######## block 1 ########
Block 1, clock wiring as the flow saved it:
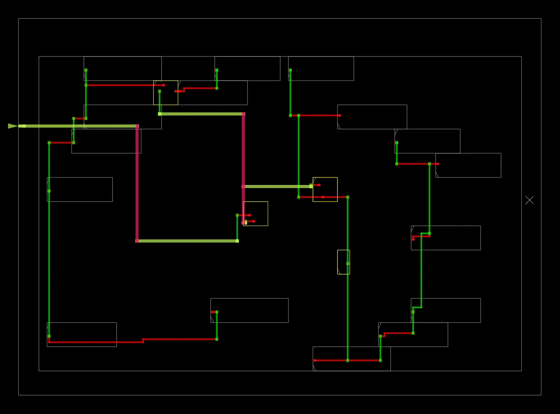

## src/rtl/prbs_sat_cnt.sv

```systemverilog
// prbs_sat_cnt: saturating counter with increment and synchronous clear
module prbs_sat_cnt #(
  parameter int W = 16
) (
  input  logic         clk,
  input  logic         rst,
  input  logic         clr,
  input  logic         inc,
  output logic [W-1:0] count
);
  logic [W-1:0] cnt_d, cnt_q;
  always_comb cnt_d = clr ? '0 : (inc && !(&cnt_q)) ? cnt_q + 1'b1 : cnt_q;
  always_ff @(posedge clk) cnt_q <= rst ? '0 : cnt_d;
  assign count = cnt_q;
endmodule

```

## config.mk

```make
export PLATFORM = sky130hd
export DESIGN_NAME = prbs_sat_cnt
export DESIGN_NICKNAME = d
export VERILOG_FILES = /design/src/rtl/prbs_sat_cnt.sv
export SDC_FILE = /design/constraint.sdc
export NUM_CORES = 1
export LEC_CHECK = 0
export CAP_MARGIN = 10
export CORE_ASPECT_RATIO = 0.7
export CORE_MARGIN = 2
export CORE_UTILIZATION = 44
export DETAILED_ROUTE_END_ITERATION = 10
export PLACE_DENSITY = 0.86
export SLEW_MARGIN = 25
export SYNTH_ARGS = -nofsm -noshare
export SYNTH_HDL_FRONTEND = slang
export SYNTH_SLANG_ARGS = --single-unit
export TNS_END_PERCENT = 1
```

## constraint.sdc

```tcl
create_clock -name clk -period 1.6 [get_ports clk]
set_input_delay 0.32 -clock clk [delete_from_list [all_inputs] [get_ports clk]]
set_output_delay 0.32 -clock clk [all_outputs]
set_load 0.005 [all_outputs]
```

######## block 2 ########
File: config.mk
export PLATFORM = sky130hd
export DESIGN_NAME = rv32i_fetch_ctrl
export DESIGN_NICKNAME = d
export VERILOG_FILES = /design/src/rtl/rv32i_fetch_pkg.sv /design/src/rtl/rv32i_redirect_arb.sv /design/src/rtl/rv32i_fetch_ctrl.sv
export SDC_FILE = /design/constraint.sdc
export NUM_CORES = 1
export LEC_CHECK = 0
export CORE_AREA = 2 2 123 125
export CTS_BUF_LIST = sky130_fd_sc_hd__clkbuf_16
export DETAILED_ROUTE_END_ITERATION = 10
export DIE_AREA = 0 0 125 127
export PLACE_DENSITY = 0.68
export SYNTH_ARGS = -nofsm -noshare
export SYNTH_HDL_FRONTEND = slang
export SYNTH_SLANG_ARGS = --single-unit
export TNS_END_PERCENT = 100
File: constraint.sdc
create_clock -name clk -period 3.05 [get_ports clk]
set_input_delay 0.305 -clock clk [delete_from_list [all_inputs] [get_ports clk]]
set_output_delay 0.305 -clock clk [all_outputs]
set_load 0.02 [all_outputs]
File: src/rtl/rv32i_fetch_pkg.sv
// Shared state encoding and constants for the rv32i instruction-fetch controller
// and its redirect arbiter.
package rv32i_fetch_pkg;

  typedef enum logic [1:0] {
    IDLE = 2'd0,
    REQ  = 2'd1,
    WAIT = 2'd2,
    HOLD = 2'd3
  } fetch_state_t;

  localparam logic [31:0] INSTR_BYTES      = 32'd4;
  localparam logic [31:0] DEFAULT_RESET_PC = 32'h0000_0000;

  function automatic logic word_misaligned(input logic [31:0] addr);
    return (addr[1:0] != 2'b00);
  endfunction

endpackage

File: src/rtl/rv32i_redirect_arb.sv
// Combinational redirect arbiter: branch > JAL > JALR priority, JALR bit-0 clear,
// and word-alignment check of the selected target.
module rv32i_redirect_arb
  import rv32i_fetch_pkg::*;
(
  input  logic        i_br_taken,
  input  logic [31:0] i_br_target,
  input  logic        i_jal,
  input  logic [31:0] i_jal_target,
  input  logic        i_jalr,
  input  logic [31:0] i_jalr_target,
  output logic        o_redirect,
  output logic [31:0] o_target,
  output logic        o_misaligned
);

  // Target selection by fixed priority
  always_comb begin
    o_target = 32'h0000_0000;
    if (i_br_taken) begin
      o_target = i_br_target;
    end else if (i_jal) begin
      o_target = i_jal_target;
    end else if (i_jalr) begin
      o_target = {i_jalr_target[31:1], 1'b0};
    end else begin
      o_target = 32'h0000_0000;
    end
  end

  assign o_redirect   = i_br_taken | i_jal | i_jalr;
  assign o_misaligned = o_redirect & word_misaligned(o_target);

endmodule

File: src/rtl/rv32i_fetch_ctrl.sv
// Instruction-fetch controller: owns the PC, issues single outstanding imem requests,
// hands instructions to decode and applies execute-stage redirects with stale-response drop.
module rv32i_fetch_ctrl
  import rv32i_fetch_pkg::*;
#(
  parameter logic [31:0] RESET_PC = DEFAULT_RESET_PC
) (
  input  logic        clk,
  input  logic        reset_n,
  input  logic        br_taken,
  input  logic [31:0] br_target,
  input  logic        jal,
  input  logic [31:0] jal_target,
  input  logic        jalr,
  input  logic [31:0] jalr_target,
  output logic        imem_req_valid,
  input  logic        imem_req_ready,
  output logic [31:0] imem_req_addr,
  input  logic        imem_rsp_valid,
  input  logic [31:0] imem_rsp_data,
  output logic        if_valid,
  input  logic        if_ready,
  output logic [31:0] if_pc,
  output logic [31:0] if_instr,
  output logic        misalign_err
);

  fetch_state_t r_state, w_state_nxt;
  logic [31:0]  r_pc, w_pc_nxt;
  logic         r_drop, w_drop_nxt;
  logic         w_capture;
  logic [31:0]  r_if_pc, r_if_instr;
  logic         r_misalign;
  logic         w_redirect, w_misaligned, w_redir_ok;
  logic [31:0]  w_target;

  rv32i_redirect_arb u_arb (
    .i_br_taken    (br_taken),
    .i_br_target   (br_target),
    .i_jal         (jal),
    .i_jal_target  (jal_target),
    .i_jalr        (jalr),
    .i_jalr_target (jalr_target),
    .o_redirect    (w_redirect),
    .o_target      (w_target),
    .o_misaligned  (w_misaligned)
  );

  assign w_redir_ok = w_redirect & ~w_misaligned;

  // State register
  always_ff @(posedge clk or negedge reset_n) begin
    if (!reset_n) begin
      r_state <= IDLE;
    end else begin
      r_state <= w_state_nxt;
    end
  end

  // Next state, next pc and drop flag; drop marks the single in-flight response as wrong-path
  always_comb begin
    w_state_nxt = r_state;
    w_pc_nxt    = r_pc;
    w_drop_nxt  = r_drop;
    w_capture   = 1'b0;
    case (r_state)
      IDLE: begin
        w_state_nxt = REQ;
        if (w_redir_ok) w_pc_nxt = w_target;
        else            w_pc_nxt = r_pc;
      end
      REQ: begin
        if (w_redir_ok) w_pc_nxt = w_target;
        else            w_pc_nxt = r_pc;
        if (imem_req_ready) begin
          w_state_nxt = WAIT;
          w_drop_nxt  = w_redir_ok;
        end else begin
          w_state_nxt = REQ;
        end
      end
      WAIT: begin
        if (w_redir_ok) begin
          w_pc_nxt = w_target;
          if (imem_rsp_valid) begin
            w_state_nxt = REQ;
            w_drop_nxt  = 1'b0;
          end else begin
            w_drop_nxt  = 1'b1;
          end
        end else if (imem_rsp_valid) begin
          if (r_drop) begin
            w_state_nxt = REQ;
            w_drop_nxt  = 1'b0;
          end else begin
            w_state_nxt = HOLD;
            w_capture   = 1'b1;
          end
        end else begin
          w_state_nxt = WAIT;
        end
      end
      HOLD: begin
        if (w_redir_ok) begin
          w_pc_nxt    = w_target;
          w_state_nxt = REQ;
        end else if (if_ready) begin
          w_pc_nxt    = r_pc + INSTR_BYTES;
          w_state_nxt = REQ;
        end else begin
          w_state_nxt = HOLD;
        end
      end
      default: begin
        w_state_nxt = IDLE;
      end
    endcase
  end

  // PC, drop flag, delivered instruction and misalignment pulse
  always_ff @(posedge clk or negedge reset_n) begin
    if (!reset_n) begin
      r_pc       <= RESET_PC;
      r_drop     <= 1'b0;
      r_if_pc    <= 32'h0000_0000;
      r_if_instr <= 32'h0000_0000;
      r_misalign <= 1'b0;
    end else begin
      r_pc       <= w_pc_nxt;
      r_drop     <= w_drop_nxt;
      r_misalign <= w_misaligned;
      if (w_capture) begin
        r_if_pc    <= r_pc;
        r_if_instr <= imem_rsp_data;
      end
    end
  end

  // Handshake outputs; if_valid is masked in a redirect cycle so a wrong-path word never leaves
  always_comb begin
    imem_req_valid = (r_state == REQ);
    if_valid       = (r_state == HOLD) & ~w_redir_ok;
  end

  assign imem_req_addr = r_pc;
  assign if_pc         = r_if_pc;
  assign if_instr      = r_if_instr;
  assign misalign_err  = r_misalign;

endmodule

######## block 3 ########
[src/rtl/ram_arbiter.sv]
// Two-port round-robin arbiter in front of a single-port RAM.
// Each access runs IDLE -> ADDR -> XFER -> DONE; reads stretch XFER to RD_LAT cycles.
module ram_arbiter #(
  parameter int RD_LAT = 1
) (
  input  logic        clk,
  input  logic        rst,
  input  logic        req0,
  input  logic        req1,
  input  logic        we0,
  input  logic        we1,
  input  logic [7:0]  addr0,
  input  logic [7:0]  addr1,
  input  logic [15:0] wdata0,
  input  logic [15:0] wdata1,
  output logic        ack0,
  output logic        ack1,
  output logic [15:0] rdata,
  output logic [7:0]  ram_addr,
  output logic [15:0] ram_wdata,
  input  logic [15:0] ram_rdata,
  output logic        ram_we,
  output logic        mdr_in,
  output logic        mdr_out,
  output logic        busy
);

  typedef enum logic [1:0] {IDLE, ADDR, XFER, DONE} state_t;

  state_t     state, state_nx;
  logic       op_we;
  logic       gnt;
  logic       last_gnt;
  logic       start;
  logic       win;
  logic [1:0] cnt;

  // Requesters hold req until ack, so a level request raised while busy
  // is still present and gets arbitrated in the next IDLE cycle.
  assign start = (state == IDLE) && (req0 || req1);
  assign win   = (req0 && req1) ? !last_gnt : req1;

  always_comb begin
    state_nx = state;
    ram_we   = 1'b0;
    mdr_in   = 1'b0;
    mdr_out  = 1'b0;
    ack0     = 1'b0;
    ack1     = 1'b0;
    busy     = (state != IDLE);
    case (state)
      IDLE: if (start) state_nx = ADDR;
      ADDR: state_nx = XFER;
      XFER: begin
        if (op_we) begin
          ram_we   = 1'b1;
          mdr_in   = 1'b1;
          state_nx = DONE;
        end else if (cnt == 2'd0) begin
          mdr_out  = 1'b1;
          state_nx = DONE;
        end
      end
      DONE: begin
        ack0     = !gnt;
        ack1     = gnt;
        state_nx = IDLE;
      end
      default: state_nx = IDLE;
    endcase
  end

  always_ff @(posedge clk) begin
    if (rst) begin
      state    <= IDLE;
      last_gnt <= 1'b1;
      gnt      <= 1'b0;
      op_we    <= 1'b0;
      cnt      <= 2'd0;
    end else begin
      state <= state_nx;
      if (start) begin
        gnt      <= win;
        last_gnt <= win;
        op_we    <= win ? we1 : we0;
        cnt      <= 2'(RD_LAT - 1);
      end else if (state == XFER && cnt != 2'd0) begin
        cnt <= cnt - 2'd1;
      end
    end
  end

  // Address/data registers are cleared by reset so the RAM sees a known bus.
  always_ff @(posedge clk) begin
    if (rst) begin
      ram_addr  <= 8'd0;
      ram_wdata <= 16'd0;
      rdata     <= 16'd0;
    end else begin
      if (start) begin
        ram_addr  <= win ? addr1 : addr0;
        ram_wdata <= win ? wdata1 : wdata0;
      end
      if (mdr_out) rdata <= ram_rdata;
    end
  end

endmodule

[config.mk]
export PLATFORM = sky130hd
export DESIGN_NAME = ram_arbiter
export DESIGN_NICKNAME = d
export VERILOG_FILES = /design/src/rtl/ram_arbiter.sv
export SDC_FILE = /design/constraint.sdc
export NUM_CORES = 1
export LEC_CHECK = 0
export ABC_AREA = 1
export ABC_CLOCK_PERIOD_IN_PS = 1600
export CAP_MARGIN = 15
export CORE_MARGIN = 1
export CORE_UTILIZATION = 35
export CTS_CLUSTER_DIAMETER = 150
export DETAILED_ROUTE_END_ITERATION = 10
export GPL_ROUTABILITY_DRIVEN = 1
export PLACE_DENSITY = 0.79
export SLEW_MARGIN = 10
export SYNTH_ARGS = -nofsm -noshare
export SYNTH_HDL_FRONTEND = slang
export SYNTH_SLANG_ARGS = --single-unit
[constraint.sdc]
create_clock -name clk -period 1.6 [get_ports clk]
set_input_delay 0.24 -clock clk [delete_from_list [all_inputs] [get_ports clk]]
set_output_delay 0.24 -clock clk [all_outputs]
set_load 0.02 [all_outputs]
Block 2, clock wiring as the flow saved it:
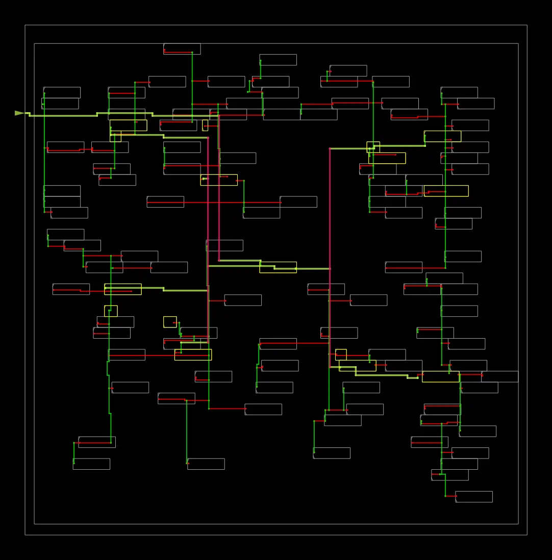
Clock Skew: 0.00822 ns
Clk. pwr: 1160 uW
Flop Count: 100
Clock Sinks: 100

==> flow_summary_export.csv, block 2 <==
group,metric,value,unit
yosys,numSynthFlops,100,
placed_design,pre_cts_slack,0.357,ns
yosys,synthCells,456,
yosys,fp_nets,597,
worst_setup_path,crit_path_end,"if_valid",
final_timing,setup_slack,0.464,ns
worst_setup_path,r2r_start,"imem_req_addr[7]",
worst_setup_path,critPathMostFrequentCell,"clkdlybuf4s50_1",
worst_setup_path,end_kind,"output pin",
floorplan,core-area,14400,um2
run,stage_log_warnings,30,
yosys,synthDistinctLibCells,38,
cts,cts_hold_buf,0,
worst_setup_path,startpoint,"jal",
routing,ant_nets,0,
yosys,synth_seq_share,50.2,%
cts,cts_root_buffer,"clkbuf_16",
cells_and_area,design_area,7850,um2
worst_setup_path,path_buffers,3,
cells_and_area,fin_util,54.4,%
power,leakagePower,0.00307,uW
worst_setup_path,cp.depth,6,
routing,drt_iter0_markers,230,
cells_and_area,area_growth,57.4,%
cts,cts_buffer_depth,2,
yosys,yosysCellCount,456,
final_timing,max_slew_margin,51.0,%
cells_and_area,antennaDiodeCount,0,
final_timing,setup_tns,0,ns
cts,cts-htree-levels,3,
worst_setup_path,worst-path-max-fanout,4,
worst_setup_path,reg2reg_slack,0.80,ns
status,status,"completed",
worst_setup_path,worstSetupPathType,"in -> out",
global_route,grt_usage,20.0,%
run,maxCapViolCount,0,
## block 2: cells by family (layout without fill, tap and decap cells)
kind of cell	after synthesis	in the layout	synth area share [%]
buffers and inverters	38	269	3.09
AND/OR/NAND/NOR	113	113	11.4
AND-OR/OR-AND	107	107	14.4
flip-flops	100	100	50.2
multiplexers	68	68	15.3
XOR/XNOR	25	25	4.39
adder cells (fa/ha/maj)	5	5	1.26
## block 2: registers in the layout (all words and copies together) (netlist names)
register / flops
misalign_err: 1
imem_req_addr: 32
r_drop: 1
r_state: 2
if_instr: 32
if_pc: 32
## block 2: where the power goes
part	total, uW	switching (uW)	internal, uW
sequential	2180	359	1820
clock	1160	522	640
combinational	2750	1290	1460
## block 2: cell type report
class | instances | area, um2
clock inverters | 7 | 75.1
repair buffers | 245 | 2440
flip-flops and latches | 100 | 2500
multi-input cells | 318 | 2340
well taps | 184 | 230
fillers | 1310 | 6580
inverters | 8 | 30.0
clock buffers | 9 | 225
## block 2: routing by layer
metal	GRT usage (%)	up-vias	share of wire, %
met3	5.40	24	5.9
met5	0	-	0
met4	6.80	0	2.4
met2	35.6	159	50
met1	23.6	2236	41
li1	-	2138	-
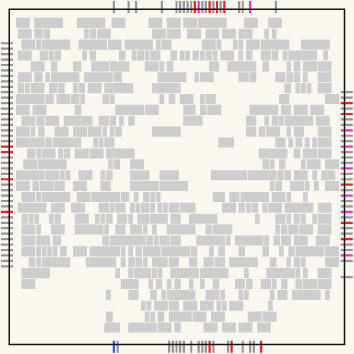
Block 3: pin map
(4 px per um) Pins as bars across the die edge, other pins in gray.
| port | color | pins | direction | edge |
|---|---|---|---|---|
| addr0 | magenta | 8 | input | 6 right, 2 top |
| mdr_in | blue | 1 | output | bottom |
| wdata0 | red | 16 | input | 5 right, 4 top, 4 left, 3 bottom |
all pins by edge: 42 left, 33 right, 22 top, 19 bottom

Block 3, cell density map:
(4 px per um) 8 x 8 tiles, from black (low) to pale yellow (high), 0 to 100% covered.
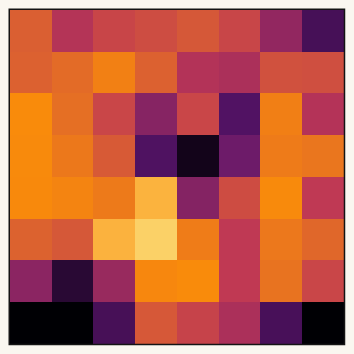
mean over tiles: 53%
nearly empty tiles: 4.7%
tiles over 75% full: 4.7%
fullest tile: 90%
emptiest ninth of the die: lower left
densest ninth of the die: middle left

==> flow_summary_export.csv, block 3 <==
group,metric,value,unit
yosys,top_cells_by_count,"nand2_1, nand3_1, dfxtp_1",
floorplan,fp_util,36.4,%
floorplan,row_count,29,
placed_design,place_area,3560,um2
worst_setup_path,path_cells,"clkdlybuf4s50_1",
status,status,"completed",
power,pwr-share-seq,33.9,%
floorplan,ios,116,
floorplan,chip_area,6960,um2
final_timing,setup_tns,0,ns
yosys,synthDistinctLibCells,24,
cells_and_area,fin_util,58.8,%
global_route,overflow,0,
power,power.group.top,"combinational cells",
worst_setup_path,slowest_delay,0.63,ns
yosys,ys_sh_simple,39.4,%
power,vdd_ir_drop_max,0.724,mV
cts,cts_root_buffer,"clkbuf_8",
power,pwr-share-comb,50.0,%
global_route,grt_pass1_wl,11000,um
cts,clk_latency,0.31,ns
yosys,synthesis.area,2320,um2
cells_and_area,design_area,3750,um2
global_route,grt_max_degree,29,
yosys,ys_sh_aoi,4.69,%
yosys,ys_top_cells_by_area,"dfxtp_1, nand3_1, nand2_1",
routing,ant_nets,0,
routing,drt_iter0_markers,87,
cells_and_area,stdcell_count,516,
routing,via_per_inst,4.76,
global_route,grt_pass1_vias,2383,
yosys,yosysTopAreaCell,"dfxtp_1",
power,pwr_density_cell,1330,nW/um2
cts,cts_buffer_depth,2,
==> block 3: cell type report <==
class                   count  area, um2
repair buffers            133       1350
inverters                  38        145
fillers                   579       2630
clock inverters             3       26.3
multi-input cells         213       1130
clock buffers               5       68.8
flip-flops and latches     47        943
well taps                  77       96.3
==> block 3: metal layers <==
layer  vias to the layer above  wire, um  part of all wire (%)  track usage [%]
met4                         0        48                  0.71             4.31
met5                         -         0                     0                0
met3                         5       661                   9.8             7.62
li1                       1240         -                     -                -
met2                        97      3190                    47             34.4
met1                      1113      2850                    42             22.3
==> block 3: state kept, by name, indices dropped and copies added (netlist names) <==
| name | count |
|---|---|
| cnt | 2 |
| last_gnt | 1 |
| rdata | 16 |
| state | 2 |
| gnt | 1 |
| op_we | 1 |
| ram_addr | 8 |
| ram_wdata | 16 |
==> block 3: final timing paths <==
| path | endpoint | from | depth (start not counted) | slack [ns] |
|---|---|---|---|---|
| setup / recovery | ram_wdata[6] | ram_wdata[6] | 1 | 0.08 |
| hold / removal | cnt[1] | cnt[1] | 2 | 0.47 |
| setup reg to reg | ram_addr[3] | state[0] | 9 | 0.10 |
| hold reg to reg | cnt[1] | cnt[1] | 2 | 0.47 |
Block 1, cell classes on the final placement:
(4 px per um)
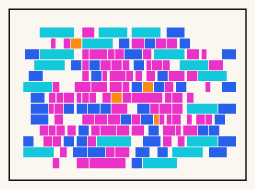
| class | color | cells | share of their area |
|---|---|---|---|
| registers | cyan | 16 | 25% |
| clock drivers and dummy loads | orange | 4 | 1.9% |
| remaining logic cells | magenta | 87 | 44% |
| remaining buffers and delay cells | blue | 44 | 29% |

## Picture notes: 'clock wiring as the flow saved it' of block 1
Clock Latency Late Sink: 0.30 ns
# clk buffers: 4
Clock Skew: 0.0121 ns
Num CTS Buffers: 3

==> flow_summary_export.csv, block 1 <==
group,metric,value,unit
cts,cts.clk_slew.worst_paths,0.10,ns
worst_setup_path,cp_slowest_cell,"or4b_2",
worst_setup_path,worst-path-max-fanout,3,
worst_setup_path,worstSetupPathType,"in -> reg",
yosys,synthCells,110,
status,violations,"DRC, setup timing",
cts,cts_tree,"yes",
final_timing,setup_slack,-0.0137,ns
global_route,gr-usage-met3,4.94,%
power,leakagePower,0.000667,uW
routing,drc,1,
status,status,"finished with violations",
cells_and_area,seq_share,24.5,%
hold_path,min_from,"rst",
power,pwr_density_cell,502,nW/um2
final_timing,setup_violations,1,
cells_and_area,drive_gt1_share,36.4,%
worst_setup_path,reg2reg_slack,0.03,ns
final_timing,setup_tns,-0.0137,ns
floorplan,core-area,1920,um2
cts,postCtsSetupBuffers,0,
power,power.group.top,"sequential cells",
final_timing,period_used_share,101,%
block 1: worst register-to-register path, delay by kind of cell (launching register included):
| kind | cells | cell delay (ns) |
|---|---|---|
| compound gates | 1 | 0.13 |
| fa+ha+maj | 1 | 0.17 |
| flops | 1 | 0.37 |
| simple gates | 3 | 0.84 |
block 1: cell families (layout without fill, tap and decap cells):
group | count (synthesis) | in the layout | synth area share [%]
simple gates | 53 | 53 | 35.3
fa+ha+maj | 1 | 1 | 1.35
buf+inv | 9 | 50 | 6.22
flops | 16 | 16 | 34.6
mux | 2 | 2 | 2.17
compound gates | 29 | 29 | 20.3
block 1: Yosys cell counts (all sizes together) (2+ instances only):
cell type  count  area [um2]
buf            4        38.8
nor3           2        10.0
o221ai         2        17.5
a31oi          4        25.0
inv            2        7.51
and2           2        12.5
or3            2        12.5
nand2          6        22.5
clkbuf         3        11.3
a21oi          9        45.0
nand2b         2        12.5
nor2           5        18.8
and4           5        46.3
dfxtp         16         320
nand4          8        56.3
and3           4        25.0
o31ai          5        37.5
nand3          9        45.0
o21ai          4        20.0
a41oi          2        17.5
mux2i          2        20.0
or4            5        37.5

==> screenshots <==
Signal wires by layer.
shot_01.png
(4 px per um)
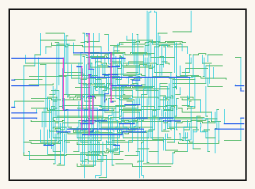
shot_02.png
(2 px per um)
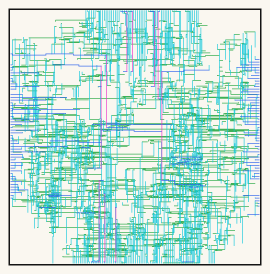
shot_03.png
(3 px per um)
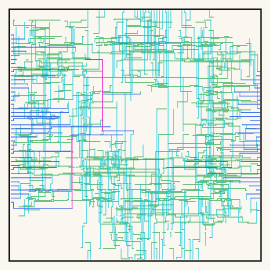
block 3 -> shot_03.png
block 2 -> shot_02.png
block 1 -> shot_01.png


######## block 4 ########
Block 4, cell density map:
(4 px per um) 10 x 10 tiles, from black (low) to pale yellow (high), 0 to 100% covered.
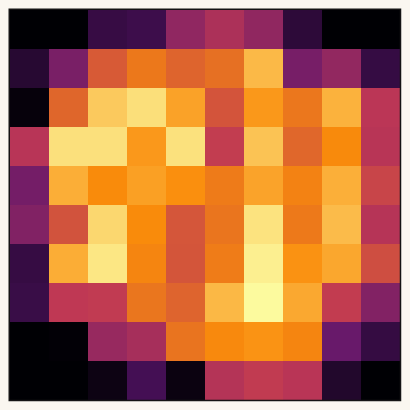

File: src/rtl/cpu_pkg.sv
// Shared encodings for the sequencer: instruction classes, control sub-ops,
// ALU select codes and the FSM state type.
package cpu_pkg;

    localparam logic [1:0] CLS_ALU_REG = 2'b00;
    localparam logic [1:0] CLS_ALU_IMM = 2'b01;
    localparam logic [1:0] CLS_CTRL    = 2'b10;
    localparam logic [1:0] CLS_HALT    = 2'b11;

    localparam logic [1:0] SUB_LDI = 2'b00;
    localparam logic [1:0] SUB_JMP = 2'b01;
    localparam logic [1:0] SUB_JC  = 2'b10;
    localparam logic [1:0] SUB_JZ  = 2'b11;

    localparam logic [2:0] ALU_ADD = 3'd0;
    localparam logic [2:0] ALU_SUB = 3'd1;
    localparam logic [2:0] ALU_AND = 3'd2;
    localparam logic [2:0] ALU_OR  = 3'd3;
    localparam logic [2:0] ALU_XOR = 3'd4;
    localparam logic [2:0] ALU_MUL = 3'd5;
    localparam logic [2:0] ALU_DIV = 3'd6;
    localparam logic [2:0] ALU_CMP = 3'd7;

    typedef enum logic [2:0] {
        FETCH  = 3'd0,
        DECODE = 3'd1,
        EXEC   = 3'd2,
        WB     = 3'd3,
        HALT   = 3'd4
    } state_e;

endpackage

File: src/rtl/regfile_4x8.sv
// Four 8-bit registers: two combinational operand reads, one debug read,
// one clocked write port, asynchronously cleared.
module regfile_4x8 (
    input  logic       clk,
    input  logic       rst_n,
    input  logic [1:0] raddr_a_i,
    output logic [7:0] rdata_a_o,
    input  logic [1:0] raddr_b_i,
    output logic [7:0] rdata_b_o,
    input  logic [1:0] dbg_addr_i,
    output logic [7:0] dbg_data_o,
    input  logic       we_i,
    input  logic [1:0] waddr_i,
    input  logic [7:0] wdata_i
);

    logic [3:0][7:0] mem_q;

    always_ff @(posedge clk or negedge rst_n) begin
        if (!rst_n) begin
            mem_q <= '0;
        end else if (we_i) begin
            mem_q[waddr_i] <= wdata_i;
        end
    end

    assign rdata_a_o  = mem_q[raddr_a_i];
    assign rdata_b_o  = mem_q[raddr_b_i];
    assign dbg_data_o = mem_q[dbg_addr_i];

endmodule

File: src/rtl/cpu_sequencer.sv
// Multi-cycle fetch/decode/execute/writeback sequencer driving an external
// combinational ALU and an acknowledge-handshaked instruction memory.
module cpu_sequencer
    import cpu_pkg::*;
#(
    parameter logic [7:0] RESET_PC = 8'h00
) (
    input  logic        clk,
    input  logic        rst_n,
    output logic        imem_req,
    output logic [7:0]  imem_addr,
    input  logic        imem_ack,
    input  logic [15:0] imem_rdata,
    output logic [7:0]  alu_a,
    output logic [7:0]  alu_b,
    output logic [2:0]  alu_sel,
    input  logic [7:0]  alu_out,
    input  logic        alu_carry,
    output logic        carry_flag,
    output logic        zero_flag,
    output logic        halted,
    input  logic [1:0]  dbg_sel,
    output logic [7:0]  dbg_data
);

    state_e      state_q;
    logic [7:0]  pc_q;
    logic [15:0] ir_q;
    logic        req_q;
    logic [7:0]  alu_a_q, alu_b_q;
    logic [2:0]  alu_sel_q;
    logic        carry_q, zero_q, halted_q;

    logic [1:0]  cls, sub, rd, rs;
    logic [7:0]  imm, rdata_a, rdata_b, wdata;
    logic        we, take_br;

    assign cls = ir_q[15:14];
    assign sub = ir_q[13:12];
    assign rd  = ir_q[10:9];
    assign rs  = ir_q[8:7];
    assign imm = ir_q[7:0];

    // LDI writes during DECODE; ALU results land during WB.
    assign we    = (state_q == WB) ||
                   (state_q == DECODE && cls == CLS_CTRL && sub == SUB_LDI);
    assign wdata = (state_q == WB) ? alu_out : imm;

    always_comb begin
        take_br = 1'b0;
        case (sub)
            SUB_JMP: take_br = 1'b1;
            SUB_JC:  take_br = carry_q;
            SUB_JZ:  take_br = zero_q;
            default: take_br = 1'b0;
        endcase
    end

    regfile_4x8 u_rf (
        .clk        (clk),
        .rst_n      (rst_n),
        .raddr_a_i  (rd),
        .rdata_a_o  (rdata_a),
        .raddr_b_i  (rs),
        .rdata_b_o  (rdata_b),
        .dbg_addr_i (dbg_sel),
        .dbg_data_o (dbg_data),
        .we_i       (we),
        .waddr_i    (rd),
        .wdata_i    (wdata)
    );

    always_ff @(posedge clk or negedge rst_n) begin
        if (!rst_n) begin
            state_q   <= FETCH;
            pc_q      <= RESET_PC;
            ir_q      <= '0;
            req_q     <= 1'b0;
            alu_a_q   <= '0;
            alu_b_q   <= '0;
            alu_sel_q <= '0;
            carry_q   <= 1'b0;
            zero_q    <= 1'b0;
            halted_q  <= 1'b0;
        end else begin
            case (state_q)
                FETCH: begin
                    // First cycle out of reset only raises the request.
                    if (!req_q) begin
                        req_q <= 1'b1;
                    end else if (imem_ack) begin
                        ir_q    <= imem_rdata;
                        req_q   <= 1'b0;
                        state_q <= DECODE;
                    end
                end
                DECODE: begin
                    case (cls)
                        CLS_ALU_REG, CLS_ALU_IMM: begin
                            alu_a_q   <= rdata_a;
                            alu_b_q   <= (cls == CLS_ALU_REG) ? rdata_b : imm;
                            alu_sel_q <= ir_q[13:11];
                            state_q   <= EXEC;
                        end
                        CLS_CTRL: begin
                            pc_q    <= take_br ? imm : pc_q + 8'd1;
                            req_q   <= 1'b1;
                            state_q <= FETCH;
                        end
                        default: begin
                            halted_q <= 1'b1;
                            state_q  <= HALT;
                        end
                    endcase
                end
                EXEC: state_q <= WB;
                WB: begin
                    carry_q <= alu_carry;
                    zero_q  <= (alu_out == 8'h00);
                    pc_q    <= pc_q + 8'd1;
                    req_q   <= 1'b1;
                    state_q <= FETCH;
                end
                HALT: state_q <= HALT;
                default: state_q <= FETCH;
            endcase
        end
    end

    assign imem_req   = req_q;
    assign imem_addr  = pc_q;
    assign alu_a      = alu_a_q;
    assign alu_b      = alu_b_q;
    assign alu_sel    = alu_sel_q;
    assign carry_flag = carry_q;
    assign zero_flag  = zero_q;
    assign halted     = halted_q;

endmodule

File: config.mk
export PLATFORM = sky130hd
export DESIGN_NAME = cpu_sequencer
export DESIGN_NICKNAME = d
export VERILOG_FILES = /design/src/rtl/cpu_pkg.sv /design/src/rtl/regfile_4x8.sv /design/src/rtl/cpu_sequencer.sv
export SDC_FILE = /design/constraint.sdc
export NUM_CORES = 1
export LEC_CHECK = 0
export CAP_MARGIN = 20
export CORE_UTILIZATION = 45
export CTS_CLUSTER_SIZE = 10
export DETAILED_ROUTE_END_ITERATION = 16
export PLACE_DENSITY = 0.8
export SYNTH_ARGS = -nofsm -noshare
export SYNTH_HDL_FRONTEND = slang
export SYNTH_SLANG_ARGS = --single-unit
File: constraint.sdc
create_clock -name clk -period 2.3 [get_ports clk]
set_input_delay 0.69 -clock clk [delete_from_list [all_inputs] [get_ports clk]]
set_output_delay 0.69 -clock clk [all_outputs]
set_load 0.01 [all_outputs]
######## block 5 ########
[src/rtl/serial_cmp_ctrl.sv]
// Multi-cycle magnitude comparator: walks operand slices MSB-first, exits early
// on the first unequal slice and falls back to the cascade inputs when all match.
//
// state | meaning
// IDLE  | waiting for start; results and slice_cnt held
// CMP   | comparing slice idx of the latched operands, one slice per edge
module serial_cmp_ctrl #(
  parameter int N = 4,
  parameter int K = 4,
  localparam int W  = N * K,
  localparam int CW = $clog2(K) + 1,
  localparam int IW = (K > 1) ? $clog2(K) : 1
) (
  input  logic          clk,
  input  logic          rst_n,
  input  logic          start,
  input  logic          abort,
  input  logic [W-1:0]  a,
  input  logic [W-1:0]  b,
  input  logic          Iagtb,
  input  logic          Iaeqb,
  input  logic          Ialtb,
  output logic          busy,
  output logic          done,
  output logic          cgt,
  output logic          ceq,
  output logic          clt,
  output logic [CW-1:0] slice_cnt
);

  typedef enum logic {IDLE, CMP} state_t;

  state_t        state_r, state_nxt;
  logic [IW-1:0] idx_r, idx_nxt;
  logic [CW-1:0] cnt_r, cnt_nxt, cnt_inc;
  logic [W-1:0]  a_r, a_nxt, b_r, b_nxt;
  logic [2:0]    cas_r, cas_nxt;        // {gt, eq, lt}
  logic [2:0]    res_nxt;               // {cgt, ceq, clt}
  logic [CW-1:0] scnt_nxt;
  logic          done_nxt;
  logic [N-1:0]  sa, sb;

  assign busy = (state_r == CMP);

  always_comb begin
    state_nxt = state_r;
    idx_nxt   = idx_r;
    cnt_nxt   = cnt_r;
    a_nxt     = a_r;
    b_nxt     = b_r;
    cas_nxt   = cas_r;
    res_nxt   = {cgt, ceq, clt};
    scnt_nxt  = slice_cnt;
    done_nxt  = 1'b0;
    cnt_inc   = cnt_r + CW'(1);
    sa        = a_r[int'(idx_r)*N +: N];
    sb        = b_r[int'(idx_r)*N +: N];
    unique case (state_r)
      IDLE: begin
        if (start) begin
          a_nxt     = a;
          b_nxt     = b;
          cas_nxt   = {Iagtb, Iaeqb, Ialtb};
          idx_nxt   = IW'(K - 1);
          cnt_nxt   = '0;
          state_nxt = CMP;
        end
      end
      CMP: begin
        // abort outranks the comparison: no pulse, results untouched
        if (abort) begin
          state_nxt = IDLE;
          idx_nxt   = IW'(K - 1);
        end else begin
          cnt_nxt = cnt_inc;
          if (sa == sb && idx_r != '0) begin
            idx_nxt = idx_r - IW'(1);
          end else begin
            if (sa > sb)           res_nxt = 3'b100;
            else if (sa < sb)      res_nxt = 3'b001;
            else if (cas_r[2])     res_nxt = 3'b100;
            else if (cas_r[0])     res_nxt = 3'b001;
            else                   res_nxt = 3'b010;
            scnt_nxt  = cnt_inc;
            done_nxt  = 1'b1;
            idx_nxt   = IW'(K - 1);
            state_nxt = IDLE;
          end
        end
      end
      default: state_nxt = IDLE;
    endcase
  end

  always_ff @(posedge clk or negedge rst_n) begin
    if (!rst_n) begin
      state_r   <= IDLE;
      idx_r     <= IW'(K - 1);
      cnt_r     <= '0;
      a_r       <= '0;
      b_r       <= '0;
      cas_r     <= '0;
      done      <= 1'b0;
      cgt       <= 1'b0;
      ceq       <= 1'b0;
      clt       <= 1'b0;
      slice_cnt <= '0;
    end else begin
      state_r   <= state_nxt;
      idx_r     <= idx_nxt;
      cnt_r     <= cnt_nxt;
      a_r       <= a_nxt;
      b_r       <= b_nxt;
      cas_r     <= cas_nxt;
      done      <= done_nxt;
      {cgt, ceq, clt} <= res_nxt;
      slice_cnt <= scnt_nxt;
    end
  end

endmodule

[config.mk]
export PLATFORM = sky130hd
export DESIGN_NAME = serial_cmp_ctrl
export DESIGN_NICKNAME = d
export VERILOG_FILES = /design/src/rtl/serial_cmp_ctrl.sv
export SDC_FILE = /design/constraint.sdc
export NUM_CORES = 1
export LEC_CHECK = 0
export ABC_AREA = 0
export CAP_MARGIN = 10
export CELL_PAD_IN_SITES_DETAIL_PLACEMENT = 1
export CELL_PAD_IN_SITES_GLOBAL_PLACEMENT = 1
export CORE_UTILIZATION = 30
export CTS_BUF_LIST = sky130_fd_sc_hd__clkbuf_8
export DETAILED_ROUTE_END_ITERATION = 8
export PLACE_DENSITY_LB_ADDON = 0.2
export SYNTH_ARGS = -nofsm -noshare
export SYNTH_HDL_FRONTEND = slang
export SYNTH_SLANG_ARGS = --single-unit
[constraint.sdc]
create_clock -name clk -period 4.8 [get_ports clk]
set_input_delay 0.48 -clock clk [delete_from_list [all_inputs] [get_ports clk]]
set_output_delay 0.48 -clock clk [all_outputs]
set_load 0.05 [all_outputs]
######## block 6 ########
### src/rtl/decode_pkg.sv
// rtl/decode_pkg.sv - shared constants and types for the decode stage
package decode_pkg;

    // Immediate extension modes
    typedef enum logic [1:0] {
        IMM_SEXT = 2'b00,
        IMM_ZEXT = 2'b01,
        IMM_LUI  = 2'b10,
        IMM_BR   = 2'b11
    } imm_sel_e;

    // Instruction field positions
    localparam int RS_LSB  = 21;
    localparam int RT_LSB  = 16;
    localparam int RD_LSB  = 11;
    localparam int IMM_LSB = 0;
    localparam int FIELD_W = 5;
    localparam int IMM_W   = 16;

endpackage

### src/rtl/regfile_bypass.sv
// rtl/regfile_bypass.sv - register file, 2 async read ports, 1 write port, write-through
//
// Ports:
//   clk_i, rst_i           clock, synchronous active-high clear of all registers
//   we_i/waddr_i/wdata_i   write port, register 0 is never written
//   raddr_a_i/raddr_b_i    read addresses
//   rdata_a_o/rdata_b_o    read data; register 0 reads 0, a same-cycle write is forwarded
module regfile_bypass #(
    parameter  int DATA_W  = 32,
    parameter  int REG_CNT = 32,
    localparam int AW      = $clog2(REG_CNT)
) (
    input  logic              clk_i,
    input  logic              rst_i,
    input  logic              we_i,
    input  logic [AW-1:0]     waddr_i,
    input  logic [DATA_W-1:0] wdata_i,
    input  logic [AW-1:0]     raddr_a_i,
    input  logic [AW-1:0]     raddr_b_i,
    output logic [DATA_W-1:0] rdata_a_o,
    output logic [DATA_W-1:0] rdata_b_o
);

    logic [DATA_W-1:0] regs_q [REG_CNT];
    logic              wr_live;

    assign wr_live = we_i && (waddr_i != '0);

    always_ff @(posedge clk_i) begin
        if (rst_i) begin
            for (int i = 0; i < REG_CNT; i++) begin
                regs_q[i] <= '0;
            end
        end else if (wr_live) begin
            regs_q[waddr_i] <= wdata_i;
        end
    end

    // Forward the incoming write so a decode in the writeback cycle sees new data
    assign rdata_a_o = (raddr_a_i == '0)                      ? '0      :
                       (wr_live && raddr_a_i == waddr_i)      ? wdata_i :
                                                                regs_q[raddr_a_i];
    assign rdata_b_o = (raddr_b_i == '0)                      ? '0      :
                       (wr_live && raddr_b_i == waddr_i)      ? wdata_i :
                                                                regs_q[raddr_b_i];

endmodule

### src/rtl/decode_stage_pipe.sv
// rtl/decode_stage_pipe.sv - pipelined decode stage with regfile, hazard detect and ID/EX register
//
// Ports:
//   Clk, Rst                 clock, synchronous active-high reset
//   Flush                    kill instruction in ID and in the ID/EX register
//   In_valid/In_ready/Instr  upstream handshake and instruction word
//   RF_B_sel, Imm_sel        B-port address select, immediate extension mode
//   Ex_MemRd, Ex_WrAddr      load in EX and its destination, for load-use detection
//   RF_WrEn/RF_WrAddr/RF_WrData_sel/ALU_out/MEM_out  writeback port
//   Out_valid/Out_ready      downstream handshake
//   Out_RF_A/Out_RF_B/Out_Immed/Out_rs/Out_rb        registered decoded operands
module decode_stage_pipe
    import decode_pkg::*;
#(
    parameter  int DATA_W  = 32,
    parameter  int REG_CNT = 32,
    localparam int AW      = $clog2(REG_CNT)
) (
    input  logic              Clk,
    input  logic              Rst,
    input  logic              Flush,
    input  logic              In_valid,
    output logic              In_ready,
    input  logic [31:0]       Instr,
    input  logic              RF_B_sel,
    input  logic [1:0]        Imm_sel,
    input  logic              Ex_MemRd,
    input  logic [AW-1:0]     Ex_WrAddr,
    input  logic              RF_WrEn,
    input  logic [AW-1:0]     RF_WrAddr,
    input  logic              RF_WrData_sel,
    input  logic [DATA_W-1:0] ALU_out,
    input  logic [DATA_W-1:0] MEM_out,
    output logic              Out_valid,
    input  logic              Out_ready,
    output logic [DATA_W-1:0] Out_RF_A,
    output logic [DATA_W-1:0] Out_RF_B,
    output logic [DATA_W-1:0] Out_Immed,
    output logic [AW-1:0]     Out_rs,
    output logic [AW-1:0]     Out_rb
);

    logic [AW-1:0]     rs_addr, rt_addr, rd_addr, rb_addr;
    logic [IMM_W-1:0]  imm;
    logic [DATA_W-1:0] wb_data, rdata_a, rdata_b, imm_sext, imm_ext;
    logic              hz, adv;
    logic              unused_opcode;

    logic              valid_q, valid_d;
    logic [DATA_W-1:0] rf_a_q, rf_a_d, rf_b_q, rf_b_d, imm_q, imm_d;
    logic [AW-1:0]     rs_q, rs_d, rb_q, rb_d;

    assign unused_opcode = ^Instr[31:26];

    assign rs_addr = Instr[RS_LSB +: AW];
    assign rt_addr = Instr[RT_LSB +: AW];
    assign rd_addr = Instr[RD_LSB +: AW];
    assign rb_addr = RF_B_sel ? rt_addr : rd_addr;
    assign imm     = Instr[IMM_LSB +: IMM_W];
    assign wb_data = RF_WrData_sel ? MEM_out : ALU_out;

    regfile_bypass #(
        .DATA_W  (DATA_W),
        .REG_CNT (REG_CNT)
    ) u_rf (
        .clk_i     (Clk),
        .rst_i     (Rst),
        .we_i      (RF_WrEn),
        .waddr_i   (RF_WrAddr),
        .wdata_i   (wb_data),
        .raddr_a_i (rs_addr),
        .raddr_b_i (rb_addr),
        .rdata_a_o (rdata_a),
        .rdata_b_o (rdata_b)
    );

    assign imm_sext = {{(DATA_W-IMM_W){imm[IMM_W-1]}}, imm};

    always_comb begin
        imm_ext = imm_sext;
        case (imm_sel_e'(Imm_sel))
            IMM_SEXT: imm_ext = imm_sext;
            IMM_ZEXT: imm_ext = {{(DATA_W-IMM_W){1'b0}}, imm};
            IMM_LUI:  imm_ext = DATA_W'({imm, 16'h0000});
            IMM_BR:   imm_ext = imm_sext << 2;
            default:  imm_ext = imm_sext;
        endcase
    end

    // Load-use: the loaded value is not available until after EX/MEM
    assign hz  = In_valid && Ex_MemRd && (Ex_WrAddr != '0) &&
                 ((Ex_WrAddr == rs_addr) || (Ex_WrAddr == rb_addr));
    assign adv = !valid_q || Out_ready;

    // Flush accepts and drops whatever is offered
    assign In_ready = Flush || (adv && !hz);

    always_comb begin
        valid_d = valid_q;
        rf_a_d  = rf_a_q;
        rf_b_d  = rf_b_q;
        imm_d   = imm_q;
        rs_d    = rs_q;
        rb_d    = rb_q;
        if (Flush) begin
            valid_d = 1'b0;
        end else if (adv) begin
            valid_d = In_valid && !hz;
            rf_a_d  = rdata_a;
            rf_b_d  = rdata_b;
            imm_d   = imm_ext;
            rs_d    = rs_addr;
            rb_d    = rb_addr;
        end
    end

    always_ff @(posedge Clk) begin
        if (Rst) begin
            valid_q <= 1'b0;
            rf_a_q  <= '0;
            rf_b_q  <= '0;
            imm_q   <= '0;
            rs_q    <= '0;
            rb_q    <= '0;
        end else begin
            valid_q <= valid_d;
            rf_a_q  <= rf_a_d;
            rf_b_q  <= rf_b_d;
            imm_q   <= imm_d;
            rs_q    <= rs_d;
            rb_q    <= rb_d;
        end
    end

    assign Out_valid = valid_q;
    assign Out_RF_A  = rf_a_q;
    assign Out_RF_B  = rf_b_q;
    assign Out_Immed = imm_q;
    assign Out_rs    = rs_q;
    assign Out_rb    = rb_q;

endmodule
### config.mk
export PLATFORM = sky130hd
export DESIGN_NAME = decode_stage_pipe
export DESIGN_NICKNAME = d
export VERILOG_FILES = /design/src/rtl/decode_pkg.sv /design/src/rtl/regfile_bypass.sv /design/src/rtl/decode_stage_pipe.sv
export SDC_FILE = /design/constraint.sdc
export NUM_CORES = 2
export LEC_CHECK = 0
export ABC_CLOCK_PERIOD_IN_PS = 3690
export CORE_ASPECT_RATIO = 0.9
export CORE_MARGIN = 1.5
export CORE_UTILIZATION = 30
export DETAILED_ROUTE_END_ITERATION = 10
export GPL_TIMING_DRIVEN = 0
export PLACE_DENSITY_LB_ADDON = 0.25
export RECOVER_POWER = 100
export SYNTH_ARGS = -nofsm -noshare
export SYNTH_HDL_FRONTEND = slang
export SYNTH_SLANG_ARGS = --single-unit
### constraint.sdc
create_clock -name Clk -period 3.69 [get_ports Clk]
set_input_delay 1.107 -clock Clk [delete_from_list [all_inputs] [get_ports Clk]]
set_output_delay 1.107 -clock Clk [all_outputs]
set_load 0.05 [all_outputs]
######## block 7 ########
File: src/rtl/sampling_pkg.sv
// Shared types and helpers for the adaptive sampling path.
package sampling_pkg;

    localparam int DATA_W = 14;
    localparam int TGT_W  = 10;

    typedef enum logic [1:0] {
        IDLE   = 2'd0,
        PRIME  = 2'd1,
        ACCUM  = 2'd2,
        UPDATE = 2'd3
    } state_t;

    function automatic logic [31:0] clamp(input logic [31:0] v,
                                          input logic [31:0] lo,
                                          input logic [31:0] hi);
        if (v < lo)      return lo;
        else if (v > hi) return hi;
        else             return v;
    endfunction

endpackage

File: src/rtl/abs_diff_accum.sv
// Windowed sum of absolute sample-to-sample differences; owns prev, acc and cnt.
module abs_diff_accum #(
    parameter int DATA_W   = 14,
    parameter int WIN_LOG2 = 6
) (
    input  logic                       clk,
    input  logic                       reset,
    input  logic                       i_clear,
    input  logic                       i_prime,
    input  logic                       i_accum,
    input  logic [DATA_W-1:0]          i_data,
    output logic [DATA_W+WIN_LOG2-1:0] o_acc,
    output logic                       o_window_last
);

    logic [DATA_W-1:0]          r_prev;
    logic [DATA_W+WIN_LOG2-1:0] r_acc;
    logic [WIN_LOG2-1:0]        r_cnt;
    logic [DATA_W-1:0]          w_diff;

    assign w_diff        = (i_data >= r_prev) ? (i_data - r_prev) : (r_prev - i_data);
    assign o_window_last = i_accum && (r_cnt == {WIN_LOG2{1'b1}});
    assign o_acc         = r_acc;

    always_ff @(posedge clk) begin
        if (reset) begin
            r_prev <= '0;
            r_acc  <= '0;
            r_cnt  <= '0;
        end else begin
            if (i_clear) begin
                r_acc <= '0;
                r_cnt <= '0;
            end else if (i_accum) begin
                r_acc <= r_acc + {{WIN_LOG2{1'b0}}, w_diff};
                r_cnt <= r_cnt + 1'b1;
            end
            if (i_prime || (i_accum && !i_clear))
                r_prev <= i_data;
        end
    end

endmodule

File: src/rtl/sample_rate_ctrl.sv
// Maps window activity to a clamped capture sample count, applied on capture_done.
// Optional: define SAMPLE_RATE_HYST_EN to stage only changes larger than HYST.
module sample_rate_ctrl
    import sampling_pkg::*;
#(
    parameter int DATA_W    = sampling_pkg::DATA_W,
    parameter int TGT_W     = sampling_pkg::TGT_W,
    parameter int WIN_LOG2  = 6,
    parameter int ACT_SHIFT = 6,
    parameter int TGT_MIN   = 16,
    parameter int TGT_MAX   = 1000
`ifdef SAMPLE_RATE_HYST_EN
    ,parameter int HYST     = 8
`endif
) (
    input  logic                       clk,
    input  logic                       reset,
    input  logic                       enable,
    input  logic                       data_valid,
    input  logic [DATA_W-1:0]          data_in,
    input  logic                       capture_done,
    output logic [TGT_W-1:0]           sample_target,
    output logic                       target_pending,
    output logic [DATA_W+WIN_LOG2-1:0] activity
);

    state_t                     r_state, w_next;
    logic                       w_clear, w_prime, w_accum, w_update, w_stage_ok;
    logic                       w_window_last;
    logic [DATA_W+WIN_LOG2-1:0] w_acc;
    logic [31:0]                w_sum;
    logic [TGT_W-1:0]           w_new;
    logic [TGT_W-1:0]           r_staged, r_target;
    logic                       r_pending;
    logic [DATA_W+WIN_LOG2-1:0] r_activity;

    abs_diff_accum #(.DATA_W(DATA_W), .WIN_LOG2(WIN_LOG2)) u_accum (
        .clk           (clk),
        .reset         (reset),
        .i_clear       (w_clear),
        .i_prime       (w_prime),
        .i_accum       (w_accum),
        .i_data        (data_in),
        .o_acc         (w_acc),
        .o_window_last (w_window_last)
    );

    always_ff @(posedge clk) begin
        if (reset) r_state <= IDLE;
        else       r_state <= w_next;
    end

    always_comb begin
        w_next = r_state;
        if (!enable) w_next = IDLE;
        else begin
            case (r_state)
                IDLE:    w_next = PRIME;
                PRIME:   if (data_valid) w_next = ACCUM;
                ACCUM:   if (w_window_last) w_next = UPDATE;
                UPDATE:  w_next = ACCUM;
                default: w_next = IDLE;
            endcase
        end
    end

    // Valids in UPDATE are dropped: neither accumulated nor taken as prev.
    always_comb begin
        w_prime  = 1'b0;
        w_accum  = 1'b0;
        w_update = 1'b0;
        w_clear  = !enable;
        if (enable) begin
            w_prime  = (r_state == PRIME) && data_valid;
            w_accum  = (r_state == ACCUM) && data_valid;
            w_update = (r_state == UPDATE);
            w_clear  = (r_state == UPDATE);
        end
    end

    assign w_sum = 32'(TGT_MIN) + 32'(w_acc >> ACT_SHIFT);
    assign w_new = TGT_W'(clamp(w_sum, 32'(TGT_MIN), 32'(TGT_MAX)));

`ifdef SAMPLE_RATE_HYST_EN
    logic [TGT_W-1:0] w_delta;
    assign w_delta    = (w_new >= r_target) ? (w_new - r_target) : (r_target - w_new);
    assign w_stage_ok = (32'(w_delta) > 32'(HYST));
`else
    assign w_stage_ok = 1'b1;
`endif

    // A same-cycle UPDATE re-arms pending after the apply has consumed the old value.
    always_ff @(posedge clk) begin
        if (reset) begin
            r_target   <= TGT_W'(TGT_MIN);
            r_staged   <= '0;
            r_pending  <= 1'b0;
            r_activity <= '0;
        end else begin
            if (r_pending && capture_done) begin
                r_target  <= r_staged;
                r_pending <= 1'b0;
            end
            if (w_update) begin
                r_activity <= w_acc;
                if (w_stage_ok) begin
                    r_staged  <= w_new;
                    r_pending <= 1'b1;
                end
            end
        end
    end

    assign sample_target  = r_target;
    assign target_pending = r_pending;
    assign activity       = r_activity;

endmodule

File: config.mk
export PLATFORM = sky130hd
export DESIGN_NAME = sample_rate_ctrl
export DESIGN_NICKNAME = d
export VERILOG_FILES = /design/src/rtl/sampling_pkg.sv /design/src/rtl/abs_diff_accum.sv /design/src/rtl/sample_rate_ctrl.sv
export SDC_FILE = /design/constraint.sdc
export NUM_CORES = 1
export LEC_CHECK = 0
export CORE_MARGIN = 1.5
export CORE_UTILIZATION = 42
export CTS_BUF_LIST = sky130_fd_sc_hd__clkbuf_4
export CTS_CLUSTER_DIAMETER = 150
export CTS_CLUSTER_SIZE = 14
export DETAILED_ROUTE_END_ITERATION = 8
export PLACE_DENSITY = 0.58
export SLEW_MARGIN = 10
export SYNTH_ARGS = -nofsm -noshare
export SYNTH_HDL_FRONTEND = slang
export SYNTH_HIERARCHICAL = 1
export SYNTH_SLANG_ARGS = --single-unit
File: constraint.sdc
create_clock -name clk -period 7.9 [get_ports clk]
set_input_delay 1.58 -clock clk [delete_from_list [all_inputs] [get_ports clk]]
set_output_delay 1.58 -clock clk [all_outputs]
set_load 0.005 [all_outputs]
Block 4, cell classes on the final placement:
(3 px per um)
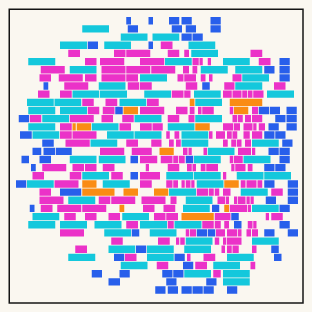
| class | color | cells | share of their area |
|---|---|---|---|
| registers | cyan | 82 | 41% |
| clock drivers and dummy loads | orange | 16 | 4.6% |
| remaining buffers and delay cells | blue | 84 | 16% |
| remaining logic cells | magenta | 202 | 39% |

Notes on 'cell density map' of block 4 above:
tiles over 75% full: 28%
emptiest ninth of the die: lower left
nearly empty tiles: 10%

==> flow_summary_export.csv, block 4 <==
group,metric,value,unit
status,status,"completed",
cts,cts.clk_slew.worst_paths,0.08,ns
final_timing,rsz0062_at_grt,"false",
floorplan,row_count,34,
hold_path,min_path_type,"in -> async",
power,vdd_ir_drop_max,0.687,mV
cts,clk_latency,0.35,ns
final_timing,hold_viol_final,0,
power,p_clk,1220,uW
worst_setup_path,cp.arrival,1.58,ns
yosys,fp_nets,331,
power,comb-power,3360,uW
cells_and_area,stdcell_count,492,
yosys,ys_sh_simple,7.85,%
final_timing,slew_violations,0,
worst_setup_path,critPathTopFamily,"multiplexers",
worst_setup_path,end_kind,"output pin",
cells_and_area,area_growth,26.7,%
yosys,synthFlopType,"dfrtp_1",
routing,drt_iter0_markers,124,
global_route,grt_use_met1,29.3,%
global_route,grt_usage,21.1,%
cells_and_area,finalNetCount,410,
yosys,synth_seq_share,50.1,%
global_route,grt-busiest-layer,"met2",
global_route,antenna_found_initial,0,
final_timing,period_used_share,98.7,%
cells_and_area,drive_gt1_share,35.7,%
cts,cts_tree,"yes",
yosys,numSynthFlops,82,
floorplan,die_w,97.4,um
cts,numCtsBuffers,9,
yosys,yosysWarningCount,0,
routing,routed_wirelength,9420,um
[block 4: area by class of cell]
type                    instances  area [um2]  share of cell area, %
clock buffers                  10         128                   2.46
clock inverters                 6         105                   2.02
flip-flops and latches         82        2050                   39.5
inverters                       4        15.0                  0.289
repair buffers                 84         798                   15.4
multi-input cells             198        1960                   37.7
well taps                     108         135                   2.60
[block 4: metal layers]
metal	part of all wire, %	up-vias
met1	44	1495
met3	6.0	10
met4	1.0	0
li1	-	1287
met2	49	100
met5	0	-
[block 4: final timing paths]
check | from | to | slack (ns) | depth (start not counted)
max in group asynchronous | rst_n | ir_q[8] | 1.44 | 2
min reg2reg | halted | halted | 0.49 | 1
max reg2reg | state_q[0] | imem_addr[5] | 0.32 | 6
min in group clk | halted | halted | 0.49 | 1
min | rst_n | halted | 0.25 | 1
max | dbg_sel[0] | dbg_data[4] | 0.03 | 4
[block 4: sequential cells by signal, indices dropped and copies added, names as in the netlist]
signal	flops
alu_a	8
u_rf.mem_q	32
imem_req	1
halted	1
zero_flag	1
alu_sel	3
ir_q	16
carry_flag	1
alu_b	8
state_q	3
imem_addr	8
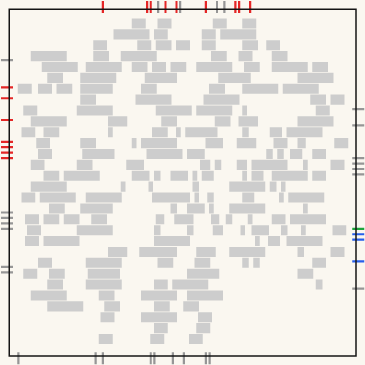
Block 5: pin map
(4 px per um) Pins as bars across the die edge, other pins in gray.
| port | color | pins | direction | edge |
|---|---|---|---|---|
| b | red | 16 | input | 9 top, 7 left |
| abort | green | 1 | input | right |
| slice_cnt | blue | 3 | output | right |

==> flow_summary_export.csv, block 5 <==
group,metric,value,unit
cts,cts_resized,0,
power,pwr_density_cell,383,nW/um2
global_route,met2_usage,22.3,%
cells_and_area,buffers,45,
yosys,fp_nets,193,
routing,wl_met3,186,um
cells_and_area,fillCellCount,747,
worst_setup_path,startpoint,"idx_r[0]",
cts,cts_sinks,47,
cells_and_area,finalNetCount,239,
power,p_clk,232,uW
worst_setup_path,reg2reg_slack,2.14,ns
cells_and_area,seq_share,43.0,%
routing,drt-met1-wl,1770,um
power,vdd_ir_drop_max,0.140,mV
cts,cts_buffer_depth,2,
worst_setup_path,path_buffers,0,
cells_and_area,comb_area,881,um2
power,power.net_switching,329,uW
power,pwr-share-comb,29.0,%
worst_setup_path,r2r_cells,5,
floorplan,nWellTaps,96,
power,powerSeq,512,uW
placed_design,pre_cts_slack,2.10,ns
final_timing,setup_slack,2.14,ns
power,swShare,31.4,%
worst_setup_path,critPathLaunchType,"flop",
worst_setup_path,path_cells,"mux4_2, ha_1, nand4_2, o21ai_2, mux2_1",
placed_design,dp_hpwl,3110,um
worst_setup_path,slowest_delay,0.76,ns
cells_and_area,drive_gt1_share,18.5,%
routing,drt_iter0_markers,23,
run,maxCapViolCount,0,
placed_design,place_area,2660,um2
cts,cts.clk_slew.worst_paths,0.09,ns
status,status,"completed",
yosys,synthCells,148,
yosys,ys_sh_aoi,4.87,%
global_route,grt_pass1_vias,1503,
global_route,antenna_found_initial,0,
floorplan,chip_area,7450,um2
routing,wl_per_cell,14.5,um
cells_and_area,largestRegisters,"a_r x16, b_r x16",
cells_and_area,layout.comb_gates.multi_input,87,
global_route,grt_use_met1,15.9,%
final_timing,max_slew_margin,31.7,%
yosys,synthMostInstantiatedCell,"dfrtp_1",
==> block 5: cells by family after synthesis <==
| logic type | after synthesis |
|---|---|
| flip-flops | 47 |
| multiplexers | 43 |
| AND/OR/NAND/NOR | 20 |
| AND-OR/OR-AND | 17 |
| buffers and inverters | 14 |
| adder cells (fa/ha/maj) | 6 |
| XOR/XNOR | 1 |
==> block 5: cell usage in the layout (no fill, tap or decap) <==
cell,Yosys,routed
nor2b_4,0,1
inv_1,7,8
ha_1,6,6
mux4_2,8,8
nor2_1,2,2
nand4_2,1,1
or4b_1,1,1
dfstp_2,2,2
o22a_1,1,1
and2b_1,1,1
mux2_1,23,23
dfrtp_1,45,45
o21ai_1,1,1
o21ai_0,6,6
clkdlybuf4s50_1,0,44
inv_2,1,1
nand2b_1,2,2
clkinvlp_4,0,1
or2_1,1,1
nor3_1,3,3
o21ai_2,2,2
buf_2,2,1
xnor2_1,1,1
mux2_2,12,12
and2_2,1,1
clkbuf_8,0,5
clkinv_2,0,1
o31a_1,1,1
a22o_1,1,1
a21oi_1,5,5
nand2_1,7,7
Block 6, clock wiring as the flow saved it:
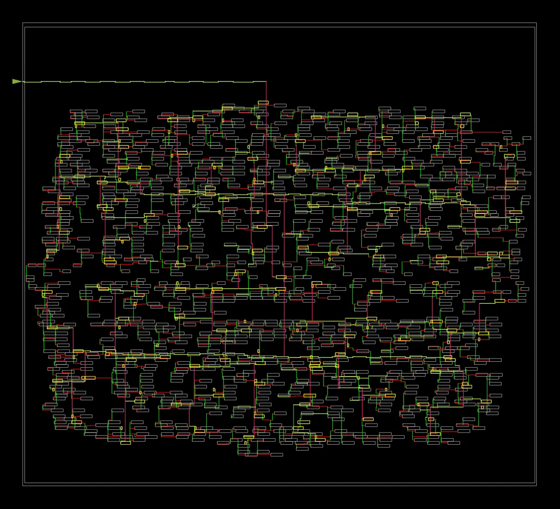
Clock Latency Late Sink: 0.79 ns
Clock Skew: 0.0310 ns
Clk. pwr: 12200 uW
Num CTS Buffers: 117
Clock Sinks: 1131

==> flow_summary_export.csv, block 6 <==
group,metric,value,unit
status,status,"finished with violations",
status,violations,"setup timing",
final_timing,worst_pin_slew,1.38,ns
cells_and_area,lay_top_count,"nor2_1",
yosys,yosysCellCount,5083,
final_timing,setup_slack,-0.258,ns
worst_setup_path,r2r_start,"Out_valid",
yosys,avgSynthCellArea,11.7,um2
worst_setup_path,startpoint,"RF_WrAddr[0]",
floorplan,row_count,154,
floorplan,chip_area,201000,um2
final_timing,min_period,3.95,ns
final_timing,setup_violations,679,
yosys,synthFlopType,"edfxtp_1",
yosys,ys_sh_aoi,11.8,%
block 6: routing by layer:
metal  vias up  track usage [%]  share of wire (%)
met5         -                0              0.059
met4         4             13.0                5.9
met3       583             7.33                 12
met2      3654             38.6                 42
met1     24900             36.5                 40
li1      20100                -                  -
block 6: area by class of cell:
cell class	count	share of cell area, %
diodes	1	0.00357
repair buffers	250	3.83
inverters	4	0.0268
clock buffers	151	4.51
multi-input cells	3427	35.6
plain buffers	546	3.61
flip-flops and latches	1131	47.0
well taps	2574	4.60
clock inverters	69	0.847
block 6: state kept, by name, summed over array words and instances (netlist names):
signal	flops
u_rf.regs_q	1024
Out_Immed	32
Out_RF_A	32
Out_RF_B	32
Out_rb	5
Out_rs	5
Out_valid	1
block 6: power breakdown:
part	total (uW)	internal [uW]	switching (uW)
clock	12200	6700	5480
sequential	15300	14700	557
combinational	5890	1960	3930
total	33300	23400	9960
block 6: worst max-delay path: cells and delay by family:
family	cells	cell delay (ns)
simple gates	3	1.64
buf+inv	3	1.60
block 6: what timing repair did:
item,CTS,global route
buffers inserted,14,7
hold endpoints to repair,0,0
resized,180,106
hold buffers,0,0
pin swaps,5,4
setup endpoints to repair,1128,452
cloned,0,0
Block 7, cell density map:
(3 px per um) 12 x 12 tiles, from black (low) to pale yellow (high), 0 to 100% covered.
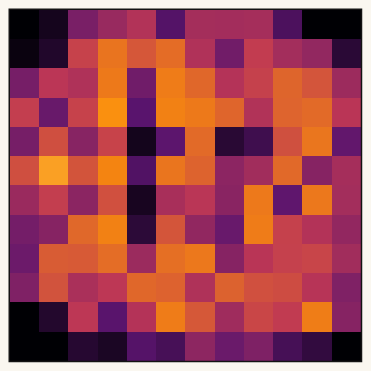
mean over tiles: 43%
tiles over 75% full: 1.4%
nearly empty tiles: 4.9%
emptiest ninth of the die: lower left

Block 7, signal wires by layer:
(2 px per um)
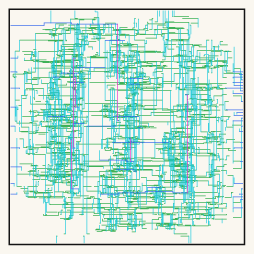
| layer | color | wire length |
|---|---|---|
| M1 | green | 5830 um |
| M4 | magenta | 193 um |
| M2 | cyan | 6080 um |
| M3 | blue | 384 um |

==> flow_summary_export.csv, block 7 <==
group,metric,value,unit
final_timing,max_slew_margin,24.1,%
power,swShare,30.2,%
cells_and_area,lay_top_count,"nand2_1",
routing,drc,0,
status,status,"completed",
worst_setup_path,required,8.29,ns
yosys,yosys_area,5450,um2
yosys,ys_sh_aoi,22.0,%
worst_setup_path,slowest_delay,0.61,ns
global_route,grt_use_met1,24.4,%
yosys,synth.logic.top_family,"AND-OR/OR-AND gates",
yosys,yosysTopAreaCell,"dfxtp_1",
cells_and_area,drive_gt1_share,6.85,%
final_timing,rsz0062_at_grt,"false",
final_timing,setup_tns,0,ns
yosys,synth_seq_share,30.5,%
hold_path,min_path_type,"reg -> reg",
cts,numCtsBuffers,9,
cells_and_area,stdcell_count,873,
final_timing,period_used_share,72.2,%
floorplan,chip_area,13700,um2
global_route,grt-busiest-layer,"met2",
run,maxCapViolCount,0,
yosys,ys_top_cells_by_area,"dfxtp_1, ha_1, mux2i_1",
final_timing,min_period,5.71,ns
global_route,grt_pass1_wl,20800,um
-- block 7: cell type report --
cell class	instances	area [um2]	share of cell area [%]
multi-input combinational	515	3470	56.7
tap	172	215	3.52
timing repair buffer	51	500	8.18
clock inverter	5	55.1	0.900
inverter	37	139	2.27
clock buffer	10	75.1	1.23
sequential	83	1660	27.2
-- block 7: per-stage QoR --
step	total power (uW)	hold slack (ns)	cell area (um2)	worst slack [ns]
2_1_floorplan	558	0.431	5450	2.91
3_3_place_gp	592	0.442	5990	1.81
3_5_place_dp	594	0.447	5990	1.71
4_1_cts	847	0.466	6120	2.20
5_1_grt	881	0.478	6120	1.74
6_report	837	0.462	6120	2.19
-- block 7: final timing paths --
check	to	start	cells after the start
max	u_accum/o_acc[16]	data_in[2]	15
min	activity[0]	activity[0]	2
max reg2reg	u_accum/o_acc[16]	u_accum/r_prev[2]	13
min reg2reg	activity[0]	activity[0]	2
-- block 7: cells in the mapped netlist, types with 12 or more instances --
cell type,instances
nand3_1,15
mux2i_1,36
clkbuf_1,17
a21o_1,13
ha_1,43
o21ai_0,29
dfxtp_1,83
inv_1,37
a21oi_1,68
nand2_1,93
nor2_1,53
xnor2_1,14
nor3_1,12


==> notes/layouts.md <==
Pictures saved along the way, in no particular order.

Clock wiring as the flow saved it.
(a)
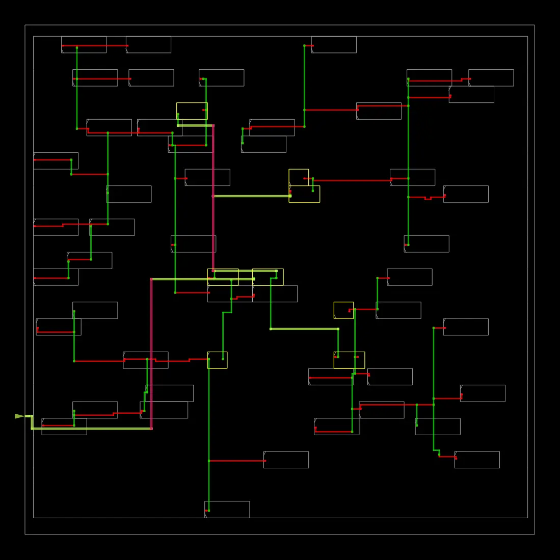
(b)
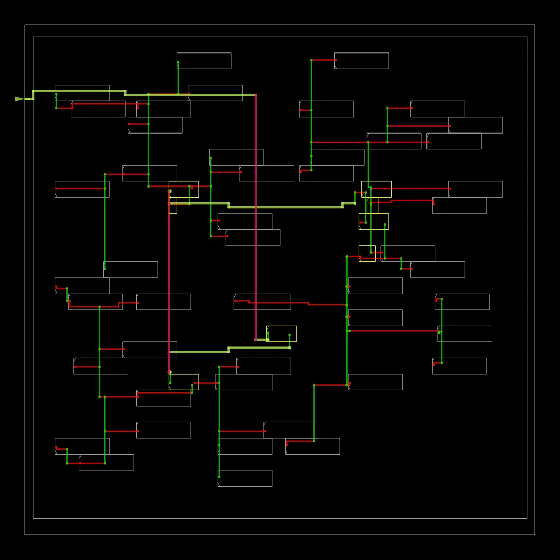
(c)
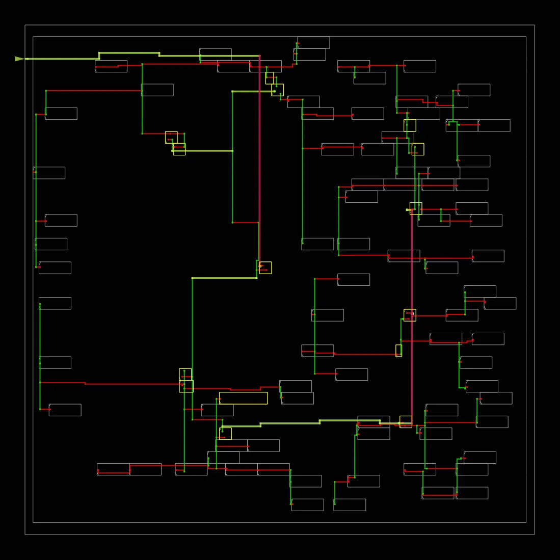
(d)
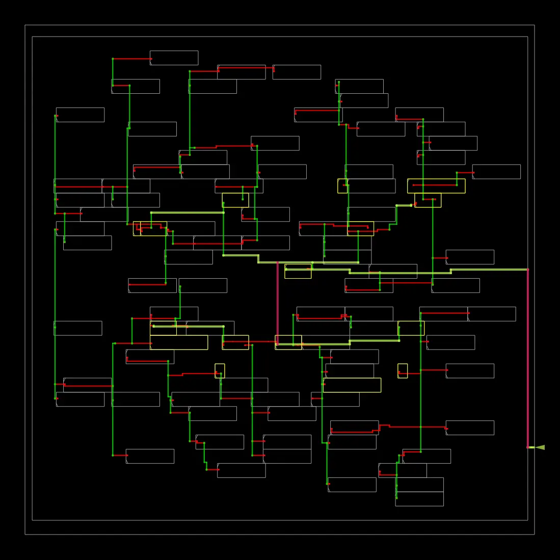
block 7: (c)
block 3: (a)
block 5: (b)
block 4: (d)


## Gallery

Cell classes on the final placement.
picture 1
(2 px per um)
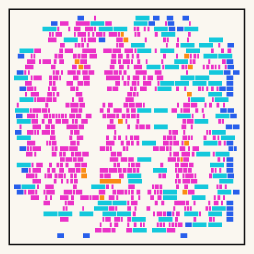
picture 2
(3 px per um)
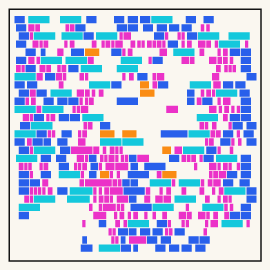
picture 3
(3 px per um)
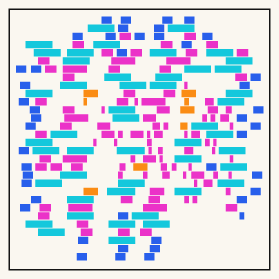
picture 4
(2 px per um)
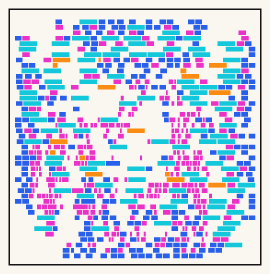
picture 5
(1 px per um)
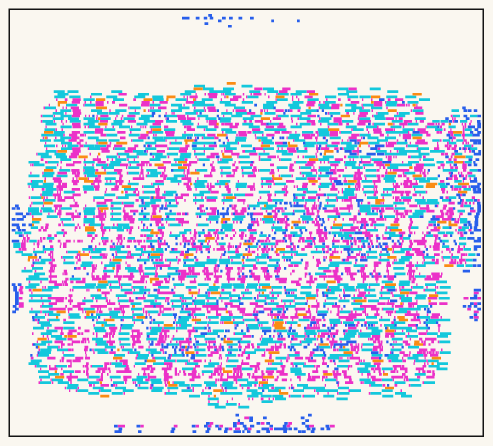
Block 3 is picture 2.
Block 5 is picture 3.
Block 7 is picture 1.
Block 2 is picture 4.
Block 6 is picture 5.

Key to picture 4:
| class | color | cells | share of their area |
|---|---|---|---|
| remaining buffers and delay cells | blue | 245 | 32% |
| registers | cyan | 100 | 33% |
| remaining logic cells | magenta | 326 | 31% |
| clock drivers and dummy loads | orange | 16 | 3.9% |

Power and IR drop assume default switching activity.
